==================== block 1
==> block_1/metal_stack.png <==
Scale bar: 20 µm.
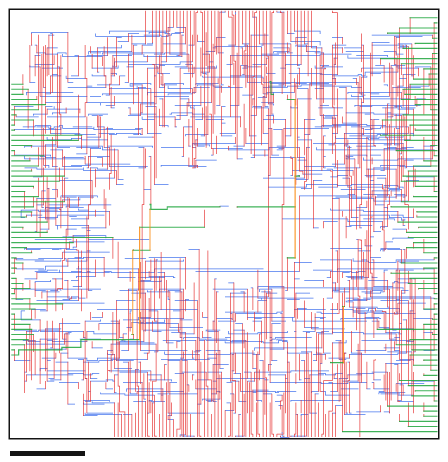
==> block_1/registers.png <==
Scale bar: 20 µm. Other sequential cells in the stronger gray, the rest of the logic in the fainter gray.
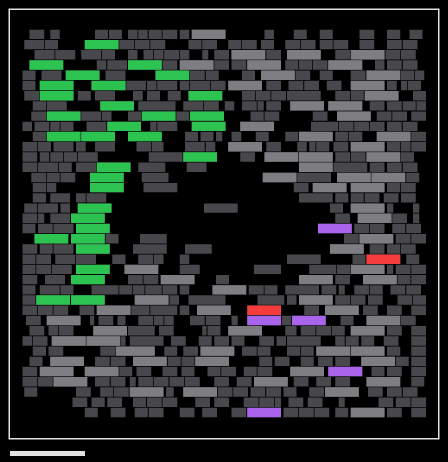
<file path="src/rtl/mem_stage_ctrl.sv">
// Memory-stage pipeline register plus req/ack sequencer for a multi-cycle data memory.
// While an access is outstanding the upstream stages are stalled and regwrM shows a bubble.
module mem_stage_ctrl #(
  parameter int DW = 32
) (
  input  logic          CLK,
  input  logic          RST_N,
  input  logic          validE,
  input  logic          regwrE,
  input  logic [1:0]    memregE,
  input  logic          memrdE,
  input  logic          memwrE,
  input  logic [DW-1:0] aluoutE,
  input  logic [DW-1:0] writedataE,
  input  logic [4:0]    writeregE,
  input  logic          flushM,
  input  logic [DW-1:0] dmem_rdata,
  input  logic          dmem_ack,
  output logic          dmem_req,
  output logic          dmem_we,
  output logic [DW-1:0] dmem_addr,
  output logic [DW-1:0] dmem_wdata,
  output logic          stallM,
  output logic          regwrM,
  output logic [1:0]    memregM,
  output logic [DW-1:0] aluoutM,
  output logic [DW-1:0] readdataM,
  output logic [4:0]    writeregM
);

  typedef enum logic [1:0] {
    S_IDLE = 2'd0,
    S_WAIT = 2'd1,
    S_DONE = 2'd2
  } state_t;

  state_t        r_state;
  logic          r_valid;
  logic          r_regwr;
  logic [1:0]    r_memreg;
  logic          r_memwr;
  logic [DW-1:0] r_aluout;
  logic [DW-1:0] r_writedata;
  logic [DW-1:0] r_readdata;
  logic [4:0]    r_writereg;

  logic w_valid_in;
  logic w_mem_op;
  logic w_waiting;

  // A flushed slot is a bubble, so it must never start an access.
  assign w_valid_in = validE & ~flushM;
  assign w_mem_op   = w_valid_in & (memrdE | memwrE);
  assign w_waiting  = (r_state == S_WAIT);

  // NOTE: sequential state uses non-blocking assignments so every register
  // samples pre-edge values; blocking here would create order-dependent races.
  always_ff @(posedge CLK or negedge RST_N) begin
    if (!RST_N) begin
      r_state     <= S_IDLE;
      r_valid     <= 1'b0;
      r_regwr     <= 1'b0;
      r_memreg    <= 2'b00;
      r_memwr     <= 1'b0;
      r_aluout    <= '0;
      r_writedata <= '0;
      r_readdata  <= '0;
      r_writereg  <= '0;
    end else begin
      case (r_state)
        S_IDLE, S_DONE: begin
          r_valid     <= w_valid_in;
          r_regwr     <= regwrE;
          r_memreg    <= memregE;
          r_memwr     <= memwrE;
          r_aluout    <= aluoutE;
          r_writedata <= writedataE;
          r_writereg  <= writeregE;
          r_state     <= w_mem_op ? S_WAIT : S_IDLE;
        end
        S_WAIT: begin
          // flushM is deliberately ignored here: an issued access always completes.
          if (dmem_ack) begin
            r_readdata <= dmem_rdata;
            r_state    <= S_DONE;
          end
        end
        default: r_state <= S_IDLE;
      endcase
    end
  end

  assign stallM     = w_waiting;
  assign dmem_req   = w_waiting;
  assign dmem_we    = r_memwr;
  assign dmem_addr  = r_aluout;
  assign dmem_wdata = r_writedata;

  assign regwrM     = r_valid & r_regwr & ~w_waiting;
  assign memregM    = r_memreg;
  assign aluoutM    = r_aluout;
  assign readdataM  = r_readdata;
  assign writeregM  = r_writereg;

endmodule

</file>
<file path="config.mk">
export PLATFORM = sky130hd
export DESIGN_NAME = mem_stage_ctrl
export DESIGN_NICKNAME = d
export VERILOG_FILES = /design/src/rtl/mem_stage_ctrl.sv
export SDC_FILE = /design/constraint.sdc
export NUM_CORES = 1
export LEC_CHECK = 0
export ABC_CLOCK_PERIOD_IN_PS = 1300
export CORE_MARGIN = 3
export CORE_UTILIZATION = 38
export DETAILED_ROUTE_END_ITERATION = 12
export GPL_ROUTABILITY_DRIVEN = 0
export PLACE_DENSITY = 0.8
export SETUP_SLACK_MARGIN = 0.2
export SLEW_MARGIN = 5
export SYNTH_ARGS = -nofsm -noshare
export SYNTH_HDL_FRONTEND = slang
export SYNTH_SLANG_ARGS = --single-unit
</file>
<file path="constraint.sdc">
create_clock -name CLK -period 1.3 [get_ports CLK]
set_input_delay 0.195 -clock CLK [delete_from_list [all_inputs] [get_ports CLK]]
set_output_delay 0.195 -clock CLK [all_outputs]
set_load 0.02 [all_outputs]
</file>
==> results.sh <==
# implementation run metrics
export IMPL_status="complete, but fails checks"
export IMPL_violations="setup timing"
export IMPL_r2r_start="r_state[0]"
export IMPL_worst_hold_path_type="input pin to asynchronous set/reset pin"
export IMPL_seq_cell_count=108
export IMPL_dr_max_layer_used="met4"
export IMPL_cp_num_cells=3
export IMPL_ys_seq_share_pct=61.1
export IMPL_cts_setup_buffers=12
export IMPL_warnings=29
export IMPL_ant_nets=0
export IMPL_fp_nets=379
export IMPL_worst_r2r_cell_count=5
export IMPL_drive_above_1_share_pct=60.0
export IMPL_simple_gate_area_share_pct=1.19
export IMPL_period_minus_slack_ns=1.43
export IMPL_timing_fmax_ghz=0.697
export IMPL_root_buffer="clkbuf_16"
export IMPL_synthTopLogicFamily="multiplexers"
export IMPL_setup_slack_ns=-0.134
export IMPL_cpPeakStageDelay_ns=0.51
export IMPL_met2_wirelength_um=6970
export IMPL_ys_sh_adder_pct=0
export IMPL_layout_nonclk_buf_share_pct=41.7
export IMPL_postCtsHoldBufs=1
export IMPL_xor_area_share_pct=0
export IMPL_common_cells="dfrtp_1, mux2_2, buf_4"
export IMPL_yosysUniqueCellTypes=14
export IMPL_grtUsageMet3_pct=4.19
export IMPL_rows=38
export IMPL_maxSlewViolCount=0
export IMPL_synth_flops=108
export IMPL_busiest_layer="met2"
export IMPL_num_nonclk_inverters=2
export IMPL_layout_nets=653
export IMPL_cp_slowest_cell="dfrtp_4"
export IMPL_max_slew_margin_pct=76.2
export IMPL_setup_viol=94
export IMPL_critPathCapture="regwrM"
export IMPL_core_mm2=0.0111
export IMPL_first_iter_violations=91
export IMPL_grt_first_pass_wirelength_um=18300
export IMPL_taps=140
export IMPL_drc_errors=0
export IMPL_post_route_period_util_pct=110
export IMPL_dominant_cells="non-clock buffers"
export IMPL_cts_sinks=108
export IMPL_cpLargestDelayFamily="flip-flops"
export IMPL_syn_avg_cell_area_um2=16.5
export IMPL_crit_fanout=3
export IMPL_dieHeight_um=114
## Picture notes: block_1/metal_stack.png
color	layer	wire length
green	met3	976 µm
blue	met1	4720 µm
red	met2	6970 µm
orange	met4	120 µm
via count: 3185
Tot GR Track Use: 17.8%
wirelength, routed: 12800 µm
wire per inst: 18.6 µm

## Picture notes: block_1/registers.png
color	name in the netlist	placed flops
green	readdataM	32
purple	writeregM	5
red	memregM	2
not colored	69
Seq. pwr: 0.00452 W
register area: 0.00271 mm²
flop share of the area: 34.6%
Finished Core Util: 70.2%

placed cells by master (no fill, tap or decap), types with 2 or more instances in the layout:
master and instances:
clkinv_2 2, mux2_2 73, mux2_4 32, dfrtp_1 107
clkdlybuf4s50_1 109, buf_8 3, buf_12 10, buf_2 14
clkinvlp_4 2, clkinv_4 2, clkbuf_16 12, buf_4 41
buf_6 125, buf_16 2
where the power goes:
group | total [W] | internal [W] | switching [W]
clock | 0.00253 | 0.00131 | 0.00123
sequential | 0.00452 | 0.00399 | 0.000527
combinational | 0.00467 | 0.00280 | 0.00187

==================== block 2
==> block_2/gate_families.png <==
Scale bar: 20 µm.
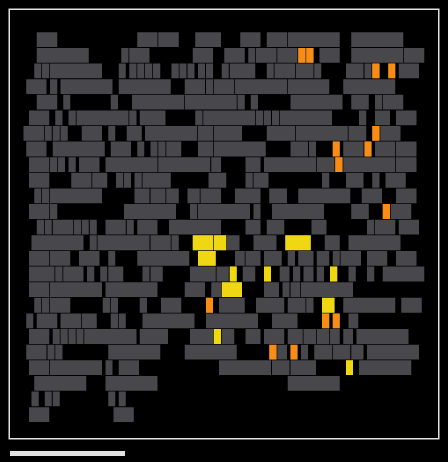
==> block_2/metal_stack.png <==
Scale bar: 20 µm.
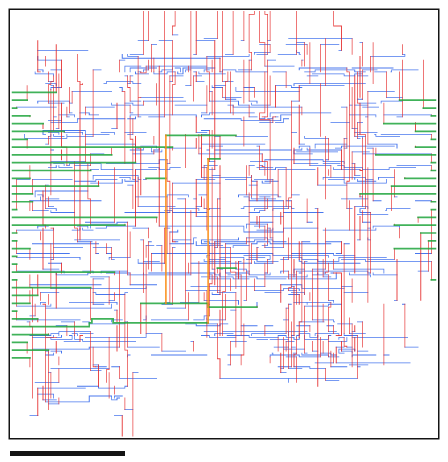
==> config.mk <==
export PLATFORM = sky130hd
export DESIGN_NAME = wts_bus_initiator
export DESIGN_NICKNAME = d
export VERILOG_FILES = /design/src/rtl/wts_bus_pkg.sv /design/src/rtl/wts_bus_initiator.sv
export SDC_FILE = /design/constraint.sdc
export NUM_CORES = 1
export LEC_CHECK = 0
export CORE_MARGIN = 2
export CORE_UTILIZATION = 45
export CTS_CLUSTER_DIAMETER = 60
export DETAILED_ROUTE_END_ITERATION = 12
export PLACE_DENSITY = 0.79
export REMOVE_ABC_BUFFERS = 1
export SLEW_MARGIN = 40
export SYNTH_ARGS = -nofsm -noshare
export SYNTH_HDL_FRONTEND = slang
export SYNTH_SLANG_ARGS = --single-unit
export TNS_END_PERCENT = 30
==> constraint.sdc <==
create_clock -name clk21m -period 2.15 [get_ports clk21m]
set_clock_uncertainty 0.2 [all_clocks]
set_input_delay 0.43 -clock clk21m [delete_from_list [all_inputs] [get_ports clk21m]]
set_output_delay 0.43 -clock clk21m [all_outputs]
set_load 0.05 [all_outputs]
==> src/rtl/wts_bus_pkg.sv <==
// Shared definitions for the wave table sound cartridge bus initiator:
// FSM state encoding, fixed response codes and bus widths.
`timescale 1ns/1ps
package wts_bus_pkg;

    localparam int WTS_ADR_W = 16;
    localparam int WTS_DAT_W = 8;

    typedef enum logic [1:0] {
        ST_IDLE = 2'd0,
        ST_REQ  = 2'd1,
        ST_GAP  = 2'd2
    } wts_state_e;

    localparam logic [WTS_DAT_W-1:0] WTS_RSP_WRITE   = 8'h00;
    localparam logic [WTS_DAT_W-1:0] WTS_RSP_TIMEOUT = 8'hFF;

endpackage

==> src/rtl/wts_bus_initiator.sv <==
// Bus master for the OCM req/ack slot bus. Accepts one byte read/write
// command at a time, holds req until ack (or timeout), returns a single
// response pulse and then enforces a minimum low time on req.
`timescale 1ns/1ps
module wts_bus_initiator
    import wts_bus_pkg::*;
#(
    parameter int unsigned TIMEOUT  = 255,
    parameter int unsigned IDLE_GAP = 2
) (
    input  logic                 clk21m,
    input  logic                 reset,
    input  logic                 cmd_valid,
    output logic                 cmd_ready,
    input  logic                 cmd_wrt,
    input  logic [WTS_ADR_W-1:0] cmd_adr,
    input  logic [WTS_DAT_W-1:0] cmd_data,
    output logic                 rsp_valid,
    output logic [WTS_DAT_W-1:0] rsp_data,
    output logic                 rsp_timeout,
    output logic                 req,
    input  logic                 ack,
    output logic                 wrt,
    output logic [WTS_ADR_W-1:0] adr,
    output logic [WTS_DAT_W-1:0] dbo,
    input  logic [WTS_DAT_W-1:0] dbi
);

    localparam logic [7:0] TIMER_LAST = 8'(TIMEOUT - 1);
    localparam logic [3:0] GAP_LOAD   = 4'(IDLE_GAP);

    wts_state_e state;
    wts_state_e state_nxt;
    logic [7:0] timer;
    logic [3:0] gap_cnt;
    logic       accept;
    logic       ack_hit;
    logic       timeout_hit;

    // Transaction events; ack takes priority over a coinciding timeout
    assign accept      = (state == ST_IDLE) && cmd_valid;
    assign ack_hit     = (state == ST_REQ) && ack;
    assign timeout_hit = (state == ST_REQ) && !ack && (timer == TIMER_LAST);

    // State register
    always_ff @(posedge clk21m or posedge reset) begin
        if (reset) begin
            state <= ST_IDLE;
        end else begin
            state <= state_nxt;
        end
    end

    // Next-state logic: IDLE -> REQ -> GAP -> IDLE
    always_comb begin
        state_nxt = state;
        case (state)
            ST_IDLE: if (accept)                  state_nxt = ST_REQ;
            ST_REQ:  if (ack_hit || timeout_hit)  state_nxt = ST_GAP;
            ST_GAP:  if (gap_cnt == 4'd1)         state_nxt = ST_IDLE;
            default:                              state_nxt = ST_IDLE;
        endcase
    end

    // Output logic: commands are only taken while idle
    always_comb begin
        cmd_ready = 1'b0;
        if (state == ST_IDLE) begin
            cmd_ready = 1'b1;
        end
    end

    // Registered bus/response outputs plus the request timer and gap counter
    always_ff @(posedge clk21m or posedge reset) begin
        if (reset) begin
            req         <= 1'b0;
            wrt         <= 1'b0;
            adr         <= '0;
            dbo         <= '0;
            rsp_valid   <= 1'b0;
            rsp_data    <= '0;
            rsp_timeout <= 1'b0;
            timer       <= '0;
            gap_cnt     <= '0;
        end else begin
            rsp_valid <= 1'b0;
            case (state)
                ST_IDLE: begin
                    if (accept) begin
                        wrt   <= cmd_wrt;
                        adr   <= cmd_adr;
                        dbo   <= cmd_data;
                        req   <= 1'b1;
                        timer <= '0;
                    end
                end
                ST_REQ: begin
                    if (ack_hit) begin
                        req         <= 1'b0;
                        rsp_valid   <= 1'b1;
                        rsp_timeout <= 1'b0;
                        rsp_data    <= wrt ? WTS_RSP_WRITE : dbi;
                        gap_cnt     <= GAP_LOAD;
                    end else if (timeout_hit) begin
                        req         <= 1'b0;
                        rsp_valid   <= 1'b1;
                        rsp_timeout <= 1'b1;
                        rsp_data    <= WTS_RSP_TIMEOUT;
                        gap_cnt     <= GAP_LOAD;
                    end else begin
                        timer <= timer + 8'd1;
                    end
                end
                ST_GAP: begin
                    if (gap_cnt != 4'd1) begin
                        gap_cnt <= gap_cnt - 4'd1;
                    end
                end
                default: begin
                end
            endcase
        end
    end

endmodule

==> results.sh <==
# implementation run metrics
export IMPL_drc_errors=0
export IMPL_yosysTopAreaCell="dfrtp_1"
export IMPL_p_int_w=0.00247
export IMPL_grt_pass1_vias=1792
export IMPL_p_total_w=0.00484
export IMPL_status="complete, no violations"
export IMPL_cts_setup_buffers=0
export IMPL_use_met2_pct=28.2
export IMPL_dpl_hpwl_um=3520
export IMPL_power_share_combinational_pct=56.3
export IMPL_synth_flops=50
export IMPL_met2_wirelength_um=2090
export IMPL_cp_start_kind="flip-flop"
export IMPL_maxPowerGroup="combinational cells"
export IMPL_postCtsHoldBufs=0
export IMPL_critPathRequiredTime_ns=1.52
export IMPL_busiest_layer="met2"
export IMPL_p_sw_w=0.00237
export IMPL_placed_area_mm2=0.00306
export IMPL_netlist_area_leader_share_pct=55.9
export IMPL_p_leak_nw=1.55
export IMPL_syn_avg_cell_area_um2=9.41
export IMPL_r2r_start="gap_cnt[1]"
export IMPL_cts_resized=0
export IMPL_setup_viol=0
export IMPL_max_slew_margin_pct=65.5
export IMPL_io_pins=74
export IMPL_post_route_period_util_pct=98.0
export IMPL_num_antenna_cells=0
export IMPL_xor_area_share_pct=0.783
export IMPL_worst_r2r_cell_count=6
export IMPL_layout_nets=356
export IMPL_clock_latency_ns=0.29
export IMPL_crit_fanout=2
export IMPL_netlist_area_mm2=0.00224
export IMPL_grt_first_pass_wirelength_um=8200
export IMPL_dieHeight_um=74.5
export IMPL_crit_chain="clkdlybuf4s50_1"
export IMPL_vias=1850
export IMPL_cpLargestDelayFamily="buffers and inverters"
export IMPL_setup_tns_final_ns=0
export IMPL_dp_cells=375
export IMPL_wl_um=4870
export IMPL_r2r_setup_slack_ns=0.28
export IMPL_clockPowerShare_pct=10.6
export IMPL_clkTransAtPathRegs_ns=0.09
export IMPL_cp_num_cells=1
export IMPL_core_mm2=0.00475
export IMPL_syn_instance_count=238
export IMPL_crit_arrival_ns=1.48
export IMPL_criticalPathCategory="flip-flop to primary output"
export IMPL_ys_area_mm2=0.00224
export IMPL_synthToLayoutAreaGrowth_pct=40.8
export IMPL_grtUsageMet3_pct=7.72
export IMPL_clockBufferDepth=2
export IMPL_yosys_cells=238
export IMPL_cpPeakStageDelay_ns=0.82
export IMPL_maxSlewViolCount=0
export IMPL_period_minus_slack_ns=2.11
export IMPL_use_met1_pct=26.2
export IMPL_mostFrequentLayoutCells="nand2_1, clkdlybuf4s50_1, dfrtp_1, inv_1, buf_4"
export IMPL_htree_levels=2
export IMPL_cp_slowest_cell="clkdlybuf4s50_1"
export IMPL_grt_use_total_pct=19.2
export IMPL_worstSetupEndpointType="primary output"
export IMPL_drive_above_1_share_pct=9.52
export IMPL_cts_buffers=5
export IMPL_vias_per_cell=4.84
About block_2/gate_families.png:
color	family	cells
yellow	NOR gates	11
orange	inverters	14
fin cells: 382
fraction of area in multi-input gates: 28.3%
Top cell excl fill/tap: nand2_1

About block_2/metal_stack.png:
color	layer	wire length
orange	met4	57.8 µm
green	met3	413 µm
red	met2	2090 µm
blue	met1	2310 µm

## cell type report
type,instances,share of cell area (%)
clock buffers,6,2.30
flip-flops and latches,50,39.7
repair buffers,79,25.2
well taps,67,2.66
clock inverters,1,0.238
inverters,14,1.67
multi-input cells,165,28.3
## registers in the layout (all words and copies together) (netlist names), 2 cells and up
name	flops
timer	8
dbo	8
state	2
gap_cnt	4
adr	16
rsp_data	8

==================== block 3
==> block_3/gate_families.png <==
Scale bar: 50 µm.
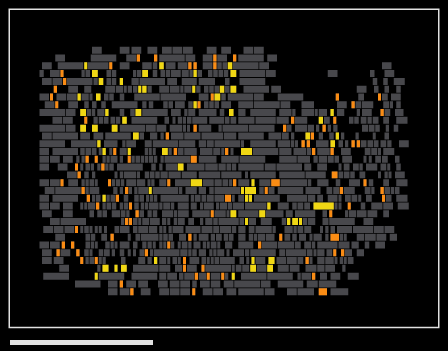
==> block_3/metal_stack.png <==
Scale bar: 50 µm.
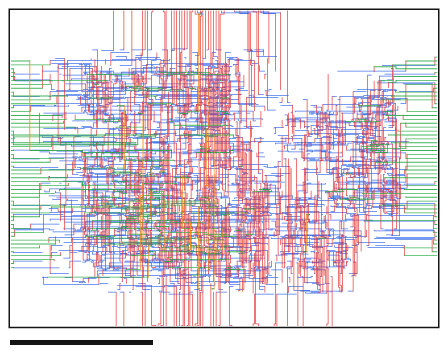
File: config.mk
export PLATFORM = sky130hd
export DESIGN_NAME = multi_bank_port_arbiter
export DESIGN_NICKNAME = d
export VERILOG_FILES = /design/src/rtl/multi_bank_port_arbiter.sv
export SDC_FILE = /design/constraint.sdc
export NUM_CORES = 1
export LEC_CHECK = 0
export ABC_AREA = 1
export CAP_MARGIN = 30
export CORE_ASPECT_RATIO = 0.7
export CORE_MARGIN = 10
export CORE_UTILIZATION = 41
export DETAILED_ROUTE_END_ITERATION = 8
export GPL_TIMING_DRIVEN = 0
export PLACE_DENSITY = 0.78
export RECOVER_POWER = 100
export SLEW_MARGIN = 0
export SYNTH_ARGS = -nofsm -noshare
export SYNTH_HDL_FRONTEND = slang
export SYNTH_SLANG_ARGS = --single-unit
File: constraint.sdc
create_clock -name i_clk -period 3 [get_ports i_clk]
set_input_delay 0.3 -clock i_clk [delete_from_list [all_inputs] [get_ports i_clk]]
set_output_delay 0.3 -clock i_clk [all_outputs]
set_load 0.05 [all_outputs]
File: src/rtl/multi_bank_port_arbiter.sv
// rtl/multi_bank_port_arbiter.sv - round-robin two-port arbiter for a banked dual-port memory
module multi_bank_port_arbiter #(
    parameter int NUM_REQ    = 4,
    parameter int ADDR_TOTAL = 10,
    parameter int WIDTH      = 8
) (
    input  logic                          i_clk,
    input  logic                          i_rst_n,
    input  logic [NUM_REQ-1:0]            i_req,
    input  logic [NUM_REQ-1:0]            i_we,
    input  logic [NUM_REQ*ADDR_TOTAL-1:0] i_addr,
    input  logic [NUM_REQ*WIDTH-1:0]      i_din,
    output logic [NUM_REQ-1:0]            o_gnt,
    output logic [NUM_REQ-1:0]            o_rvalid,
    output logic [NUM_REQ*WIDTH-1:0]      o_rdata,
    output logic                          o_en_a,
    output logic                          o_we_a,
    output logic [1:0]                    o_bank_sel_a,
    output logic [ADDR_TOTAL-3:0]         o_addr_a,
    output logic [WIDTH-1:0]              o_din_a,
    output logic                          o_en_b,
    output logic                          o_we_b,
    output logic [1:0]                    o_bank_sel_b,
    output logic [ADDR_TOTAL-3:0]         o_addr_b,
    output logic [WIDTH-1:0]              o_din_b,
    input  logic [WIDTH-1:0]              i_dout_a,
    input  logic [WIDTH-1:0]              i_dout_b
);

    localparam int PTR_W = $clog2(NUM_REQ);

    logic [PTR_W-1:0]      rr_ptr;
    logic [PTR_W-1:0]      rr_ptr_nxt;
    logic                  found_a;
    logic                  found_b;
    logic                  grant_b;
    logic [PTR_W-1:0]      idx_a;
    logic [PTR_W-1:0]      idx_b;
    logic [ADDR_TOTAL-1:0] sel_addr_a;
    logic [ADDR_TOTAL-1:0] sel_addr_b;
    logic                  sel_we_a;
    logic                  sel_we_b;
    logic [WIDTH-1:0]      sel_din_a;
    logic [WIDTH-1:0]      sel_din_b;

    // In-flight tags: stage 1 rides with the command, stage 2 lines up with memory data
    logic                  tag1_vld_a, tag1_vld_b, tag2_vld_a, tag2_vld_b;
    logic [PTR_W-1:0]      tag1_idx_a, tag1_idx_b, tag2_idx_a, tag2_idx_b;

    function automatic logic [PTR_W-1:0] next_idx(input logic [PTR_W-1:0] idx);
        logic [PTR_W:0] sum;
        sum = {1'b0, idx} + (PTR_W+1)'(1);
        if (sum >= (PTR_W+1)'(NUM_REQ)) sum = '0;
        return sum[PTR_W-1:0];
    endfunction

    // Cyclic scan from rr_ptr: first active requester is A, the next one is B
    always_comb begin
        found_a = 1'b0;
        found_b = 1'b0;
        idx_a   = '0;
        idx_b   = '0;
        for (int k = 0; k < NUM_REQ; k++) begin
            logic [PTR_W:0] pos;
            pos = {1'b0, rr_ptr} + (PTR_W+1)'(k);
            if (pos >= (PTR_W+1)'(NUM_REQ)) pos = pos - (PTR_W+1)'(NUM_REQ);
            if (i_req[pos[PTR_W-1:0]]) begin
                if (!found_a) begin
                    found_a = 1'b1;
                    idx_a   = pos[PTR_W-1:0];
                end else if (!found_b) begin
                    found_b = 1'b1;
                    idx_b   = pos[PTR_W-1:0];
                end
            end
        end
    end

    // Candidate fields, conflict filtering of B, grant vector and pointer advance
    always_comb begin
        sel_addr_a = i_addr[idx_a*ADDR_TOTAL +: ADDR_TOTAL];
        sel_addr_b = i_addr[idx_b*ADDR_TOTAL +: ADDR_TOTAL];
        sel_we_a   = i_we[idx_a];
        sel_we_b   = i_we[idx_b];
        sel_din_a  = i_din[idx_a*WIDTH +: WIDTH];
        sel_din_b  = i_din[idx_b*WIDTH +: WIDTH];
        // A write racing any access to the same word is deferred so B sees the result
        grant_b    = found_b && !((sel_addr_a == sel_addr_b) && (sel_we_a || sel_we_b));
        o_gnt      = '0;
        if (i_rst_n) begin
            if (found_a) o_gnt[idx_a] = 1'b1;
            if (grant_b) o_gnt[idx_b] = 1'b1;
        end
        if (grant_b)      rr_ptr_nxt = next_idx(idx_b);
        else if (found_a) rr_ptr_nxt = next_idx(idx_a);
        else              rr_ptr_nxt = rr_ptr;
    end

    // Pointer, registered memory commands and the two-stage tag pipeline
    always_ff @(posedge i_clk or negedge i_rst_n) begin
        if (!i_rst_n) begin
            rr_ptr       <= '0;
            o_en_a       <= 1'b0;
            o_we_a       <= 1'b0;
            o_bank_sel_a <= '0;
            o_addr_a     <= '0;
            o_din_a      <= '0;
            o_en_b       <= 1'b0;
            o_we_b       <= 1'b0;
            o_bank_sel_b <= '0;
            o_addr_b     <= '0;
            o_din_b      <= '0;
            tag1_vld_a   <= 1'b0;
            tag1_vld_b   <= 1'b0;
            tag2_vld_a   <= 1'b0;
            tag2_vld_b   <= 1'b0;
            tag1_idx_a   <= '0;
            tag1_idx_b   <= '0;
            tag2_idx_a   <= '0;
            tag2_idx_b   <= '0;
        end else begin
            rr_ptr       <= rr_ptr_nxt;
            o_en_a       <= found_a;
            o_we_a       <= found_a & sel_we_a;
            o_bank_sel_a <= found_a ? sel_addr_a[ADDR_TOTAL-1:ADDR_TOTAL-2] : 2'b00;
            o_addr_a     <= found_a ? sel_addr_a[ADDR_TOTAL-3:0] : '0;
            o_din_a      <= found_a ? sel_din_a : '0;
            o_en_b       <= grant_b;
            o_we_b       <= grant_b & sel_we_b;
            o_bank_sel_b <= grant_b ? sel_addr_b[ADDR_TOTAL-1:ADDR_TOTAL-2] : 2'b00;
            o_addr_b     <= grant_b ? sel_addr_b[ADDR_TOTAL-3:0] : '0;
            o_din_b      <= grant_b ? sel_din_b : '0;
            tag1_vld_a   <= found_a & ~sel_we_a;
            tag1_vld_b   <= grant_b & ~sel_we_b;
            tag1_idx_a   <= idx_a;
            tag1_idx_b   <= idx_b;
            tag2_vld_a   <= tag1_vld_a;
            tag2_vld_b   <= tag1_vld_b;
            tag2_idx_a   <= tag1_idx_a;
            tag2_idx_b   <= tag1_idx_b;
        end
    end

    // Route returning memory data to the requester that owns each tag
    always_comb begin
        o_rvalid = '0;
        o_rdata  = '0;
        if (tag2_vld_a) begin
            o_rvalid[tag2_idx_a]               = 1'b1;
            o_rdata[tag2_idx_a*WIDTH +: WIDTH] = i_dout_a;
        end
        if (tag2_vld_b) begin
            o_rvalid[tag2_idx_b]               = 1'b1;
            o_rdata[tag2_idx_b*WIDTH +: WIDTH] = i_dout_b;
        end
    end

endmodule

==> results.sh <==
# implementation run metrics
export IMPL_status="complete, but fails checks"
export IMPL_violations="setup timing"
export IMPL_antenna_found_initial=1
export IMPL_synthTopLogicFamily="simple AND/OR/NAND/NOR gates"
export IMPL_final_clk_cell_share_pct=1.95
export IMPL_maxCapViolCount=0
export IMPL_setup_slack_ns=-0.769
export IMPL_warnings=47
export IMPL_critPathCapture="o_gnt[2]"
export IMPL_cts_sinks=54
export IMPL_r2r_end="o_din_b[5]"
export IMPL_top_cell="nand2_1"
export IMPL_gr_total_overflow=0
export IMPL_setup_viol=27
export IMPL_criticalPathCategory="flip-flop to primary output"
export IMPL_tritoncts="yes"
export IMPL_area_leaders="dfrtp_1, nand2_1, nand3_1"
export IMPL_worst_hold_path_type="input pin to asynchronous set/reset pin"
export IMPL_die_area_mm2=0.0165
export IMPL_root_buffer="clkbuf_16"
export IMPL_simple_gate_area_share_pct=38.3
export IMPL_buffers=262
export IMPL_crit_fanout=7
export IMPL_yosysTopAreaCell="dfrtp_1"
export IMPL_holdWs_ns=0.0178
export IMPL_wire_per_inst_um=18.3
export IMPL_grt_use_total_pct=21.4
export IMPL_wl_um=20300
export IMPL_tightestPinTransition_ns=1.30
export IMPL_crit_top_cell="nand2_4"
export IMPL_post_route_period_util_pct=126
export IMPL_yosys_cells=719
export IMPL_yosysUniqueCellTypes=38
export IMPL_io_pins=178
export IMPL_grt_first_pass_wirelength_um=29500
## Picture notes: block_3/gate_families.png
color	family	cells
orange	inverters	95
yellow	NOR gates	64

## Picture notes: block_3/metal_stack.png
color	layer	wire length
orange	met4	614 µm
green	met3	2520 µm
red	met2	9040 µm
blue	met1	8100 µm

[what timing repair did]
action                                  CTS  global route
cloned                                    3             3
resized                                 136           125
endpoints found under the setup margin   61            66
setup buffers                            21            23
pin swaps                                21            44
endpoints found under the hold margin     0             0
[metal layers]
| metal | share of wire, % | GRT usage [%] | up-vias |
|---|---|---|---|
| met2 | 45 | 33.8 | 378 |
| met3 | 12 | 7.98 | 62 |
| met5 | 0 | 0 | - |
| li1 | - | - | 2832 |
| met1 | 40 | 26.8 | 2752 |
| met4 | 3.0 | 5.26 | 0 |

==================== block 4
`src/rtl/mux16_rr_arbiter.sv`:
```
// rtl/mux16_rr_arbiter.sv - round-robin grant and select control for the mux16 16:1 mux
// Optional lock input that suppresses tenure timeout: define MUX16_ARB_LOCK_EN.
module mux16_rr_arbiter #(
  parameter int HOLD_MAX = 8,
  parameter int CNT_W    = 8
) (
  input  logic        clk,
  input  logic        rst_n,
  input  logic [15:0] req,
  input  logic        done,
`ifdef MUX16_ARB_LOCK_EN
  input  logic        lock,
`endif
  output logic [15:0] gnt,
  output logic [3:0]  sel,
  output logic        valid
);

  typedef enum logic {IDLE, GRANT} state_t;

  localparam logic [CNT_W-1:0] CNT_LAST = CNT_W'((HOLD_MAX == 0) ? 0 : HOLD_MAX - 1);
  localparam logic [CNT_W-1:0] CNT_SAT  = '1;

  state_t            state, state_nxt;
  logic [15:0]       gnt_nxt;
  logic [3:0]        sel_nxt, ptr, ptr_nxt;
  logic [CNT_W-1:0]  cnt, cnt_nxt;
  logic              valid_nxt;
  logic              hold_lock, timeout, dropped, release_ev;
  logic [15:0]       elig;
  logic [4:0]        win;

  // Returns {found, index} of the first set bit of v scanning p, p+1, ... circularly.
  function automatic logic [4:0] pick(input logic [15:0] v, input logic [3:0] p);
    logic [4:0] r;
    logic [3:0] k;
    r = '0;
    for (int i = 15; i >= 0; i--) begin
      k = p + 4'(i);
      if (v[k]) r = {1'b1, k};
    end
    return r;
  endfunction

`ifdef MUX16_ARB_LOCK_EN
  assign hold_lock = lock;
`else
  assign hold_lock = 1'b0;
`endif

  // >= rather than == so that a count that ran past the limit under lock times out once lock drops.
  assign timeout    = (HOLD_MAX != 0) && (cnt >= CNT_LAST) && !hold_lock;
  assign dropped    = !req[sel];
  assign release_ev = done || dropped || timeout;

  always_ff @(posedge clk or negedge rst_n) begin
    if (!rst_n) begin
      state <= IDLE;
      gnt   <= 16'h0000;
      sel   <= 4'h0;
      valid <= 1'b0;
      ptr   <= 4'h0;
      cnt   <= '0;
    end else begin
      state <= state_nxt;
      gnt   <= gnt_nxt;
      sel   <= sel_nxt;
      valid <= valid_nxt;
      ptr   <= ptr_nxt;
      cnt   <= cnt_nxt;
    end
  end

  always_comb begin
    state_nxt = state;
    gnt_nxt   = gnt;
    sel_nxt   = sel;
    valid_nxt = valid;
    ptr_nxt   = ptr;
    cnt_nxt   = cnt;
    elig      = req;
    win       = '0;
    case (state)
      IDLE: begin
        win = pick(req, ptr);
      end
      GRANT: begin
        if (release_ev) begin
          ptr_nxt = sel + 4'd1;
          // A timed-out owner stays eligible; it only loses priority.
          if (done || dropped) elig[sel] = 1'b0;
          win = pick(elig, sel + 4'd1);
          if (!win[4]) begin
            state_nxt = IDLE;
            gnt_nxt   = 16'h0000;
            valid_nxt = 1'b0;
          end
        end else if (cnt != CNT_SAT) begin
          cnt_nxt = cnt + 1'b1;
        end
      end
      default: begin
        state_nxt = IDLE;
      end
    endcase
    if (win[4]) begin
      state_nxt = GRANT;
      gnt_nxt   = 16'h0001 << win[3:0];
      sel_nxt   = win[3:0];
      valid_nxt = 1'b1;
      cnt_nxt   = '0;
    end
  end

endmodule
```
`config.mk`:
```
export PLATFORM = sky130hd
export DESIGN_NAME = mux16_rr_arbiter
export DESIGN_NICKNAME = d
export VERILOG_FILES = /design/src/rtl/mux16_rr_arbiter.sv
export SDC_FILE = /design/constraint.sdc
export NUM_CORES = 1
export LEC_CHECK = 0
export ABC_CLOCK_PERIOD_IN_PS = 12250
export CORE_MARGIN = 10
export CORE_UTILIZATION = 35
export CTS_CLUSTER_SIZE = 8
export DETAILED_ROUTE_END_ITERATION = 10
export GPL_ROUTABILITY_DRIVEN = 0
export PLACE_DENSITY = 0.62
export SKIP_CTS_REPAIR_TIMING = 1
export SYNTH_ARGS = -nofsm -noshare
export SYNTH_HDL_FRONTEND = slang
export SYNTH_SLANG_ARGS = --single-unit
```
`constraint.sdc`:
```
create_clock -name clk -period 12.25 [get_ports clk]
set_clock_uncertainty 0.2 [all_clocks]
set_input_delay 2.45 -clock clk [delete_from_list [all_inputs] [get_ports clk]]
set_output_delay 2.45 -clock clk [all_outputs]
set_load 0.1 [all_outputs]
```
==> block_4/gate_families.png <==
Scale bar: 50 µm.
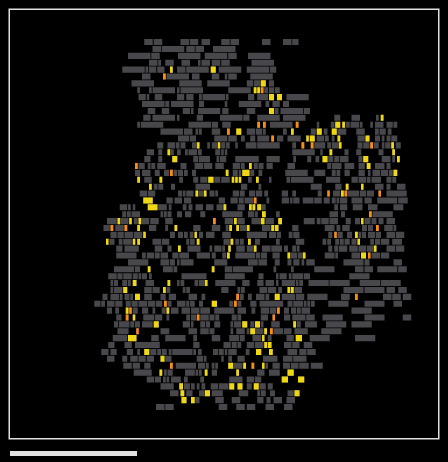
color	family	cells
yellow	NOR gates	135
orange	inverters	36

==> results.sh <==
# implementation run metrics
export IMPL_die_area_mm2=0.0286
export IMPL_wire_per_inst_um=23.0
export IMPL_seq_cell_count=34
export IMPL_flop_cell="dfrtp_1"
export IMPL_layout_nets=1009
export IMPL_syn_instance_count=978
export IMPL_whs_path_depth=2
export IMPL_layout_nonclk_buf_share_pct=6.13
export IMPL_grt_use_total_pct=19.0
export IMPL_drive_above_1_share_pct=14.3
export IMPL_num_clock_buffers=6
export IMPL_final_clk_cell_share_pct=1.79
export IMPL_ys_area_mm2=0.00778
export IMPL_worst_hold_path_type="flip-flop to flip-flop"
export IMPL_status="complete, no violations"
export IMPL_async_flop_share_pct=100
export IMPL_criticalPathCategory="input pin to flip-flop"
export IMPL_fill_cells=2217
export IMPL_grt_max_degree=69
export IMPL_cp_start_kind="input pin"
export IMPL_rows=54
export IMPL_cts_sinks=34
export IMPL_critPathRequiredTime_ns=12.25
export IMPL_comb_cells=840
export IMPL_top_cell="nand2_1"
export IMPL_comb_cell_share_pct=76.2
export IMPL_cp_num_cells=13
export IMPL_clkTransAtPathRegs_ns=0.06
## flip-flops by register name (all words and copies together), names as in the netlist
register,flops
cnt,8
gnt,16
ptr,4
sel,4
state,1
valid,1
## logic make-up after synthesis
family	count (synthesis)	synth area share, %
and+or+nand+nor	336	21.2
xor gates and xnor gates	25	3.35
buffers and inverters	104	6.26
adders and majority gates	17	2.73
AOI/OAI and AO/OA	344	33.8
muxes	118	21.7
DFF	34	10.9
## worst min-delay path: cells and delay by family, from the launching register on
family	cells	cell delay [ns]
flip-flops	1	0.34
AND-OR/OR-AND	1	0.05
AND/OR/NAND/NOR	1	0.05

==================== block 5
==> src/rtl/dallanma_cozucu.sv <==
// Execute-stage branch resolver: evaluates B/JAL/JALR, feeds the predictor,
// redirects getir on a mispredict and flushes the wrong path.
module dallanma_cozucu #(
  parameter int unsigned TEMIZLE_CEVRIM = 2,
  parameter int unsigned SAYAC_W        = 32
) (
  input  logic               clk_i,
  input  logic               rst_ni,
  input  logic               ddb_durdur_i,
  input  logic               gecerli_i,
  input  logic [1:0]         tur_i,
  input  logic [2:0]         funct3_i,
  input  logic [30:0]        ps_i,
  input  logic               ctipi_i,
  input  logic [31:0]        rs1_i,
  input  logic [31:0]        rs2_i,
  input  logic [31:0]        imm_i,
  input  logic               ongorulen_atla_i,
  input  logic [30:0]        ongorulen_ps_i,
  output logic [30:0]        atlanan_ps_o,
  output logic               atlanan_ps_gecerli_o,
  output logic [31:0]        donus_adr_o,
  output logic               yonlendir_o,
  output logic [30:0]        yonlendir_ps_o,
  output logic               temizle_o,
  output logic [SAYAC_W-1:0] dallanma_sayisi_o,
  output logic [SAYAC_W-1:0] hata_sayisi_o
);

  localparam int unsigned SAY_W = (TEMIZLE_CEVRIM < 2) ? 1 : $clog2(TEMIZLE_CEVRIM + 1);

  localparam logic [1:0] TUR_B    = 2'd0;
  localparam logic [1:0] TUR_JAL  = 2'd1;
  localparam logic [1:0] TUR_JALR = 2'd2;
  localparam logic [1:0] TUR_YOK  = 2'd3;

  typedef enum logic {BOSTA, TEMIZLE} durum_e;

  durum_e             durum_q;
  logic [SAY_W-1:0]   sayac_q;
  logic               yonlendir_q;
  logic [30:0]        yonlendir_ps_q;
  logic               temizle_q;
  logic [SAYAC_W-1:0] dallanma_q;
  logic [SAYAC_W-1:0] hata_q;

  logic [31:0] pc_c;
  logic [31:0] bdal_hedef_c;
  logic [31:0] jalr_toplam_c;
  logic [31:0] hedef_c;
  logic        atla_c;
  logic        hata_c;
  logic        yakala_c;
  logic [30:0] yonlendir_ps_d;
  logic        unused_hedef0;

  // Outcome, target, link value and mispredict decision
  always_comb begin
    pc_c          = {ps_i, 1'b0};
    bdal_hedef_c  = pc_c + imm_i;
    jalr_toplam_c = rs1_i + imm_i;
    hedef_c       = bdal_hedef_c;
    atla_c        = 1'b0;
    case (tur_i)
      TUR_B: begin
        case (funct3_i)
          3'b000:  atla_c = (rs1_i == rs2_i);
          3'b001:  atla_c = (rs1_i != rs2_i);
          3'b100:  atla_c = ($signed(rs1_i) <  $signed(rs2_i));
          3'b101:  atla_c = ($signed(rs1_i) >= $signed(rs2_i));
          3'b110:  atla_c = (rs1_i <  rs2_i);
          3'b111:  atla_c = (rs1_i >= rs2_i);
          default: atla_c = 1'b0;
        endcase
      end
      TUR_JAL:  atla_c = 1'b1;
      TUR_JALR: begin
        atla_c  = 1'b1;
        hedef_c = {jalr_toplam_c[31:1], 1'b0};
      end
      default:  atla_c = 1'b0;
    endcase
    hata_c = (atla_c != ongorulen_atla_i) |
             (atla_c & ongorulen_atla_i & (hedef_c[31:1] != ongorulen_ps_i));
    yakala_c = gecerli_i & ~ddb_durdur_i & (tur_i != TUR_YOK) & (durum_q == BOSTA);
    yonlendir_ps_d = atla_c ? hedef_c[31:1] : (ps_i + (ctipi_i ? 31'd1 : 31'd2));
  end

  assign unused_hedef0        = hedef_c[0];
  assign atlanan_ps_o         = hedef_c[31:1];
  assign atlanan_ps_gecerli_o = atla_c & gecerli_i;
  assign donus_adr_o          = pc_c + (ctipi_i ? 32'd2 : 32'd4);

  // Resolve/flush FSM with counters and registered redirect outputs
  always_ff @(posedge clk_i or negedge rst_ni) begin
    if (!rst_ni) begin
      durum_q        <= BOSTA;
      sayac_q        <= '0;
      yonlendir_q    <= 1'b0;
      yonlendir_ps_q <= '0;
      temizle_q      <= 1'b0;
      dallanma_q     <= '0;
      hata_q         <= '0;
    end else begin
      yonlendir_q <= 1'b0;
      case (durum_q)
        BOSTA: begin
          if (yakala_c) begin
            dallanma_q <= dallanma_q + SAYAC_W'(1);
            if (hata_c) begin
              hata_q         <= hata_q + SAYAC_W'(1);
              yonlendir_q    <= 1'b1;
              yonlendir_ps_q <= yonlendir_ps_d;
              temizle_q      <= 1'b1;
              sayac_q        <= SAY_W'(TEMIZLE_CEVRIM);
              durum_q        <= TEMIZLE;
            end
          end
        end
        TEMIZLE: begin
          // flush runs even while the pipeline is stalled
          sayac_q <= sayac_q - SAY_W'(1);
          if (sayac_q == SAY_W'(1)) begin
            temizle_q <= 1'b0;
            durum_q   <= BOSTA;
          end
        end
        default: begin
          temizle_q <= 1'b0;
          durum_q   <= BOSTA;
        end
      endcase
    end
  end

  assign yonlendir_o       = yonlendir_q;
  assign yonlendir_ps_o    = yonlendir_ps_q;
  assign temizle_o         = temizle_q;
  assign dallanma_sayisi_o = dallanma_q;
  assign hata_sayisi_o     = hata_q;

endmodule

==> config.mk <==
export PLATFORM = sky130hd
export DESIGN_NAME = dallanma_cozucu
export DESIGN_NICKNAME = d
export VERILOG_FILES = /design/src/rtl/dallanma_cozucu.sv
export SDC_FILE = /design/constraint.sdc
export NUM_CORES = 1
export LEC_CHECK = 0
export CAP_MARGIN = 20
export CELL_PAD_IN_SITES_DETAIL_PLACEMENT = 0
export CELL_PAD_IN_SITES_GLOBAL_PLACEMENT = 2
export CORE_MARGIN = 8
export CORE_UTILIZATION = 30
export DETAILED_ROUTE_END_ITERATION = 10
export PLACE_DENSITY_LB_ADDON = 0.08
export SLEW_MARGIN = 20
export SYNTH_ARGS = -nofsm -noshare
export SYNTH_HDL_FRONTEND = slang
export SYNTH_SLANG_ARGS = --single-unit
==> constraint.sdc <==
create_clock -name clk_i -period 20.1 [get_ports clk_i]
set_input_delay 6.03 -clock clk_i [delete_from_list [all_inputs] [get_ports clk_i]]
set_output_delay 6.03 -clock clk_i [all_outputs]
set_load 0.03 [all_outputs]
==> block_5/gate_families.png <==
Scale bar: 50 µm.
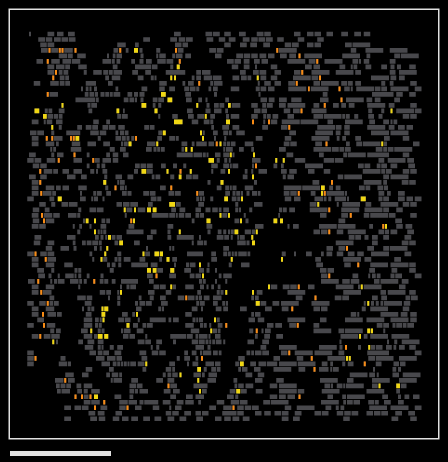
color	family	cells
yellow	NOR gates	123
orange	inverters	91

==> block_5/final_placement.png <==
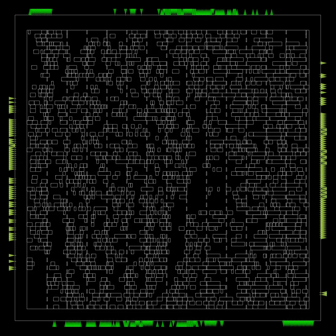
row cnt: 71
Well-Tap Cells: 511
flop share of the area: 16.0%
filler instances: 3881

-- logic make-up (layout without fill, tap and decap cells) --
| kind of cell | after synthesis | count (layout) | share of synthesized area [%] |
|---|---|---|---|
| xor gates and xnor gates | 182 | 182 | 15.1 |
| other | 1 | 3 | 0.0326 |
| adders and majority gates | 104 | 104 | 11.5 |
| and+or+nand+nor | 430 | 430 | 19.3 |
| buffers and inverters | 149 | 441 | 5.11 |
| DFF | 100 | 100 | 21.8 |
| AOI/OAI and AO/OA | 332 | 332 | 20.1 |
| muxes | 78 | 78 | 7.15 |
==> results.sh <==
# implementation run metrics
export IMPL_layout_nets=1936
export IMPL_comb_power_w=0.000633
export IMPL_yosysTopAreaCell="dfrtp_1"
export IMPL_rsz0062_at_grt="no"
export IMPL_dpl_hpwl_um=39800
export IMPL_critPathRequiredTime_ns=14.07
export IMPL_drt_first_pass_iters=4
export IMPL_die_area_mm2=0.0449
export IMPL_p_per_area_mw_per_mm2=71.8
export IMPL_dieHeight_um=212
export IMPL_crit_arrival_ns=10.47
export IMPL_area_leaders="dfrtp_1, ha_1, xnor2_1"
export IMPL_criticalPathCategory="input pin to primary output"
export IMPL_postCtsHoldBufs=0
export IMPL_ir_drop_uv=40.5
export IMPL_cts_setup_buffers=0
export IMPL_cp_slowest_cell="clkdlybuf4s50_1"
export IMPL_layout_nonclk_buf_share_pct=21.3
export IMPL_final_clk_cell_share_pct=2.30
export IMPL_r2r_end="dallanma_sayisi_o[27]"
export IMPL_status="complete, no violations"
export IMPL_sequentialPower_w=0.000281
export IMPL_swShare_pct=42.9
export IMPL_maxCapViolCount=0
export IMPL_critPathBufInv=3
export IMPL_yosysUniqueCellTypes=89
export IMPL_design_area_mm2=0.0156

==================== block 6
<file path="src/rtl/mc_ctrl_pkg.sv">
// -----------------------------------------------------------------------------
// mc_ctrl_pkg
// Shared encodings for the multicycle register-file sequencer: MIPS opcode and
// funct values the sequencer understands, ALU operation codes, the FSM state
// encoding and a helper that selects the register-file write target.
// -----------------------------------------------------------------------------
package mc_ctrl_pkg;

  // Opcodes (instr[31:26])
  localparam logic [5:0] OP_RTYPE = 6'b000000;
  localparam logic [5:0] OP_ADDI  = 6'b001000;
  localparam logic [5:0] OP_LW    = 6'b100011;
  localparam logic [5:0] OP_SW    = 6'b101011;
  localparam logic [5:0] OP_BEQ   = 6'b000100;

  // R-type funct values (instr[5:0])
  localparam logic [5:0] FUNCT_ADD = 6'b100000;
  localparam logic [5:0] FUNCT_SUB = 6'b100010;
  localparam logic [5:0] FUNCT_AND = 6'b100100;
  localparam logic [5:0] FUNCT_OR  = 6'b100101;
  localparam logic [5:0] FUNCT_SLT = 6'b101010;

  // ALU operation codes
  localparam logic [2:0] ALU_ADD = 3'b000;
  localparam logic [2:0] ALU_SUB = 3'b001;
  localparam logic [2:0] ALU_AND = 3'b010;
  localparam logic [2:0] ALU_OR  = 3'b011;
  localparam logic [2:0] ALU_SLT = 3'b100;

  typedef enum logic [2:0] {
    S_IDLE      = 3'd0,
    S_DECODE    = 3'd1,
    S_EXECUTE   = 3'd2,
    S_MEM       = 3'd3,
    S_WRITEBACK = 3'd4
  } state_t;

  // R-type instructions write rd, everything else writes rt.
  function automatic logic [4:0] write_target(input logic [4:0] rd_f,
                                              input logic [4:0] rt_f,
                                              input logic       reg_dst);
    return reg_dst ? rd_f : rt_f;
  endfunction

endpackage

</file>
<file path="src/rtl/mc_decode.sv">
// -----------------------------------------------------------------------------
// mc_decode
// Purely combinational instruction classifier for the sequencer.
// Ports:
//   opcode     in  6  instr[31:26]
//   funct      in  6  instr[5:0], only meaningful for R-type
//   legal      out 1  opcode/funct combination is supported
//   reg_dst    out 1  write rd (R-type) rather than rt
//   alu_src    out 1  operand2 comes from the immediate
//   alu_op     out 3  ALU operation code
//   is_lw      out 1  load word
//   is_sw      out 1  store word
//   is_beq     out 1  branch if equal
//   writes_reg out 1  instruction produces a register-file write
// -----------------------------------------------------------------------------
module mc_decode
  import mc_ctrl_pkg::*;
(
  input  logic [5:0] opcode,
  input  logic [5:0] funct,
  output logic       legal,
  output logic       reg_dst,
  output logic       alu_src,
  output logic [2:0] alu_op,
  output logic       is_lw,
  output logic       is_sw,
  output logic       is_beq,
  output logic       writes_reg
);

  always_comb begin
    legal      = 1'b0;
    reg_dst    = 1'b0;
    alu_src    = 1'b0;
    alu_op     = ALU_ADD;
    is_lw      = 1'b0;
    is_sw      = 1'b0;
    is_beq     = 1'b0;
    writes_reg = 1'b0;
    case (opcode)
      OP_RTYPE: begin
        legal      = 1'b1;
        reg_dst    = 1'b1;
        writes_reg = 1'b1;
        case (funct)
          FUNCT_ADD: alu_op = ALU_ADD;
          FUNCT_SUB: alu_op = ALU_SUB;
          FUNCT_AND: alu_op = ALU_AND;
          FUNCT_OR:  alu_op = ALU_OR;
          FUNCT_SLT: alu_op = ALU_SLT;
          default: begin
            legal      = 1'b0;
            reg_dst    = 1'b0;
            writes_reg = 1'b0;
          end
        endcase
      end
      OP_ADDI: begin
        legal      = 1'b1;
        alu_src    = 1'b1;
        writes_reg = 1'b1;
      end
      OP_LW: begin
        legal      = 1'b1;
        alu_src    = 1'b1;
        is_lw      = 1'b1;
        writes_reg = 1'b1;
      end
      OP_SW: begin
        legal   = 1'b1;
        alu_src = 1'b1;
        is_sw   = 1'b1;
      end
      OP_BEQ: begin
        legal  = 1'b1;
        is_beq = 1'b1;
        alu_op = ALU_SUB;
      end
      default: legal = 1'b0;
    endcase
  end

endmodule

</file>
<file path="src/rtl/mc_regfile_sequencer.sv">
// -----------------------------------------------------------------------------
// mc_regfile_sequencer
// Multicycle control FSM between instruction fetch and the register-file /
// ALU / data-memory datapath. Accepts one instruction per valid/ready
// handshake and steps it through DECODE, EXECUTE, optional MEM and optional
// WRITEBACK. All outputs are decoded from the state and the latched IR,
// except the MEM-state strobes/done/mem_err which also look at mem_ready.
// Ports:
//   clk, rst              clock, asynchronous active-high reset
//   instr, instr_valid    instruction word and its valid (from fetch)
//   instr_ready           sequencer is idle and will take an instruction
//   mem_ready             data memory finished the current access
//   rs, rt, rd            register address fields of the IR
//   RegDst, ALUSrc        write-port select, immediate operand select
//   RegWrite              one-cycle register-file write strobe
//   alu_op                ALU operation code
//   mem_read, mem_write   data-memory strobes, held during MEM
//   branch                beq compare cycle
//   done, illegal, mem_err  one-cycle retire / bad-instruction / timeout pulses
// Parameters:
//   MEM_TIMEOUT           MEM wait count at which the access is abandoned
//   TO_W                  width of the MEM wait counter
// -----------------------------------------------------------------------------
// state       | meaning
// ------------+---------------------------------------------------------------
// S_IDLE      | instr_ready high, waiting for a handshake
// S_DECODE    | IR classified; unsupported instructions pulse illegal
// S_EXECUTE   | ALU controls valid; beq compares and retires here
// S_MEM       | lw/sw strobe held until mem_ready or timeout
// S_WRITEBACK | register write (unless the target is r0) and retire
// -----------------------------------------------------------------------------
module mc_regfile_sequencer
  import mc_ctrl_pkg::*;
#(
  parameter int MEM_TIMEOUT = 15,
  parameter int TO_W        = 4
) (
  input  logic        clk,
  input  logic        rst,
  input  logic [31:0] instr,
  input  logic        instr_valid,
  output logic        instr_ready,
  input  logic        mem_ready,
  output logic [4:0]  rs,
  output logic [4:0]  rt,
  output logic [4:0]  rd,
  output logic        RegDst,
  output logic        ALUSrc,
  output logic        RegWrite,
  output logic [2:0]  alu_op,
  output logic        mem_read,
  output logic        mem_write,
  output logic        branch,
  output logic        done,
  output logic        illegal,
  output logic        mem_err
);

  state_t            state_q, state_d;
  logic [31:0]       ir_q;
  logic [TO_W-1:0]   cnt_q;
  logic              accept;
  logic              mem_timeout;

  logic              dec_legal;
  logic              dec_reg_dst;
  logic              dec_alu_src;
  logic [2:0]        dec_alu_op;
  logic              dec_is_lw;
  logic              dec_is_sw;
  logic              dec_is_beq;
  logic              dec_writes_reg;
  logic [4:0]        wr_target;

  // Shift amount is not used by any supported instruction.
  logic              unused_shamt;
  assign unused_shamt = ^ir_q[10:6];

  mc_decode u_decode (
    .opcode     (ir_q[31:26]),
    .funct      (ir_q[5:0]),
    .legal      (dec_legal),
    .reg_dst    (dec_reg_dst),
    .alu_src    (dec_alu_src),
    .alu_op     (dec_alu_op),
    .is_lw      (dec_is_lw),
    .is_sw      (dec_is_sw),
    .is_beq     (dec_is_beq),
    .writes_reg (dec_writes_reg)
  );

  // Gated by rst so fetch never sees ready while the reset is still applied.
  assign instr_ready = (state_q == S_IDLE) && !rst;
  assign accept      = instr_ready && instr_valid;
  assign mem_timeout = (cnt_q == TO_W'(MEM_TIMEOUT));
  assign wr_target   = write_target(ir_q[15:11], ir_q[20:16], dec_reg_dst);

  always_ff @(posedge clk or posedge rst) begin
    if (rst) begin
      state_q <= S_IDLE;
      ir_q    <= '0;
      cnt_q   <= '0;
    end else begin
      state_q <= state_d;
      if (accept) begin
        ir_q <= instr;
      end
      // Counts MEM cycles spent without mem_ready; cleared everywhere else
      // so each access starts from zero.
      if (state_q == S_MEM && !mem_ready) begin
        cnt_q <= cnt_q + TO_W'(1);
      end else begin
        cnt_q <= '0;
      end
    end
  end

  always_comb begin
    state_d   = state_q;
    rs        = '0;
    rt        = '0;
    rd        = '0;
    RegDst    = 1'b0;
    ALUSrc    = 1'b0;
    RegWrite  = 1'b0;
    alu_op    = ALU_ADD;
    mem_read  = 1'b0;
    mem_write = 1'b0;
    branch    = 1'b0;
    done      = 1'b0;
    illegal   = 1'b0;
    mem_err   = 1'b0;

    if (state_q != S_IDLE) begin
      rs = ir_q[25:21];
      rt = ir_q[20:16];
      rd = ir_q[15:11];
    end

    // ALU/path controls are held from EXECUTE to the end of the instruction
    // so the datapath sees stable selects across MEM and WRITEBACK.
    if (state_q == S_EXECUTE || state_q == S_MEM || state_q == S_WRITEBACK) begin
      RegDst = dec_reg_dst;
      ALUSrc = dec_alu_src;
      alu_op = dec_alu_op;
    end

    unique case (state_q)
      S_IDLE: begin
        if (accept) state_d = S_DECODE;
      end
      S_DECODE: begin
        illegal = !dec_legal;
        state_d = dec_legal ? S_EXECUTE : S_IDLE;
      end
      S_EXECUTE: begin
        branch = dec_is_beq;
        done   = dec_is_beq;
        if (dec_is_beq)                  state_d = S_IDLE;
        else if (dec_is_lw || dec_is_sw) state_d = S_MEM;
        else                             state_d = S_WRITEBACK;
      end
      S_MEM: begin
        // mem_ready takes priority over the timeout on the same cycle.
        if (mem_ready) begin
          mem_read  = dec_is_lw;
          mem_write = dec_is_sw;
          done      = dec_is_sw;
          state_d   = dec_is_lw ? S_WRITEBACK : S_IDLE;
        end else if (mem_timeout) begin
          mem_err = 1'b1;
          state_d = S_IDLE;
        end else begin
          mem_read  = dec_is_lw;
          mem_write = dec_is_sw;
        end
      end
      S_WRITEBACK: begin
        RegWrite = dec_writes_reg && (wr_target != 5'd0);
        done     = 1'b1;
        state_d  = S_IDLE;
      end
      default: state_d = S_IDLE;
    endcase
  end

endmodule

</file>
<file path="config.mk">
export PLATFORM = sky130hd
export DESIGN_NAME = mc_regfile_sequencer
export DESIGN_NICKNAME = d
export VERILOG_FILES = /design/src/rtl/mc_ctrl_pkg.sv /design/src/rtl/mc_decode.sv /design/src/rtl/mc_regfile_sequencer.sv
export SDC_FILE = /design/constraint.sdc
export NUM_CORES = 1
export LEC_CHECK = 0
export CELL_PAD_IN_SITES_DETAIL_PLACEMENT = 0
export CELL_PAD_IN_SITES_GLOBAL_PLACEMENT = 2
export CORE_MARGIN = 2
export CORE_UTILIZATION = 29
export DETAILED_ROUTE_END_ITERATION = 10
export PLACE_DENSITY = 0.95
export SLEW_MARGIN = 0
export SYNTH_ARGS = -nofsm -noshare
export SYNTH_HDL_FRONTEND = slang
export SYNTH_SLANG_ARGS = --single-unit
</file>
<file path="constraint.sdc">
create_clock -name clk -period 4.45 [get_ports clk]
set_clock_uncertainty 0.05 [all_clocks]
set_input_delay 0.445 -clock clk [delete_from_list [all_inputs] [get_ports clk]]
set_output_delay 0.445 -clock clk [all_outputs]
set_load 0.005 [all_outputs]
</file>
==> block_6/gate_families.png <==
Scale bar: 20 µm.
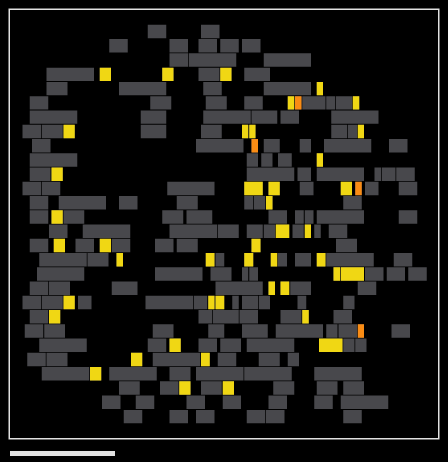
color	family	cells
yellow	NOR gates	43
orange	inverters	4
fraction of area in multi-input gates: 34.1%
fin cells: 296
Top cell excl fill/tap: clkdlybuf4s50_1

==> block_6/final_placement.png <==
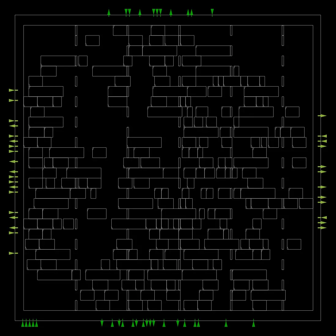
filler instances: 589
Finished Core Util: 42.9%
core area: 0.00589 mm²
flop share of the area: 33.7%
Well-Tap Cells: 75

==> results.sh <==
# implementation run metrics
export IMPL_mostFrequentLayoutCells="clkdlybuf4s50_1, dfrtp_1, mux2_2, nor2b_1, nor2_1"
export IMPL_period_minus_slack_ns=3.13
export IMPL_area_leaders="dfrtp_1, mux2_2, nor2b_1"
export IMPL_gr_total_overflow=0
export IMPL_power_share_combinational_pct=24.1
export IMPL_netlist_area_leader_share_pct=48.7
export IMPL_status="complete, no violations"
export IMPL_crit_path_start="ir_q[31]"
export IMPL_syn_instance_count=159
export IMPL_yosysUniqueCellTypes=37
export IMPL_comb_power_w=0.000221
export IMPL_synthTopLogicFamily="simple AND/OR/NAND/NOR gates"
export IMPL_worstSetupEndpointType="primary output"
export IMPL_layout_nets=257
export IMPL_worst_r2r_cell_count=5
export IMPL_r2r_setup_slack_ns=2.64
export IMPL_p_per_area_mw_per_mm2=362
export IMPL_simple_gate_area_share_pct=21.9
export IMPL_syn_avg_cell_area_um2=11.0
export IMPL_maxSlewViolCount=0
export IMPL_whs_path_depth=1
export IMPL_ys_seq_share_pct=48.7
export IMPL_dieWidth_um=81.6
export IMPL_yosys_cells=159
export IMPL_p_leak_nw=0.993
export IMPL_swShare_pct=27.3
export IMPL_flop_cell="dfrtp_1"
export IMPL_timing_fmax_ghz=0.320
export IMPL_io_buffers=58
export IMPL_cp_num_cells=5
## final cells by class
class / instances / area [µm²]
tap: 75 / 93.8
fill: 589 / 3360
clock buffer: 8 / 110
inverter: 4 / 15.0
multi-input combinational: 115 / 862
sequential: 34 / 851
timing repair buffer: 60 / 596
## registers in the layout (all words and copies together) (netlist names)
signal	cells
cnt_q	4
state_q	3
ir_q	27
## layer usage
layer	vias to the layer above	part of all wire [%]	GRT usage [%]	wire [µm]
li1	684	-	-	-
met1	664	44	15.9	1740
met2	43	47	22.1	1890
met3	6	7.6	4.95	301
met4	0	1.3	4.00	51
met5	-	0	0	0

==================== block 7
<file path="config.mk">
export PLATFORM = sky130hd
export DESIGN_NAME = alu_exec_stage_flat
export DESIGN_NICKNAME = d
export VERILOG_FILES = /design/src/rtl/alu_exec_stage_if.sv /design/src/rtl/alu_exec_stage.sv /design/src/flat_wrapper.sv
export SDC_FILE = /design/constraint.sdc
export NUM_CORES = 1
export LEC_CHECK = 0
export CAP_MARGIN = 20
export CORE_ASPECT_RATIO = 1.1
export CORE_MARGIN = 1
export CORE_UTILIZATION = 54
export DETAILED_ROUTE_END_ITERATION = 16
export GPL_ROUTABILITY_DRIVEN = 0
export PLACE_DENSITY_LB_ADDON = 0.1
export SYNTH_ARGS = -nofsm -noshare
export SYNTH_HDL_FRONTEND = slang
export SYNTH_SLANG_ARGS = --single-unit
</file>
<file path="constraint.sdc">
create_clock -name clk -period 3.17 [get_ports clk]
set_input_delay 0.951 -clock clk [delete_from_list [all_inputs] [get_ports clk]]
set_output_delay 0.951 -clock clk [all_outputs]
set_load 0.1 [all_outputs]
</file>
<file path="src/rtl/alu_exec_stage_if.sv">
// alu_exec_stage_if
// Bundles the instruction handshake, the two register-file read ports, the
// register-file write port and the status outputs of the execute stage.
//   master : environment side (sequencer + register file) - drives the
//            instruction and the read data, observes everything else
//   slave  : execute-stage side - the mirror image
// Signals:
//   instr_valid/instr_ready, op[2:0], rd/rs/rt[4:0]   instruction handshake
//   rdAddrA/rdAddrB[4:0] -> rdDataA/rdDataB[15:0]       read ports
//   write, wrAddr[4:0], wrData[15:0]                     write port
//   done, flag_z, flag_c                                 status to sequencer
interface alu_exec_stage_if;
    logic        instr_valid;
    logic        instr_ready;
    logic [2:0]  op;
    logic [4:0]  rd;
    logic [4:0]  rs;
    logic [4:0]  rt;
    logic [4:0]  rdAddrA;
    logic [15:0] rdDataA;
    logic [4:0]  rdAddrB;
    logic [15:0] rdDataB;
    logic        write;
    logic [4:0]  wrAddr;
    logic [15:0] wrData;
    logic        done;
    logic        flag_z;
    logic        flag_c;

    modport master (
        output instr_valid, op, rd, rs, rt, rdDataA, rdDataB,
        input  instr_ready, rdAddrA, rdAddrB, write, wrAddr, wrData, done, flag_z, flag_c
    );

    modport slave (
        input  instr_valid, op, rd, rs, rt, rdDataA, rdDataB,
        output instr_ready, rdAddrA, rdAddrB, write, wrAddr, wrData, done, flag_z, flag_c
    );
endinterface

</file>
<file path="src/rtl/alu_exec_stage.sv">
// alu_exec_stage
// Multi-cycle execute/write-back stage in front of a 32 x 16-bit register file.
// Accepts one register-register instruction at a time, reads both operands,
// computes a 16-bit result (single-cycle ALU op or 16-step shift-add multiply)
// and writes it back, then reports zero/carry flags and a done pulse.
// Ports:
//   clk    rising-edge clock
//   reset  synchronous, active-high
//   bus    alu_exec_stage_if.slave (handshake, read ports, write port, status)
module alu_exec_stage (
    input  logic              clk,
    input  logic              reset,
    alu_exec_stage_if.slave   bus
);

    typedef enum logic [1:0] {StIdle, StRead, StExec, StWb} state_e;

    typedef enum logic [2:0] {
        OpAdd = 3'b000,
        OpSub = 3'b001,
        OpAnd = 3'b010,
        OpOr  = 3'b011,
        OpXor = 3'b100,
        OpSll = 3'b101,
        OpSrl = 3'b110,
        OpMul = 3'b111
    } op_e;

    state_e      state_q, state_d;
    op_e         op_q;
    logic [4:0]  rd_q;
    logic [15:0] op_a_q;
    logic [15:0] op_b_q;      // doubles as the multiplier, shifted right each MUL step
    logic [31:0] mcand_q;
    logic [31:0] product_q;
    logic [3:0]  count_q;
    logic        carry_q;

    logic [31:0] prod_nxt;
    logic [15:0] alu_res;
    logic        alu_c;

    assign bus.instr_ready = (state_q == StIdle);

    // One shift-add step of the multiply.
    assign prod_nxt = op_b_q[0] ? (product_q + mcand_q) : product_q;

    always_comb begin
        alu_res = 16'h0000;
        alu_c   = 1'b0;
        unique case (op_q)
            OpAdd: {alu_c, alu_res} = {1'b0, op_a_q} + {1'b0, op_b_q};
            OpSub: begin
                alu_res = op_a_q - op_b_q;
                alu_c   = (op_a_q < op_b_q);
            end
            OpAnd: alu_res = op_a_q & op_b_q;
            OpOr:  alu_res = op_a_q | op_b_q;
            OpXor: alu_res = op_a_q ^ op_b_q;
            OpSll: alu_res = op_a_q << op_b_q[3:0];
            OpSrl: alu_res = op_a_q >> op_b_q[3:0];
            OpMul: begin
                // Only meaningful on the last step, when prod_nxt is the full product.
                alu_res = prod_nxt[15:0];
                alu_c   = |prod_nxt[31:16];
            end
        endcase
    end

    always_ff @(posedge clk) begin
        if (reset) begin
            state_q <= StIdle;
        end else begin
            state_q <= state_d;
        end
    end

    always_comb begin
        state_d = state_q;
        unique case (state_q)
            StIdle: if (bus.instr_valid) state_d = StRead;
            StRead: state_d = StExec;
            StExec: if (op_q != OpMul || count_q == 4'd15) state_d = StWb;
            StWb:   state_d = StIdle;
        endcase
    end

    always_ff @(posedge clk) begin
        if (reset) begin
            op_q        <= OpAdd;
            rd_q        <= 5'd0;
            op_a_q      <= 16'h0000;
            op_b_q      <= 16'h0000;
            mcand_q     <= 32'h0;
            product_q   <= 32'h0;
            count_q     <= 4'd0;
            carry_q     <= 1'b0;
            bus.rdAddrA <= 5'd0;
            bus.rdAddrB <= 5'd0;
            bus.write   <= 1'b0;
            bus.done    <= 1'b0;
            bus.wrAddr  <= 5'd0;
            bus.wrData  <= 16'h0000;
            bus.flag_z  <= 1'b0;
            bus.flag_c  <= 1'b0;
        end else begin
            unique case (state_q)
                StIdle: begin
                    if (bus.instr_valid) begin
                        op_q        <= op_e'(bus.op);
                        rd_q        <= bus.rd;
                        bus.rdAddrA <= bus.rs;
                        bus.rdAddrB <= bus.rt;
                    end
                end
                StRead: begin
                    op_a_q <= bus.rdDataA;
                    op_b_q <= bus.rdDataB;
                    if (op_q == OpMul) begin
                        product_q <= 32'h0;
                        mcand_q   <= {16'h0000, bus.rdDataA};
                        count_q   <= 4'd0;
                    end
                end
                StExec: begin
                    if (op_q == OpMul) begin
                        product_q <= prod_nxt;
                        mcand_q   <= mcand_q << 1;
                        op_b_q    <= op_b_q >> 1;
                        count_q   <= count_q + 4'd1;
                    end
                    if (state_d == StWb) begin
                        bus.wrAddr <= rd_q;
                        bus.wrData <= alu_res;
                        carry_q    <= alu_c;
                        // r0 writes are dropped but still reported as done.
                        bus.write  <= (rd_q != 5'd0);
                        bus.done   <= 1'b1;
                    end
                end
                StWb: begin
                    bus.write  <= 1'b0;
                    bus.done   <= 1'b0;
                    bus.flag_z <= (bus.wrData == 16'h0000);
                    bus.flag_c <= carry_q;
                end
            endcase
        end
    end

endmodule

</file>
<file path="src/flat_wrapper.sv">
// flat-port wrapper written by rule: the top's interface ports become plain ports
module alu_exec_stage_flat 
  (clk, reset, bus_instr_valid, bus_op, bus_rd, bus_rs, bus_rt, bus_rdDataA, bus_rdDataB, bus_instr_ready, bus_rdAddrA, bus_rdAddrB, bus_write, bus_wrAddr, bus_wrData, bus_done, bus_flag_z, bus_flag_c);
  alu_exec_stage_if bus_i ();
  input  logic clk;
  input  logic reset;
  input wire logic [$bits(bus_i.instr_valid)-1:0] bus_instr_valid;
  input wire logic [$bits(bus_i.op)-1:0] bus_op;
  input wire logic [$bits(bus_i.rd)-1:0] bus_rd;
  input wire logic [$bits(bus_i.rs)-1:0] bus_rs;
  input wire logic [$bits(bus_i.rt)-1:0] bus_rt;
  input wire logic [$bits(bus_i.rdDataA)-1:0] bus_rdDataA;
  input wire logic [$bits(bus_i.rdDataB)-1:0] bus_rdDataB;
  output wire logic [$bits(bus_i.instr_ready)-1:0] bus_instr_ready;
  output wire logic [$bits(bus_i.rdAddrA)-1:0] bus_rdAddrA;
  output wire logic [$bits(bus_i.rdAddrB)-1:0] bus_rdAddrB;
  output wire logic [$bits(bus_i.write)-1:0] bus_write;
  output wire logic [$bits(bus_i.wrAddr)-1:0] bus_wrAddr;
  output wire logic [$bits(bus_i.wrData)-1:0] bus_wrData;
  output wire logic [$bits(bus_i.done)-1:0] bus_done;
  output wire logic [$bits(bus_i.flag_z)-1:0] bus_flag_z;
  output wire logic [$bits(bus_i.flag_c)-1:0] bus_flag_c;
  assign bus_i.instr_valid = bus_instr_valid;
  assign bus_i.op = bus_op;
  assign bus_i.rd = bus_rd;
  assign bus_i.rs = bus_rs;
  assign bus_i.rt = bus_rt;
  assign bus_i.rdDataA = bus_rdDataA;
  assign bus_i.rdDataB = bus_rdDataB;
  assign bus_instr_ready = bus_i.instr_ready;
  assign bus_rdAddrA = bus_i.rdAddrA;
  assign bus_rdAddrB = bus_i.rdAddrB;
  assign bus_write = bus_i.write;
  assign bus_wrAddr = bus_i.wrAddr;
  assign bus_wrData = bus_i.wrData;
  assign bus_done = bus_i.done;
  assign bus_flag_z = bus_i.flag_z;
  assign bus_flag_c = bus_i.flag_c;
  alu_exec_stage u_core (.clk(clk), .reset(reset), .bus(bus_i));
endmodule
</file>
==> results.sh <==
# implementation run metrics
export IMPL_status="complete, no violations"
export IMPL_clockPowerShare_pct=17.5
export IMPL_htree_levels=4
export IMPL_common_cells="nor2_1, dfxtp_1, a21oi_1"
export IMPL_dieWidth_um=140
export IMPL_yosysTopAreaCell="dfxtp_1"
export IMPL_ys_seq_share_pct=25.8
export IMPL_maxSlewViolCount=0
export IMPL_critPathBufInv=1
export IMPL_rows=55
export IMPL_r2r_start="u_core.mcand_q[3]"
export IMPL_p_seq_share_pct=21.1
export IMPL_finalHoldViolCount=0
export IMPL_seq_cell_count=146
export IMPL_critPathRequiredTime_ns=3.50
export IMPL_utilization_pct=66.5
export IMPL_p_per_area_mw_per_mm2=854
export IMPL_swShare_pct=49.6
export IMPL_worstSetupEndpointType="flip-flop"
export IMPL_warnings=63
export IMPL_core_mm2=0.0206
export IMPL_period_minus_slack_ns=3.08
export IMPL_largest_registers="u_core.mcand_q x32, u_core.product_q x32"
export IMPL_synthTopLogicFamily="AND-OR/OR-AND gates"
export IMPL_min_delay_start="u_core.bus.wrAddr[4]"
export IMPL_synthToLayoutAreaGrowth_pct=20.9
export IMPL_flop_cell="dfxtp_1"
export IMPL_dominant_cells="logic gates"
export IMPL_grtUsageMet3_pct=6.94
export IMPL_comb_cell_share_pct=58.7
export IMPL_crit_path_start="u_core.mcand_q[3]"
export IMPL_dieHeight_um=154
export IMPL_num_nonclk_inverters=70
export IMPL_post_route_period_util_pct=97.1
export IMPL_tritoncts="yes"
export IMPL_crit_top_cell="o211ai_1"
export IMPL_clock_skew_ns=0.0153
export IMPL_clkTransAtPathRegs_ns=0.08
export IMPL_grt_first_pass_wirelength_um=61300
export IMPL_worst_r2r_cell_count=12
export IMPL_dp_cells=1835
export IMPL_dpl_hpwl_um=28100
export IMPL_setup_slack_ns=0.0922
export IMPL_seqCellArea_mm2=0.00293
export IMPL_p_leak_nw=5.45
export IMPL_simple_gate_area_share_pct=21.2
export IMPL_crit_fanout=4
export IMPL_ir_drop_uv=654
export IMPL_synthAoiAreaFrac_pct=28.2
export IMPL_worst_hold_path_type="flip-flop to flip-flop"
export IMPL_setup_viol=0
export IMPL_drt_first_pass_iters=6
export IMPL_yosysUniqueCellTypes=76
export IMPL_cts_setup_buffers=0
export IMPL_io_pins=89
export IMPL_num_clock_buffers=20
export IMPL_netlist_area_mm2=0.0113
export IMPL_place_ws_ns=-0.0806
export IMPL_cts_resized=4
export IMPL_fp_nets=1641
export IMPL_ant_nets=0
export IMPL_wire_per_inst_um=20.7
-- power groups by stage --
stage | Clock (W) | Sequential, W | Combinational [W]
floorplan | 0 | 0.00282 | 0.00431
global route | 0.00213 | 0.00249 | 0.00776
CTS | 0.00206 | 0.00243 | 0.00684
finish | 0.00205 | 0.00246 | 0.00718
global placement | 0 | 0.00245 | 0.00671
detailed placement | 0 | 0.00247 | 0.00679
-- layout by cell type, fill, tap and decap left out, drive strengths merged, types with 51 or more instances in the layout --
master / n
nor2: 233
dfxtp: 146
ha: 85
clkdlybuf4s50: 51
mux2i: 63
o21ai: 77
inv: 75
a21oi: 125
nand2: 123
buf: 133
==> block_7/metal_stack.png <==
Scale bar: 50 µm.
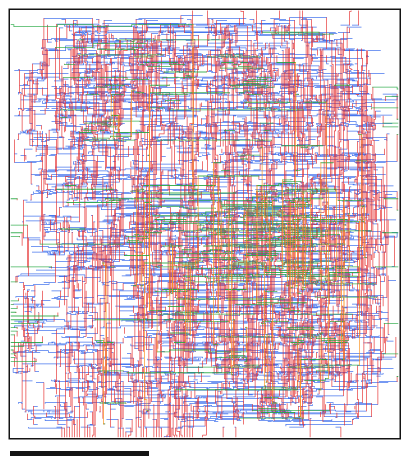
color	layer	wire length
blue	met1	16100 µm
green	met3	3340 µm
orange	met4	1860 µm
red	met2	17300 µm

==> block_7/met4.png <==
Scale bar: 50 µm.
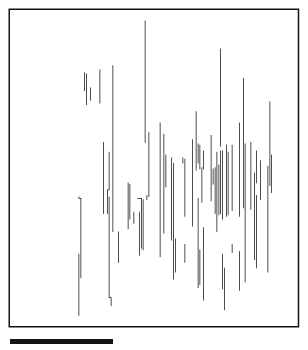
wire length on this layer	1860 µm
share of all routed wire	4.8%
longest straight run	80.9 µm
nets with wire on the layer	54
via count: 12100
wirelength, routed: 38600 µm


==================== block 8
==> block_8/registers.png <==
Scale bar: 20 µm. Other sequential cells in the stronger gray, the rest of the logic in the fainter gray.
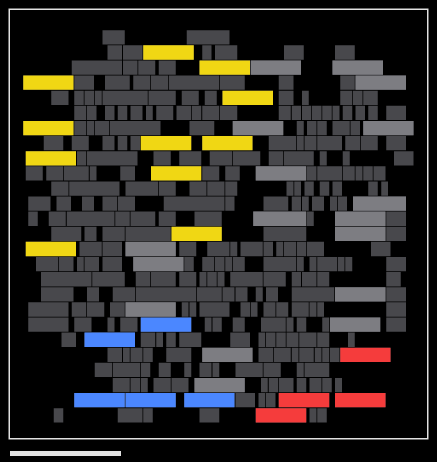
==> block_8/cell_classes.png <==
Scale bar: 20 µm. Fill, decap, tap and diode cells in gray.
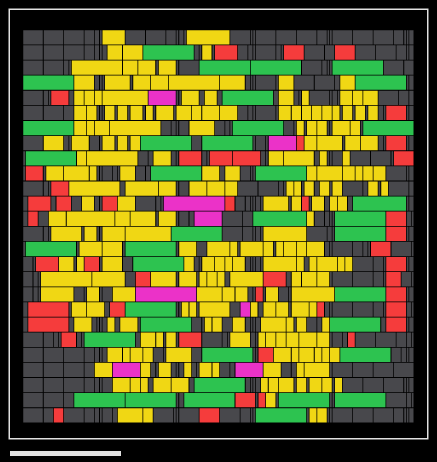
`config.mk`:
```
export PLATFORM = sky130hd
export DESIGN_NAME = adpll_lock_sequencer
export DESIGN_NICKNAME = d
export VERILOG_FILES = /design/src/rtl/adpll_pkg.sv /design/src/rtl/adpll_lock_monitor.sv /design/src/rtl/adpll_lock_sequencer.sv
export SDC_FILE = /design/constraint.sdc
export NUM_CORES = 1
export LEC_CHECK = 0
export CAP_MARGIN = 20
export CORE_AREA = 2 2 73 75
export CTS_CLUSTER_SIZE = 20
export DETAILED_ROUTE_END_ITERATION = 7
export DIE_AREA = 0 0 75 77
export GPL_TIMING_DRIVEN = 0
export PLACE_DENSITY = 0.76
export SYNTH_ARGS = -nofsm -noshare
export SYNTH_HDL_FRONTEND = slang
export SYNTH_SLANG_ARGS = --single-unit
```
`constraint.sdc`:
```
create_clock -name fpga_clk_i -period 2 [get_ports fpga_clk_i]
set_clock_uncertainty 0.05 [all_clocks]
set_input_delay 0.4 -clock fpga_clk_i [delete_from_list [all_inputs] [get_ports fpga_clk_i]]
set_output_delay 0.4 -clock fpga_clk_i [all_outputs]
set_load 0.02 [all_outputs]
```
`src/rtl/adpll_pkg.sv`:
```
// Shared types and helpers for the ADPLL acquisition/lock controller.
// State encoding, default widths and the saturating magnitude helper.
package adpll_pkg;

   localparam int DEF_CTRL_WIDTH = 5;
   localparam int DEF_PDET_WIDTH = 8;

   typedef enum logic [2:0] {
      ST_IDLE    = 3'd0,
      ST_SETTLE  = 3'd1,
      ST_MEASURE = 3'd2,
      ST_DECIDE  = 3'd3,
      ST_TRACK   = 3'd4,
      ST_LOCKED  = 3'd5
   } state_e;

   // Magnitude of a w-bit signed value held sign-extended in 32 bits;
   // the most-negative code saturates instead of wrapping.
   function automatic logic [31:0] sat_abs(
      input logic signed [31:0] x,
      input int                 w
   );
      logic signed [31:0] lo;
      lo = -(32'sd1 <<< (w - 1));
      if (x == lo) return (32'd1 << (w - 1)) - 32'd1;
      if (x < 0) return -x;
      return x;
   endfunction

endpackage

```
`src/rtl/adpll_lock_monitor.sv`:
```
// Lock/unlock qualifier: error magnitude compare plus consecutive-run
// counters that flag when a lock or loss-of-lock run completes.
module adpll_lock_monitor
   import adpll_pkg::*;
#(
   parameter int PDET_WIDTH   = DEF_PDET_WIDTH,
   parameter int LOCK_TOL     = 2,
   parameter int LOCK_COUNT   = 16,
   parameter int UNLOCK_TOL   = 8,
   parameter int UNLOCK_COUNT = 4
) (
   input  logic                         clk_i,
   input  logic                         rst_n_i,
   input  logic                         clr_i,
   input  logic                         trk_en_i,
   input  logic                         lck_en_i,
   input  logic signed [PDET_WIDTH-1:0] error_i,
   output logic                         lock_hit_o,
   output logic                         unlock_hit_o
);

   localparam int RW = $clog2(LOCK_COUNT + 1);
   localparam int UW = $clog2(UNLOCK_COUNT + 1);

   logic [31:0]   mag;
   logic          in_tol;
   logic          out_tol;
   logic [RW-1:0] run_q, run_d;
   logic [UW-1:0] miss_q, miss_d;

   assign mag     = sat_abs(32'(error_i), PDET_WIDTH);
   assign in_tol  = (mag <= 32'(LOCK_TOL));
   assign out_tol = (mag > 32'(UNLOCK_TOL));

   assign lock_hit_o   = trk_en_i && in_tol &&
                         (run_q == RW'(LOCK_COUNT - 1));
   assign unlock_hit_o = lck_en_i && out_tol &&
                         (miss_q == UW'(UNLOCK_COUNT - 1));

   always_comb begin
      run_d  = run_q;
      miss_d = miss_q;
      if (clr_i) begin
         run_d  = '0;
         miss_d = '0;
      end else begin
         if (trk_en_i) run_d = in_tol ? run_q + RW'(1) : '0;
         if (lck_en_i) miss_d = out_tol ? miss_q + UW'(1) : '0;
      end
   end

   always_ff @(posedge clk_i or negedge rst_n_i) begin
      if (!rst_n_i) begin
         run_q  <= '0;
         miss_q <= '0;
      end else begin
         run_q  <= run_d;
         miss_q <= miss_d;
      end
   end

endmodule

```
`src/rtl/adpll_lock_sequencer.sv`:
```
// ADPLL acquisition controller: SAR search of the DCO bias code, then
// closed-loop tracking with lock detection and loss-of-lock recalibration.
module adpll_lock_sequencer
   import adpll_pkg::*;
#(
   parameter int CTRL_WIDTH     = DEF_CTRL_WIDTH,
   parameter int PDET_WIDTH     = DEF_PDET_WIDTH,
   parameter int SETTLE_SAMPLES = 4,
   parameter int MEAS_SAMPLES   = 8,
   parameter int LOCK_TOL       = 2,
   parameter int LOCK_COUNT     = 16,
   parameter int UNLOCK_TOL     = 8,
   parameter int UNLOCK_COUNT   = 4
) (
   input  logic                         fpga_clk_i,
   input  logic                         reset_n_i,
   input  logic                         enable_i,
   input  logic                         restart_i,
   input  logic                         err_valid_i,
   input  logic signed [PDET_WIDTH-1:0] error_i,
   output logic [CTRL_WIDTH-1:0]        bias_o,
   output logic                         loop_en_o,
   output logic                         cal_done_o,
   output logic                         locked_o,
   output logic                         lost_lock_o,
   output logic [2:0]                   state_o
);

   localparam int MW   = (MEAS_SAMPLES > 1) ? $clog2(MEAS_SAMPLES) : 0;
   localparam int AW   = PDET_WIDTH + MW;
   localparam int KW   = (CTRL_WIDTH > 1) ? $clog2(CTRL_WIDTH) : 1;
   localparam int CMAX = (SETTLE_SAMPLES > MEAS_SAMPLES) ?
                         SETTLE_SAMPLES : MEAS_SAMPLES;
   localparam int CW   = $clog2(CMAX + 1);

   localparam logic [CTRL_WIDTH-1:0] BIAS_MID =
      CTRL_WIDTH'(1) << (CTRL_WIDTH - 1);
   localparam logic [KW-1:0] K_TOP = KW'(CTRL_WIDTH - 1);

   state_e                 state_q;
   logic [CTRL_WIDTH-1:0]  bias_q;
   logic [CTRL_WIDTH-1:0]  bias_dec;
   logic [KW-1:0]          k_q;
   logic [CW-1:0]          cnt_q;
   logic signed [AW-1:0]   acc_q;
   logic signed [AW-1:0]   err_ext;
   logic                   loop_en_q;
   logic                   cal_done_q;
   logic                   locked_q;
   logic                   lost_lock_q;

   logic trk_en, lck_en, mon_clr;
   logic lock_hit, unlock_hit;
   logic sar_start, lost_evt;

   assign err_ext = AW'(error_i);

   assign trk_en  = err_valid_i && (state_q == ST_TRACK);
   assign lck_en  = err_valid_i && (state_q == ST_LOCKED);
   assign mon_clr = !((state_q == ST_TRACK) || (state_q == ST_LOCKED));

   // Qualified only when enable_i is high; enable low overrides everything.
   assign lost_evt  = !restart_i && (state_q == ST_LOCKED) && unlock_hit;
   assign sar_start = (state_q == ST_IDLE) || restart_i || lost_evt;

   // Resolve the trial bit and arm the next lower one in a single step.
   always_comb begin
      bias_dec = bias_q;
      bias_dec[k_q] = ~acc_q[AW-1];
      if (k_q != '0) bias_dec[k_q - KW'(1)] = 1'b1;
   end

   adpll_lock_monitor #(
      .PDET_WIDTH   (PDET_WIDTH),
      .LOCK_TOL     (LOCK_TOL),
      .LOCK_COUNT   (LOCK_COUNT),
      .UNLOCK_TOL   (UNLOCK_TOL),
      .UNLOCK_COUNT (UNLOCK_COUNT)
   ) u_mon (
      .clk_i        (fpga_clk_i),
      .rst_n_i      (reset_n_i),
      .clr_i        (mon_clr),
      .trk_en_i     (trk_en),
      .lck_en_i     (lck_en),
      .error_i      (error_i),
      .lock_hit_o   (lock_hit),
      .unlock_hit_o (unlock_hit)
   );

   always_ff @(posedge fpga_clk_i or negedge reset_n_i) begin
      if (!reset_n_i) begin
         state_q     <= ST_IDLE;
         bias_q      <= BIAS_MID;
         k_q         <= K_TOP;
         cnt_q       <= '0;
         acc_q       <= '0;
         loop_en_q   <= 1'b0;
         cal_done_q  <= 1'b0;
         locked_q    <= 1'b0;
         lost_lock_q <= 1'b0;
      end else begin
         lost_lock_q <= 1'b0;
         if (!enable_i) begin
            state_q    <= ST_IDLE;
            cnt_q      <= '0;
            acc_q      <= '0;
            loop_en_q  <= 1'b0;
            cal_done_q <= 1'b0;
            locked_q   <= 1'b0;
         end else if (sar_start) begin
            state_q     <= ST_SETTLE;
            bias_q      <= BIAS_MID;
            k_q         <= K_TOP;
            cnt_q       <= '0;
            acc_q       <= '0;
            loop_en_q   <= 1'b0;
            cal_done_q  <= 1'b0;
            locked_q    <= 1'b0;
            lost_lock_q <= lost_evt;
         end else begin
            unique case (state_q)
               ST_SETTLE: begin
                  if (err_valid_i) begin
                     if (cnt_q == CW'(SETTLE_SAMPLES - 1)) begin
                        cnt_q   <= '0;
                        state_q <= ST_MEASURE;
                     end else begin
                        cnt_q <= cnt_q + CW'(1);
                     end
                  end
               end
               ST_MEASURE: begin
                  if (err_valid_i) begin
                     acc_q <= acc_q + err_ext;
                     if (cnt_q == CW'(MEAS_SAMPLES - 1)) begin
                        cnt_q   <= '0;
                        state_q <= ST_DECIDE;
                     end else begin
                        cnt_q <= cnt_q + CW'(1);
                     end
                  end
               end
               ST_DECIDE: begin
                  bias_q <= bias_dec;
                  acc_q  <= '0;
                  if (k_q != '0) begin
                     k_q     <= k_q - KW'(1);
                     state_q <= ST_SETTLE;
                  end else begin
                     state_q    <= ST_TRACK;
                     loop_en_q  <= 1'b1;
                     cal_done_q <= 1'b1;
                  end
               end
               ST_TRACK: begin
                  if (lock_hit) begin
                     state_q  <= ST_LOCKED;
                     locked_q <= 1'b1;
                  end
               end
               default: ;
            endcase
         end
      end
   end

   assign bias_o      = bias_q;
   assign loop_en_o   = loop_en_q;
   assign cal_done_o  = cal_done_q;
   assign locked_o    = locked_q;
   assign lost_lock_o = lost_lock_q;
   assign state_o     = state_q;

endmodule
```
==> results.sh <==
# implementation run metrics
export IMPL_clock_latency_ns=0.30
export IMPL_ys_sh_adder_pct=9.65
export IMPL_ir_drop_uv=363
export IMPL_layout_nets=348
export IMPL_cts_resized=53
export IMPL_vias=2225
export IMPL_cts_sinks=37
export IMPL_area_leaders="dfrtp_1, ha_1, a21oi_1"
export IMPL_first_iter_violations=215
export IMPL_worst_hold_path_type="input pin to asynchronous set/reset pin"
export IMPL_m1WireLength_um=2640
export IMPL_period_minus_slack_ns=2.20
export IMPL_cp_slowest_cell="nor4_1"
export IMPL_violations="setup timing"
export IMPL_maxSlewViolCount=0
export IMPL_setup_viol=22
export IMPL_use_met2_pct=34.5
export IMPL_taps=70
export IMPL_edf_count=0
export IMPL_wl_met3_um=223
export IMPL_yosysTopAreaCell="dfrtp_1"
export IMPL_synthAoiAreaFrac_pct=25.0
export IMPL_status="complete, but fails checks"
export IMPL_design_area_mm2=0.00333
export IMPL_num_nonclk_inverters=12
export IMPL_p_sw_w=0.000443
export IMPL_clkTransAtPathRegs_ns=0.09
export IMPL_cpPeakStageDelay_ns=0.62
export IMPL_dominant_cells="logic gates"
export IMPL_ant_nets=0
export IMPL_dieHeight_um=77
export IMPL_met2_wirelength_um=3080
export IMPL_crit_arrival_ns=2.32
export IMPL_place_congestion=0.897
export IMPL_critPathRequiredTime_ns=2.12
export IMPL_ys_sh_mux_pct=0.788
export IMPL_setup_slack_ns=-0.202
export IMPL_largest_register_ffs=11
export IMPL_grtUsageMet3_pct=4.07
export IMPL_flop_cell="dfrtp_1"
About block_8/registers.png:
color	name in the netlist	placed flops
yellow	acc_q	11
red	cnt_q	4
blue	u_mon.run_q	5
not colored	17
Finished Core Util: 67.0%
register area: 928 µm²
flop share of the area: 27.9%
Seq. pwr: 0.000762 W

About block_8/cell_classes.png:
color	class	cells
green	flip-flops	37
yellow	all other logic	228
magenta	clock drivers and dummy loads	8
red	other buffers and delay cells	44

[per-stage QoR]
| stage | setup WS (ns) | total power (W) | hold slack [ns] | instances | util [%] |
|---|---|---|---|---|---|
| 6_report | -0.202 | 0.00180 | 0.154 | 387 | 67.0 |
| 5_1_grt | -0.276 | 0.00188 | 0.227 | 387 | 67.0 |
| 4_1_cts | -0.139 | 0.00180 | 0.176 | 385 | 65.4 |
| 3_5_place_dp | -1.21 | 0.000986 | 0.410 | 368 | 58.3 |
| 3_3_place_gp | -1.17 | 0.000982 | 0.405 | 368 | 58.4 |
| 2_1_floorplan | -0.191 | 0.000903 | 0.0544 | 275 | - |

==================== block 9
File: config.mk
export PLATFORM = sky130hd
export DESIGN_NAME = axi_4_master_arbiter_flat
export DESIGN_NICKNAME = d
export VERILOG_FILES = /design/src/rtl/axi_4_master_arbiter_pkg.sv /design/src/rtl/axi_4_master_arbiter_if.sv /design/src/rtl/axi_4_master_arbiter_picker.sv /design/src/rtl/axi_4_master_arbiter.sv /design/src/flat_wrapper.sv
export SDC_FILE = /design/constraint.sdc
export NUM_CORES = 1
export LEC_CHECK = 0
export ABC_AREA = 1
export CAP_MARGIN = 25
export CORE_AREA = 2 2 39 41
export CTS_CLUSTER_DIAMETER = 200
export DETAILED_ROUTE_END_ITERATION = 8
export DIE_AREA = 0 0 41 43
export MAX_ROUTING_LAYER = met4
export PLACE_DENSITY = 0.62
export RECOVER_POWER = 50
export SYNTH_ARGS = -nofsm -noshare
export SYNTH_HDL_FRONTEND = slang
export SYNTH_SLANG_ARGS = --single-unit
File: constraint.sdc
create_clock -name clk -period 2.8 [get_ports clk]
set_input_delay 0.56 -clock clk [delete_from_list [all_inputs] [get_ports clk]]
set_output_delay 0.56 -clock clk [all_outputs]
set_load 0.03 [all_outputs]
File: src/rtl/axi_4_master_arbiter_pkg.sv
// Shared definitions for the AXI4 master arbiter: FSM state encoding and
// the upper bound on the number of requesters.
package axi_4_master_arbiter_pkg;

    localparam int AXI4_ARB_MAX_REQ = 8;

    typedef enum logic [1:0] {
        ARB_IDLE   = 2'd0,
        ARB_ISSUE  = 2'd1,
        ARB_WAIT_R = 2'd2,
        ARB_WAIT_B = 2'd3
    } axi_4_arb_states_e;

endpackage

File: src/rtl/axi_4_master_arbiter_if.sv
// Bundle of requester handshakes, grant outputs, controller pulses and the
// AXI read-data / write-response snoop strobes around the arbiter.
// master modport: the arbiter side. slave modport: requesters + AXI side.
interface axi_4_master_arbiter_if #(
    parameter int NUM_REQ = 2,
    parameter int IDX_W   = $clog2(NUM_REQ)
);

    logic [NUM_REQ-1:0] req_ld;
    logic [NUM_REQ-1:0] req_st;
    logic [NUM_REQ-1:0] gnt;
    logic [IDX_W-1:0]   gnt_idx;
    logic [NUM_REQ-1:0] done;
    logic               busy;
    logic               ld_req;
    logic               st_req;
    logic               s_rvalid;
    logic               m_rready;
    logic               s_rlast;
    logic               s_bvalid;
    logic               m_bready;

    modport master (
        input  req_ld, req_st, s_rvalid, m_rready, s_rlast, s_bvalid, m_bready,
        output gnt, gnt_idx, done, busy, ld_req, st_req
    );

    modport slave (
        output req_ld, req_st, s_rvalid, m_rready, s_rlast, s_bvalid, m_bready,
        input  gnt, gnt_idx, done, busy, ld_req, st_req
    );

endinterface

File: src/rtl/axi_4_master_arbiter_picker.sv
// axi_4_arb_picker: combinational masked priority picker. Starting at
// i_ptr, returns the first eligible requester searching upward with wrap.
// A pointer tied to zero gives plain lowest-index-wins priority.
module axi_4_arb_picker
    import axi_4_master_arbiter_pkg::*;
#(
    parameter int NUM_REQ = 2,
    parameter int IDX_W   = $clog2(NUM_REQ)
) (
    input  logic [NUM_REQ-1:0] i_elig,
    input  logic [IDX_W-1:0]   i_ptr,
    output logic [NUM_REQ-1:0] o_gnt,
    output logic [IDX_W-1:0]   o_idx,
    output logic               o_any
);

    // Rotating scan from the pointer; the first hit wins.
    always_comb begin : p_pick
        int unsigned v_pos;
        logic [IDX_W-1:0] v_idx;
        logic w_found;
        o_gnt   = '0;
        o_idx   = '0;
        v_pos   = 0;
        v_idx   = '0;
        w_found = 1'b0;
        for (int unsigned k = 0; k < NUM_REQ; k++) begin
            v_pos = 32'(i_ptr) + k;
            if (v_pos >= NUM_REQ) begin
                v_pos = v_pos - NUM_REQ;
            end
            v_idx = IDX_W'(v_pos);
            if (!w_found && i_elig[v_idx]) begin
                w_found      = 1'b1;
                o_gnt[v_idx] = 1'b1;
                o_idx        = v_idx;
            end
        end
        o_any = w_found;
    end

endmodule

File: src/rtl/axi_4_master_arbiter.sv
// axi_4_master_arbiter: shares one AXI4 master controller between NUM_REQ
// load/store requesters. Grants one requester, pulses ld_req/st_req for one
// cycle, and holds the grant until the read-data last beat or the write
// response completes.
// Build option: define AXI4_ARB_RR_EN for round-robin selection; otherwise
// fixed priority (lowest index wins) and no pointer register is built.
module axi_4_master_arbiter
    import axi_4_master_arbiter_pkg::*;
#(
    parameter int NUM_REQ = 2,
    parameter int IDX_W   = $clog2(NUM_REQ)
) (
    input  logic                  clk,
    input  logic                  reset,
    axi_4_master_arbiter_if.master io_bus
);

    generate
        if (NUM_REQ < 2 || NUM_REQ > AXI4_ARB_MAX_REQ) begin : g_bad_num_req
            $error("axi_4_master_arbiter: NUM_REQ out of range 2..8");
        end
    endgenerate

    axi_4_arb_states_e  r_state;
    axi_4_arb_states_e  w_next;

    logic [NUM_REQ-1:0] r_gnt;
    logic [IDX_W-1:0]   r_gnt_idx;
    logic               r_is_ld;
    logic [NUM_REQ-1:0] r_done;

    logic [NUM_REQ-1:0] w_elig;
    logic [NUM_REQ-1:0] w_pick_gnt;
    logic [IDX_W-1:0]   w_pick_idx;
    logic               w_pick_any;
    logic [IDX_W-1:0]   w_ptr;
    logic               w_r_hs;
    logic               w_b_hs;
    logic               w_complete;
    logic               w_ld_req;
    logic               w_st_req;
    logic               w_busy;

    // A requester seeing done this cycle still has its request up; mask it
    // so the same request is never granted twice.
    assign w_elig     = (io_bus.req_ld | io_bus.req_st) & ~r_done;
    assign w_r_hs     = io_bus.s_rvalid & io_bus.m_rready & io_bus.s_rlast;
    assign w_b_hs     = io_bus.s_bvalid & io_bus.m_bready;
    assign w_complete = ((r_state == ARB_WAIT_R) && w_r_hs) ||
                        ((r_state == ARB_WAIT_B) && w_b_hs);

`ifdef AXI4_ARB_RR_EN
    logic [IDX_W-1:0] r_ptr;

    // Round-robin pointer: one past the requester that just completed.
    always_ff @(posedge clk) begin
        if (reset) begin
            r_ptr <= '0;
        end else if (w_complete) begin
            if (32'(r_gnt_idx) == NUM_REQ - 1) begin
                r_ptr <= '0;
            end else begin
                r_ptr <= r_gnt_idx + IDX_W'(1);
            end
        end
    end

    assign w_ptr = r_ptr;
`else
    assign w_ptr = '0;
`endif

    axi_4_arb_picker #(
        .NUM_REQ (NUM_REQ),
        .IDX_W   (IDX_W)
    ) u_picker (
        .i_elig (w_elig),
        .i_ptr  (w_ptr),
        .o_gnt  (w_pick_gnt),
        .o_idx  (w_pick_idx),
        .o_any  (w_pick_any)
    );

    // FSM state register.
    always_ff @(posedge clk) begin
        if (reset) begin
            r_state <= ARB_IDLE;
        end else begin
            r_state <= w_next;
        end
    end

    // FSM next-state: snoop strobes only count in the matching wait state.
    always_comb begin
        w_next = r_state;
        unique case (r_state)
            ARB_IDLE:   if (w_pick_any) w_next = ARB_ISSUE;
            ARB_ISSUE:  w_next = r_is_ld ? ARB_WAIT_R : ARB_WAIT_B;
            ARB_WAIT_R: if (w_r_hs) w_next = ARB_IDLE;
            ARB_WAIT_B: if (w_b_hs) w_next = ARB_IDLE;
            default:    w_next = ARB_IDLE;
        endcase
    end

    // FSM outputs: single controller pulse in ARB_ISSUE, busy outside idle.
    always_comb begin
        w_ld_req = 1'b0;
        w_st_req = 1'b0;
        w_busy   = (r_state != ARB_IDLE);
        if (r_state == ARB_ISSUE) begin
            w_ld_req = r_is_ld;
            w_st_req = ~r_is_ld;
        end
    end

    // Grant and direction capture in idle; cleared on AXI completion.
    always_ff @(posedge clk) begin
        if (reset) begin
            r_gnt     <= '0;
            r_gnt_idx <= '0;
            r_is_ld   <= 1'b0;
        end else if ((r_state == ARB_IDLE) && w_pick_any) begin
            r_gnt     <= w_pick_gnt;
            r_gnt_idx <= w_pick_idx;
            r_is_ld   <= |(io_bus.req_ld & w_pick_gnt);
        end else if (w_complete) begin
            r_gnt     <= '0;
            r_gnt_idx <= '0;
        end
    end

    // One-cycle done pulse to the requester that held the grant.
    always_ff @(posedge clk) begin
        if (reset) begin
            r_done <= '0;
        end else begin
            r_done <= w_complete ? r_gnt : '0;
        end
    end

    assign io_bus.gnt     = r_gnt;
    assign io_bus.gnt_idx = r_gnt_idx;
    assign io_bus.done    = r_done;
    assign io_bus.busy    = w_busy;
    assign io_bus.ld_req  = w_ld_req;
    assign io_bus.st_req  = w_st_req;

endmodule

File: src/flat_wrapper.sv
// flat-port wrapper written by rule: the top's interface ports become plain ports
module axi_4_master_arbiter_flat import axi_4_master_arbiter_pkg::*;
#(
    parameter int NUM_REQ = 2,
    parameter int IDX_W   = $clog2(NUM_REQ)
)
  (clk, reset, io_bus_req_ld, io_bus_req_st, io_bus_s_rvalid, io_bus_m_rready, io_bus_s_rlast, io_bus_s_bvalid, io_bus_m_bready, io_bus_gnt, io_bus_gnt_idx, io_bus_done, io_bus_busy, io_bus_ld_req, io_bus_st_req);
  axi_4_master_arbiter_if #(.NUM_REQ(NUM_REQ), .IDX_W(IDX_W)) io_bus_i ();
  input  logic clk;
  input  logic reset;
  input wire logic [$bits(io_bus_i.req_ld)-1:0] io_bus_req_ld;
  input wire logic [$bits(io_bus_i.req_st)-1:0] io_bus_req_st;
  input wire logic [$bits(io_bus_i.s_rvalid)-1:0] io_bus_s_rvalid;
  input wire logic [$bits(io_bus_i.m_rready)-1:0] io_bus_m_rready;
  input wire logic [$bits(io_bus_i.s_rlast)-1:0] io_bus_s_rlast;
  input wire logic [$bits(io_bus_i.s_bvalid)-1:0] io_bus_s_bvalid;
  input wire logic [$bits(io_bus_i.m_bready)-1:0] io_bus_m_bready;
  output wire logic [$bits(io_bus_i.gnt)-1:0] io_bus_gnt;
  output wire logic [$bits(io_bus_i.gnt_idx)-1:0] io_bus_gnt_idx;
  output wire logic [$bits(io_bus_i.done)-1:0] io_bus_done;
  output wire logic [$bits(io_bus_i.busy)-1:0] io_bus_busy;
  output wire logic [$bits(io_bus_i.ld_req)-1:0] io_bus_ld_req;
  output wire logic [$bits(io_bus_i.st_req)-1:0] io_bus_st_req;
  assign io_bus_i.req_ld = io_bus_req_ld;
  assign io_bus_i.req_st = io_bus_req_st;
  assign io_bus_i.s_rvalid = io_bus_s_rvalid;
  assign io_bus_i.m_rready = io_bus_m_rready;
  assign io_bus_i.s_rlast = io_bus_s_rlast;
  assign io_bus_i.s_bvalid = io_bus_s_bvalid;
  assign io_bus_i.m_bready = io_bus_m_bready;
  assign io_bus_gnt = io_bus_i.gnt;
  assign io_bus_gnt_idx = io_bus_i.gnt_idx;
  assign io_bus_done = io_bus_i.done;
  assign io_bus_busy = io_bus_i.busy;
  assign io_bus_ld_req = io_bus_i.ld_req;
  assign io_bus_st_req = io_bus_i.st_req;
  axi_4_master_arbiter #(.NUM_REQ(NUM_REQ), .IDX_W(IDX_W)) u_core (.clk(clk), .reset(reset), .io_bus(io_bus_i));
endmodule
==> block_9/final_placement.png <==
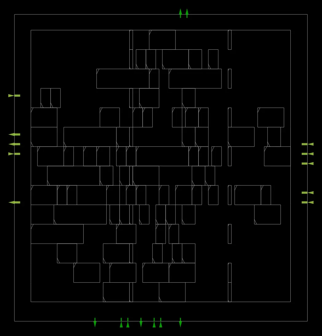
row cnt: 14
core area: 0.00138 mm²

==> block_9/gate_families.png <==
Scale bar: 10 µm.
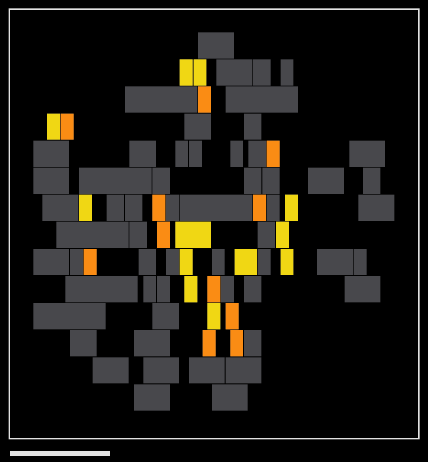
color	family	cells
orange	inverters	11
yellow	NOR gates	12

==> results.sh <==
# implementation run metrics
export IMPL_status="complete, no violations"
export IMPL_io_buffers=18
export IMPL_grt_max_degree=7
export IMPL_use_met1_pct=13.9
export IMPL_fin_cells=96
export IMPL_num_clock_buffers=4
export IMPL_timing_fmax_ghz=0.478
export IMPL_clockPowerShare_pct=25.9
export IMPL_wl_met3_um=68
export IMPL_period_minus_slack_ns=2.09
export IMPL_wire_per_inst_um=8.72
export IMPL_crit_chain="nand2_1 -> nor2_1 -> clkdlybuf4s50_1"
export IMPL_drc_errors=0
export IMPL_top_cell="nand2_1"
export IMPL_final_clk_cell_share_pct=4.47
export IMPL_cp_slowest_cell="clkdlybuf4s50_1"
export IMPL_cpPeakStageDelay_ns=0.67
export IMPL_holdWs_ns=0.448
export IMPL_area_leaders="dfxtp_1, nand2_1, nand3_1"
export IMPL_yosysUniqueCellTypes=14
export IMPL_grtUsageMet3_pct=4.71
export IMPL_antenna_found_initial=0
export IMPL_postCtsHoldBufs=0
export IMPL_dp_cells=92
export IMPL_mostFrequentLayoutCells="clkdlybuf4s50_1, nand2_1, nor2_1, nand3_1"
export IMPL_critPathRequiredTime_ns=2.24
export IMPL_p_leak_nw=0.239
export IMPL_final_common_cell="clkdlybuf4s50_1"
export IMPL_flop_cell="dfxtp_1"
export IMPL_async_flop_share_pct=0
export IMPL_dieHeight_um=43
export IMPL_whs_path_depth=2
export IMPL_m1WireLength_um=368
export IMPL_ir_drop_uv=236
export IMPL_worstSetupEndpointType="primary output"
export IMPL_place_ws_ns=0.974
export IMPL_cts_resized=0
export IMPL_tritoncts="yes"
export IMPL_drt_first_pass_iters=3
export IMPL_ys_area_um2=374
export IMPL_finalHoldViolCount=0
-- power groups by stage --
stage	Clock, W	Combinational, W	Sequential, W
after CTS	0.0000961	0.000142	0.000127
after global routing	0.000104	0.000151	0.000129
after floorplan	0	0.0000823	0.000135
after detailed placement	0	0.000141	0.000129
after global placement	0	0.000141	0.000128
final	0.0000921	0.000137	0.000127
-- logic make-up (layout without fill, tap and decap cells) --
family	after synthesis	after routing	synth area share, %
AND-OR/OR-AND	7	7	10.0
flip-flops	7	7	37.5
AND/OR/NAND/NOR	33	33	39.5
buffers and inverters	12	33	13.0

==================== block 10
==> block_10/gate_families.png <==
Scale bar: 50 µm.
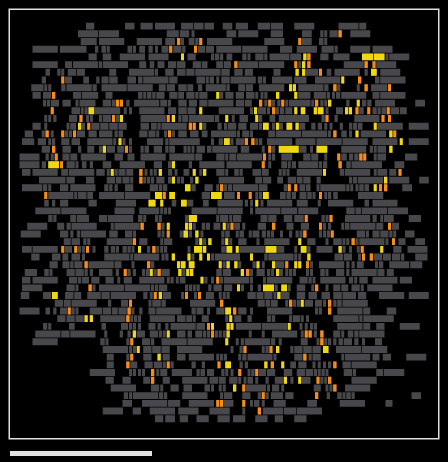
==> block_10/met4.png <==
Scale bar: 50 µm.
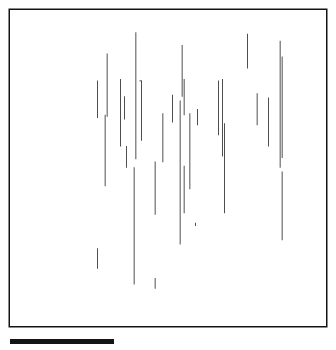
==> block_10/cell_classes.png <==
Scale bar: 50 µm. Fill, decap, tap and diode cells in gray.
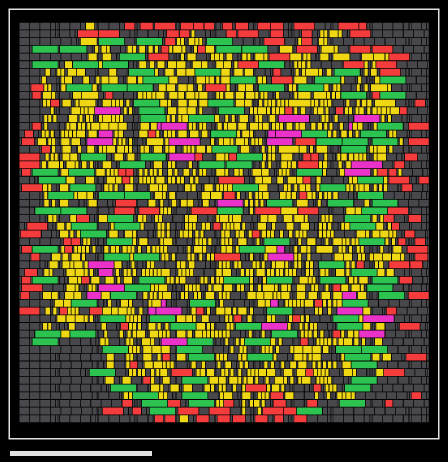
### config.mk
export PLATFORM = sky130hd
export DESIGN_NAME = l2_tlb_mshr_coalesce
export DESIGN_NICKNAME = d
export VERILOG_FILES = /design/src/rtl/l2_tlb_mshr_coalesce.sv
export SDC_FILE = /design/constraint.sdc
export NUM_CORES = 1
export LEC_CHECK = 0
export ABC_AREA = 1
export CAP_MARGIN = 10
export CELL_PAD_IN_SITES_DETAIL_PLACEMENT = 0
export CELL_PAD_IN_SITES_GLOBAL_PLACEMENT = 1
export CORE_MARGIN = 3
export CORE_UTILIZATION = 45
export CTS_CLUSTER_DIAMETER = 150
export DETAILED_ROUTE_END_ITERATION = 10
export PLACE_DENSITY = 0.95
export SETUP_SLACK_MARGIN = 0.1
export SYNTH_ARGS = -nofsm -noshare
export SYNTH_HDL_FRONTEND = slang
export SYNTH_SLANG_ARGS = --single-unit
### constraint.sdc
create_clock -name clk_i -period 3.05 [get_ports clk_i]
set_input_delay 0.4575 -clock clk_i [delete_from_list [all_inputs] [get_ports clk_i]]
set_output_delay 0.4575 -clock clk_i [all_outputs]
set_load 0.05 [all_outputs]
### src/rtl/l2_tlb_mshr_coalesce.sv
// Coalescing MSHR for the L2 TLB. Each entry tracks one outstanding page-table walk,
// moving FREE -> WAITING -> ISSUED -> FREE. Misses on a VPN that is already pending
// are merged into that entry's destination mask, so one walk answers every requester.
//
// Handshake rule for the PTW request channel: a request transfers on a rising edge
// where ptw_req_valid_o && ptw_req_rdy_i. Once valid is raised, it and the VPN stay
// stable until the transfer happens; only clr_i withdraws it.
module l2_tlb_mshr_coalesce #(
  parameter int N_ENTRIES = 4,
  parameter int VPN_W     = 27,
  parameter int N_DEST    = 2,
  localparam int CW       = $clog2(N_ENTRIES + 1),
  localparam int IW       = $clog2(N_ENTRIES)
) (
  input  logic              clk_i,
  input  logic              rst_ni,
  input  logic              clr_i,
  input  logic              add_valid_i,
  input  logic [VPN_W-1:0]  add_vpn_i,
  input  logic [N_DEST-1:0] add_dest_i,
  output logic              add_rdy_o,
  output logic              ptw_req_valid_o,
  output logic [VPN_W-1:0]  ptw_req_vpn_o,
  input  logic              ptw_req_rdy_i,
  input  logic              ptw_ans_valid_i,
  input  logic [VPN_W-1:0]  ptw_ans_vpn_i,
  output logic              ans_match_o,
  output logic [N_DEST-1:0] ans_dest_o,
  output logic              full_o,
  output logic [CW-1:0]     count_o
);

  typedef enum logic [1:0] {E_FREE = 2'd0, E_WAIT = 2'd1, E_ISSUED = 2'd2} ent_state_e;

  ent_state_e          r_state    [N_ENTRIES];
  logic [VPN_W-1:0]    r_vpn      [N_ENTRIES];
  logic [N_DEST-1:0]   r_dest     [N_ENTRIES];
  logic                r_lock;
  logic [IW-1:0]       r_lock_idx;

  ent_state_e          w_state_nxt[N_ENTRIES];
  logic [VPN_W-1:0]    w_vpn_nxt  [N_ENTRIES];
  logic [N_DEST-1:0]   w_dest_nxt [N_ENTRIES];
  logic                w_lock_nxt;
  logic [IW-1:0]       w_lock_idx_nxt;

  logic [N_ENTRIES-1:0] w_add_hit;
  logic [N_ENTRIES-1:0] w_ans_hit;
  logic                 w_any_wait;
  logic [IW-1:0]        w_wait_idx;
  logic                 w_free_any;
  logic [IW-1:0]        w_free_idx;
  logic [CW-1:0]        w_count;
  logic [N_DEST-1:0]    w_ans_dest;
  logic                 w_hit;
  logic                 w_full;
  logic                 w_alloc;
  logic                 w_req_valid;
  logic [IW-1:0]        w_sel_idx;
  logic                 w_fire;
  logic                 w_dup;

  // Lookup: lowest FREE / WAITING index, occupancy and add/answer VPN matches.
  // An entry retired by this cycle's answer is not a merge target.
  always_comb begin
    w_add_hit  = '0;
    w_ans_hit  = '0;
    w_any_wait = 1'b0;
    w_wait_idx = '0;
    w_free_any = 1'b0;
    w_free_idx = '0;
    w_count    = '0;
    w_ans_dest = '0;
    for (int i = N_ENTRIES - 1; i >= 0; i--) begin
      if (r_state[i] == E_FREE) begin
        w_free_any = 1'b1;
        w_free_idx = IW'(i);
      end
      if (r_state[i] == E_WAIT) begin
        w_any_wait = 1'b1;
        w_wait_idx = IW'(i);
      end
    end
    for (int i = 0; i < N_ENTRIES; i++) begin
      if (r_state[i] != E_FREE) w_count = w_count + {{(CW-1){1'b0}}, 1'b1};
      w_ans_hit[i] = ptw_ans_valid_i && (r_state[i] == E_ISSUED) && (r_vpn[i] == ptw_ans_vpn_i);
      w_add_hit[i] = add_valid_i && (r_state[i] != E_FREE) && !w_ans_hit[i] &&
                     (r_vpn[i] == add_vpn_i);
      if (w_ans_hit[i]) w_ans_dest = w_ans_dest | r_dest[i];
    end
  end

  assign w_hit           = |w_add_hit;
  assign w_full          = !w_free_any;
  assign full_o          = w_full;
  assign count_o         = w_count;
  assign add_rdy_o       = add_valid_i && !clr_i && (w_hit || !w_full);
  assign w_alloc         = add_rdy_o && !w_hit;
  assign w_req_valid     = r_lock || w_any_wait;
  assign w_sel_idx       = r_lock ? r_lock_idx : w_wait_idx;
  assign ptw_req_valid_o = w_req_valid && !clr_i;
  assign ptw_req_vpn_o   = ptw_req_valid_o ? r_vpn[w_sel_idx] : '0;
  assign w_fire          = ptw_req_valid_o && ptw_req_rdy_i;
  assign ans_match_o     = !clr_i && (|w_ans_hit);
  assign ans_dest_o      = clr_i ? '0 : w_ans_dest;

  // Next state of every entry and of the issue lock; clr_i wins over everything.
  always_comb begin
    w_state_nxt    = r_state;
    w_vpn_nxt      = r_vpn;
    w_dest_nxt     = r_dest;
    w_lock_nxt     = r_lock;
    w_lock_idx_nxt = r_lock_idx;
    if (clr_i) begin
      for (int i = 0; i < N_ENTRIES; i++) begin
        w_state_nxt[i] = E_FREE;
        w_dest_nxt[i]  = '0;
      end
      w_lock_nxt = 1'b0;
    end else begin
      for (int i = 0; i < N_ENTRIES; i++) begin
        if (w_ans_hit[i]) begin
          w_state_nxt[i] = E_FREE;
          w_dest_nxt[i]  = '0;
        end else begin
          if (w_fire && (w_sel_idx == IW'(i))) w_state_nxt[i] = E_ISSUED;
          if (w_add_hit[i]) w_dest_nxt[i] = r_dest[i] | add_dest_i;
          if (w_alloc && (w_free_idx == IW'(i))) begin
            w_state_nxt[i] = E_WAIT;
            w_vpn_nxt[i]   = add_vpn_i;
            w_dest_nxt[i]  = add_dest_i;
          end
        end
      end
      if (w_req_valid && !ptw_req_rdy_i) begin
        w_lock_nxt     = 1'b1;
        w_lock_idx_nxt = w_sel_idx;
      end else if (w_fire) begin
        w_lock_nxt = 1'b0;
      end
    end
  end

  // Entry and lock registers.
  always_ff @(posedge clk_i or negedge rst_ni) begin
    if (!rst_ni) begin
      for (int i = 0; i < N_ENTRIES; i++) begin
        r_state[i] <= E_FREE;
        r_vpn[i]   <= '0;
        r_dest[i]  <= '0;
      end
      r_lock     <= 1'b0;
      r_lock_idx <= '0;
    end else begin
      r_state    <= w_state_nxt;
      r_vpn      <= w_vpn_nxt;
      r_dest     <= w_dest_nxt;
      r_lock     <= w_lock_nxt;
      r_lock_idx <= w_lock_idx_nxt;
    end
  end

  // Duplicate detector: two live entries holding the same VPN.
  always_comb begin
    w_dup = 1'b0;
    for (int i = 0; i < N_ENTRIES; i++) begin
      for (int j = i + 1; j < N_ENTRIES; j++) begin
        if ((r_state[i] != E_FREE) && (r_state[j] != E_FREE) && (r_vpn[i] == r_vpn[j]))
          w_dup = 1'b1;
      end
    end
  end

  a_one_entry_per_vpn: assert property (@(posedge clk_i) disable iff (!rst_ni) !w_dup);

endmodule

==> results.sh <==
# implementation run metrics
export IMPL_crit_fanout=6
export IMPL_cts_setup_buffers=0
export IMPL_p_per_area_mw_per_mm2=600
export IMPL_grt_max_degree=59
export IMPL_dp_cells=1718
export IMPL_critPathRequiredTime_ns=2.59
export IMPL_grt_first_pass_wirelength_um=48800
export IMPL_netlist_area_mm2=0.00949
export IMPL_dieWidth_um=151
export IMPL_final_clk_cell_share_pct=5.16
export IMPL_crit_arrival_ns=2.48
export IMPL_common_cells="nand2_1, dfrtp_1, inv_1"
export IMPL_syn_avg_cell_area_um2=7.05
export IMPL_crit_top_cell="nand3_1"
export IMPL_setup_slack_ns=0.117
export IMPL_placed_area_mm2=0.0114
export IMPL_status="complete, no violations"
export IMPL_io_pins=98
export IMPL_grt_use_total_pct=27.8
export IMPL_place_ws_ns=-0.0577
export IMPL_cp_num_cells=12
export IMPL_die_area_mm2=0.0229
export IMPL_cpLargestDelayFamily="simple AND/OR/NAND/NOR gates"
export IMPL_worst_hold_path_type="flip-flop to flip-flop"
export IMPL_vias=9421
export IMPL_initial_core_util_pct=46.3
export IMPL_mi_logic_area_mm2=0.00568
export IMPL_timing_fmax_ghz=0.341
export IMPL_postCtsHoldBufs=1
export IMPL_ir_drop_uv=362
export IMPL_synthTopLogicFamily="simple AND/OR/NAND/NOR gates"
export IMPL_crit_chain="clkdlybuf4s50_1 -> inv_1 -> nand2_1 -> nand3_1 -> nor2_1 -> nand3_1 -> nor2_4 -> nand2_2 -> nand2_4 -> nor2_8 -> a21boi_2 -> buf_12"
export IMPL_grt_pass1_vias=8942
export IMPL_ant_nets=0
export IMPL_tritoncts="yes"
export IMPL_fill_cells=1843
export IMPL_max_slew_margin_pct=57.4
export IMPL_period_minus_slack_ns=2.93
export IMPL_simple_gate_area_share_pct=29.0
export IMPL_yosysUniqueCellTypes=38
export IMPL_regMostFlops="r_vpn"
export IMPL_ys_area_mm2=0.00949
export IMPL_cts_buffers=17
export IMPL_largest_register_ffs=108
export IMPL_seq_cell_count=127
export IMPL_power_share_combinational_pct=35.4
About block_10/gate_families.png:
color	family	cells
orange	inverters	144
yellow	NOR gates	137
Top cell excl fill/tap: nand2_1
fin cells: 1759

About block_10/met4.png:
wire length on this layer	835 µm
nets with wire on the layer	20
share of all routed wire	2.6%
main direction	vertical
longest straight run	68.7 µm

About block_10/cell_classes.png:
color	class	cells
yellow	all other logic	1170
magenta	clock drivers and dummy loads	32
red	other buffers and delay cells	160
green	flip-flops	127
core area: 0.0205 mm²
Finished Core Util: 60.9%
row cnt: 52
flop share of the area: 25.5%

[final timing paths]
path / start / slack, ns / end
worst min register to register: r_dest[1] / 0.49 / r_dest[1]
worst max-delay path: add_vpn_i[24] / 0.12 / add_rdy_o
worst max register to register: r_vpn[96] / 0.54 / r_vpn[15]
worst min-delay path: r_dest[1] / 0.49 / r_dest[1]
max in group asynchronous: rst_ni / 1.58 / r_vpn[51]
min in group asynchronous: rst_ni / 0.56 / r_vpn[3]
[metal layers]
metal,track usage [%],wire length (µm)
met5,0,0
met4,7.71,834
met3,4.82,3050
met2,43.3,15100
met1,39.8,13600

==================== block 11
==> block_11/final_placement.png <==
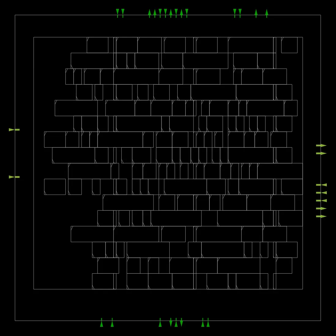
==> block_11/metal_stack.png <==
Scale bar: 20 µm.
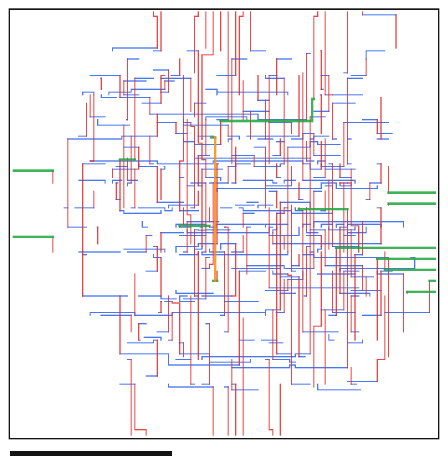
`config.mk`:
```
export PLATFORM = sky130hd
export DESIGN_NAME = irq_arbiter8
export DESIGN_NICKNAME = d
export VERILOG_FILES = /design/src/rtl/irq_arbiter8_pkg.sv /design/src/rtl/irq_arbiter8_prio_enc8.sv /design/src/rtl/irq_arbiter8.sv
export SDC_FILE = /design/constraint.sdc
export NUM_CORES = 1
export LEC_CHECK = 0
export ABC_AREA = 1
export ABC_CLOCK_PERIOD_IN_PS = 950
export CAP_MARGIN = 25
export CORE_MARGIN = 3
export CORE_UTILIZATION = 38
export CTS_CLUSTER_DIAMETER = 100
export DETAILED_ROUTE_END_ITERATION = 10
export MAX_ROUTING_LAYER = met4
export PLACE_DENSITY = 0.79
export SYNTH_ARGS = -nofsm -noshare
export SYNTH_HDL_FRONTEND = slang
export SYNTH_SLANG_ARGS = --single-unit
```
`constraint.sdc`:
```
create_clock -name clk -period 0.95 [get_ports clk]
set_input_delay 0.1425 -clock clk [delete_from_list [all_inputs] [get_ports clk]]
set_output_delay 0.1425 -clock clk [all_outputs]
set_load 0.02 [all_outputs]
```
`src/rtl/irq_arbiter8_pkg.sv`:
```
// Shared types and constants for the 8-source interrupt arbiter.
// Latency: n/a (declarations only).
// Backpressure: n/a.
package irq_arbiter8_pkg;

  // Number of interrupt sources and the width of their binary index.
  localparam int NSRC = 8;
  localparam int IDXW = 3;

  // Two-state grant FSM: waiting for an eligible source, or holding a code
  // until the consumer acknowledges it.
  typedef enum logic [0:0] {
    ST_IDLE    = 1'b0,
    ST_PRESENT = 1'b1
  } state_t;

  // One-hot vector with only bit idx set; used to clear an acknowledged source.
  function automatic logic [NSRC-1:0] idx_to_onehot(input logic [IDXW-1:0] idx);
    logic [NSRC-1:0] v;
    v      = '0;
    v[idx] = 1'b1;
    return v;
  endfunction

endpackage

```
`src/rtl/irq_arbiter8_prio_enc8.sv`:
```
// Lowest-index-wins priority encoder over an 8-bit request vector.
// Latency: purely combinational, zero cycles.
// Backpressure: none; any_o=0 means idx carries no meaning.
module prio_enc8
  import irq_arbiter8_pkg::*;
(
  input  logic [NSRC-1:0] vec,
  output logic [IDXW-1:0] idx,
  output logic            any_o
);

  // Scan from the lowest-priority bit upward so the lowest set index is the
  // last assignment and therefore wins.
  always_comb begin
    idx   = '0;
    any_o = 1'b0;
    for (int i = NSRC - 1; i >= 0; i--) begin
      if (vec[i]) begin
        idx   = IDXW'(i);
        any_o = 1'b1;
      end
    end
  end

endmodule

```
`src/rtl/irq_arbiter8.sv`:
```
// Captures 8 interrupt requests into a pending register and presents the lowest eligible index.
// Latency: req sampled at edge k -> pending after k -> valid_o after k+1 (FSM idle, source unmasked).
// Backpressure: a presented code is held until ack_i; at least one valid_o=0 cycle between grants.
module irq_arbiter8
  import irq_arbiter8_pkg::*;
#(
  parameter int EDGE_MODE = 1
) (
  input  logic            clk,
  input  logic            rst,
  input  logic [NSRC-1:0] req,
  input  logic [NSRC-1:0] mask,
  input  logic            ack_i,
  output logic            valid_o,
  output logic [IDXW-1:0] code_o,
  output logic [NSRC-1:0] pending_o
);

  state_t          state;
  state_t          next_state;
  logic [NSRC-1:0] req_d;
  logic [NSRC-1:0] pending;
  logic [NSRC-1:0] captured;
  logic [NSRC-1:0] eligible;
  logic [NSRC-1:0] clr_vec;
  logic [IDXW-1:0] grant_idx;
  logic            grant_any;
  logic            load_code;

  // New pending events: rising edges in edge mode, raw level otherwise.
  // req_d resets to all-ones so a line already high when reset releases is
  // not mistaken for a fresh edge.
  assign captured = (EDGE_MODE != 0) ? (req & ~req_d) : req;

  // Mask only decides who may win; it never stops a bit from pending.
  assign eligible = pending & mask;

  prio_enc8 u_prio (
    .vec   (eligible),
    .idx   (grant_idx),
    .any_o (grant_any)
  );

  // Registered copy of req for edge detection.
  always_ff @(posedge clk) begin
    if (rst) begin
      req_d <= '1;
    end else begin
      req_d <= req;
    end
  end

  // Next-state logic: grant from IDLE, release and clear on ack in PRESENT.
  always_comb begin
    next_state = state;
    load_code  = 1'b0;
    clr_vec    = '0;
    unique case (state)
      ST_IDLE: begin
        // ack_i is deliberately ignored here.
        if (grant_any) begin
          next_state = ST_PRESENT;
          load_code  = 1'b1;
        end
      end
      ST_PRESENT: begin
        // code_o is frozen; mask or pending changes have no effect until ack.
        if (ack_i) begin
          next_state = ST_IDLE;
          clr_vec    = idx_to_onehot(code_o);
        end
      end
      default: begin
        next_state = ST_IDLE;
      end
    endcase
  end

  // FSM state register.
  always_ff @(posedge clk) begin
    if (rst) begin
      state <= ST_IDLE;
    end else begin
      state <= next_state;
    end
  end

  // Registered grant outputs; code_o keeps its last value while idle.
  always_ff @(posedge clk) begin
    if (rst) begin
      valid_o <= 1'b0;
      code_o  <= '0;
    end else begin
      valid_o <= (next_state == ST_PRESENT);
      if (load_code) begin
        code_o <= grant_idx;
      end
    end
  end

  // Pending register: a set on the same edge as a clear leaves the bit set.
  always_ff @(posedge clk) begin
    if (rst) begin
      pending <= '0;
    end else begin
      pending <= (pending & ~clr_vec) | captured;
    end
  end

  assign pending_o = pending;

  // A presented code must not move or vanish without an acknowledge.
  a_hold : assert property (@(posedge clk) disable iff (rst)
    (state == ST_PRESENT && !ack_i) |=> (valid_o && $stable(code_o)));

  // Every acknowledged grant is followed by at least one idle cycle.
  a_gap : assert property (@(posedge clk) disable iff (rst)
    (state == ST_PRESENT && ack_i) |=> !valid_o);

endmodule

```
==> results.sh <==
# implementation run metrics
export IMPL_status="complete, but fails checks"
export IMPL_violations="setup timing"
export IMPL_dieWidth_um=52.8
export IMPL_p_leak_nw=0.712
export IMPL_root_buffer="clkbuf_4"
export IMPL_layout_nonclk_buf_share_pct=29.6
export IMPL_final_clk_cell_share_pct=2.51
export IMPL_htree_levels=1
export IMPL_ys_sh_mux_pct=0
export IMPL_use_met1_pct=18.1
export IMPL_dominant_cells="logic gates"
export IMPL_die_area_mm2=0.00279
export IMPL_tritoncts="yes"
export IMPL_common_cells="nand2_1, dfxtp_1, inv_1"
export IMPL_met2_wirelength_um=1140
export IMPL_placed_area_mm2=0.00129
export IMPL_layout_nets=179
export IMPL_ys_seq_share_pct=48.1
export IMPL_ys_sh_adder_pct=0
export IMPL_dieHeight_um=52.8
export IMPL_yosysUniqueCellTypes=15
export IMPL_io_pins=31
export IMPL_xor_area_share_pct=0
export IMPL_yosysTopAreaCell="dfxtp_1"
export IMPL_cts_setup_buffers=0
export IMPL_dr_max_layer_used="met4"
export IMPL_io_buffers=30
export IMPL_crit_arrival_ns=0.93
export IMPL_synthTopLogicFamily="simple AND/OR/NAND/NOR gates"
export IMPL_m1WireLength_um=844
export IMPL_yosys_warnings=0
export IMPL_setup_tns_final_ns=-0.486
export IMPL_drc_errors=0
export IMPL_crit_fanout=3
export IMPL_top_cell="nand2_1"
export IMPL_cp_num_cells=2
export IMPL_worstSetupEndpointType="primary output"
export IMPL_yosys_cells=110
export IMPL_grtUsageMet3_pct=2.85
export IMPL_design_area_mm2=0.00145
export IMPL_worst_r2r_cell_count=6
export IMPL_grt_max_degree=12
export IMPL_seqCellArea_um2=419
export IMPL_antenna_found_initial=0
export IMPL_synthAoiAreaFrac_pct=15.0
export IMPL_max_slew_margin_pct=81.7
export IMPL_timing_fmax_ghz=0.936
export IMPL_edf_count=0
export IMPL_postCtsHoldBufs=0
export IMPL_clock_latency_ns=0.30
export IMPL_post_route_period_util_pct=112
export IMPL_place_congestion=0.886
export IMPL_cp_start_kind="flip-flop"
export IMPL_setup_slack_ns=-0.119
export IMPL_setup_viol=8
export IMPL_rows=16
export IMPL_netlist_area_leader_share_pct=48.1
export IMPL_seq_cell_count=20
About block_11/final_placement.png:
flop share of the area: 29.0%
core area: 0.00202 mm²
filler instances: 142
Well-Tap Cells: 27

About block_11/metal_stack.png:
color	layer	wire length
blue	met1	845 µm
green	met3	76.7 µm
red	met2	1140 µm
orange	met4	17.7 µm
wirelength, routed: 2080 µm
wire per inst: 11.2 µm
via count: 852
Tot GR Track Use: 16.2%

## path summary, 6_finish.rpt
check,end,startpoint
setup / recovery,pending_o[3],pending_o[3]
hold / removal,pending_o[2],req[2]
setup reg to reg,code_o[1],pending_o[3]
hold reg to reg,pending_o[3],req_d[3]
## where the power goes
group / internal, W / switching, W
logic: 0.000301 / 0.000280
clock network: 0.000234 / 0.000252
registers: 0.000902 / 0.0000424
total: 0.00144 / 0.000574
## state kept, by name (all words and copies together) (netlist names)
register   flops
pending_o      8
code_o         3
valid_o        1
req_d          8


==> notes/layouts.md <==
Pictures saved along the way, in no particular order.

Signal wires by layer.
(a)
Scale bar: 50 µm.
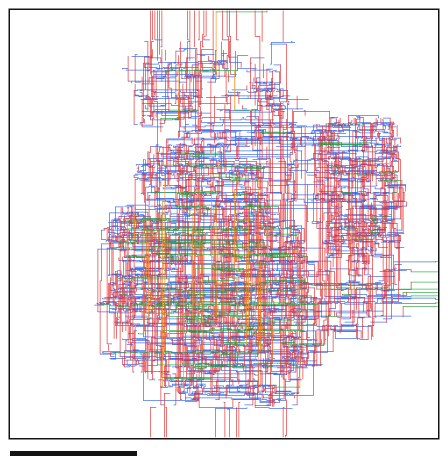
(b)
Scale bar: 20 µm.
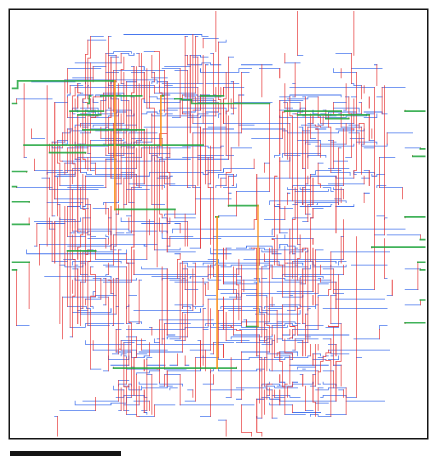
(c)
Scale bar: 50 µm.
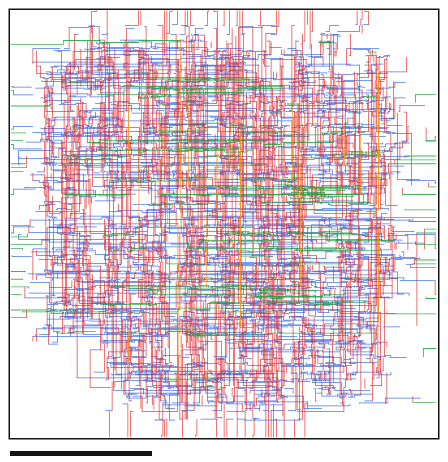
(d)
Scale bar: 50 µm.
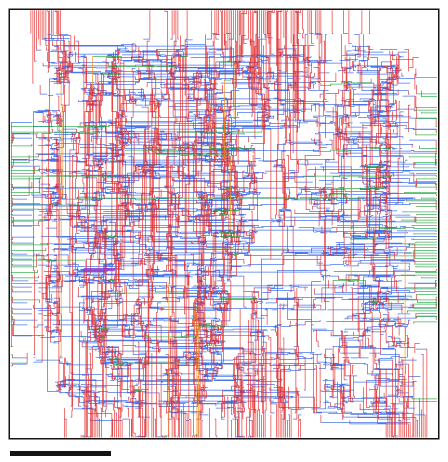
(e)
Scale bar: 20 µm.
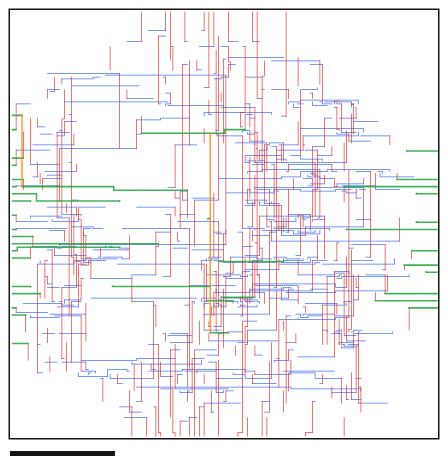
(f)
Scale bar: 10 µm.
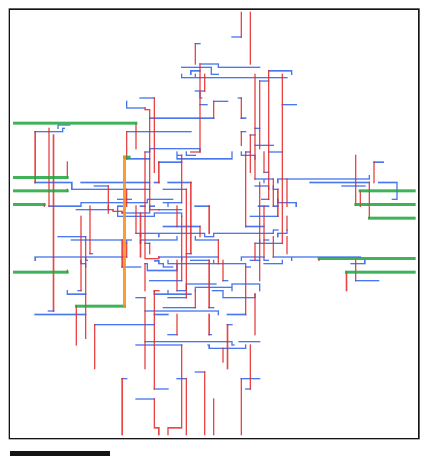
block 10: (c)
block 8: (b)
block 5: (d)
block 4: (a)
block 6: (e)
block 9: (f)
- least wire: (f)

Key to (d):
color	layer	wire length
blue	met1	21.4 mm
green	met3	2290 µm
red	met2	21.6 mm
orange	met4	892 µm
purple	met5	13.8 µm


==> screenshots <==
The metal 4 layer.
Scale bar: 50 µm.
shot_01.png
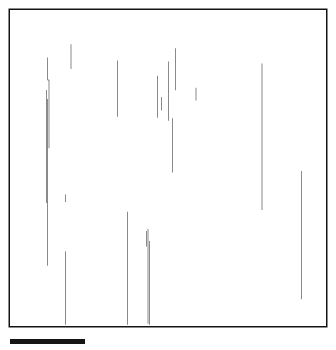
shot_02.png
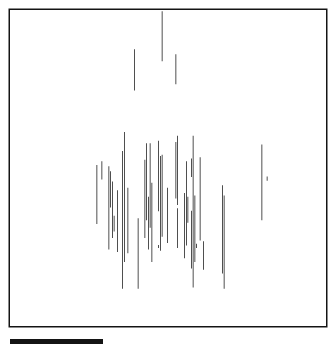
shot_03.png
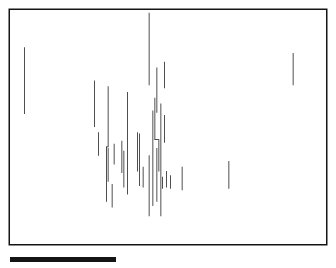
block 5 -> shot_01.png
block 3 -> shot_03.png
block 4 -> shot_02.png
- largest die: shot_01.png

Key to shot_03.png:
main direction	vertical
longest straight run	53.0 µm

Power is estimated from default activity; no workload was simulated.
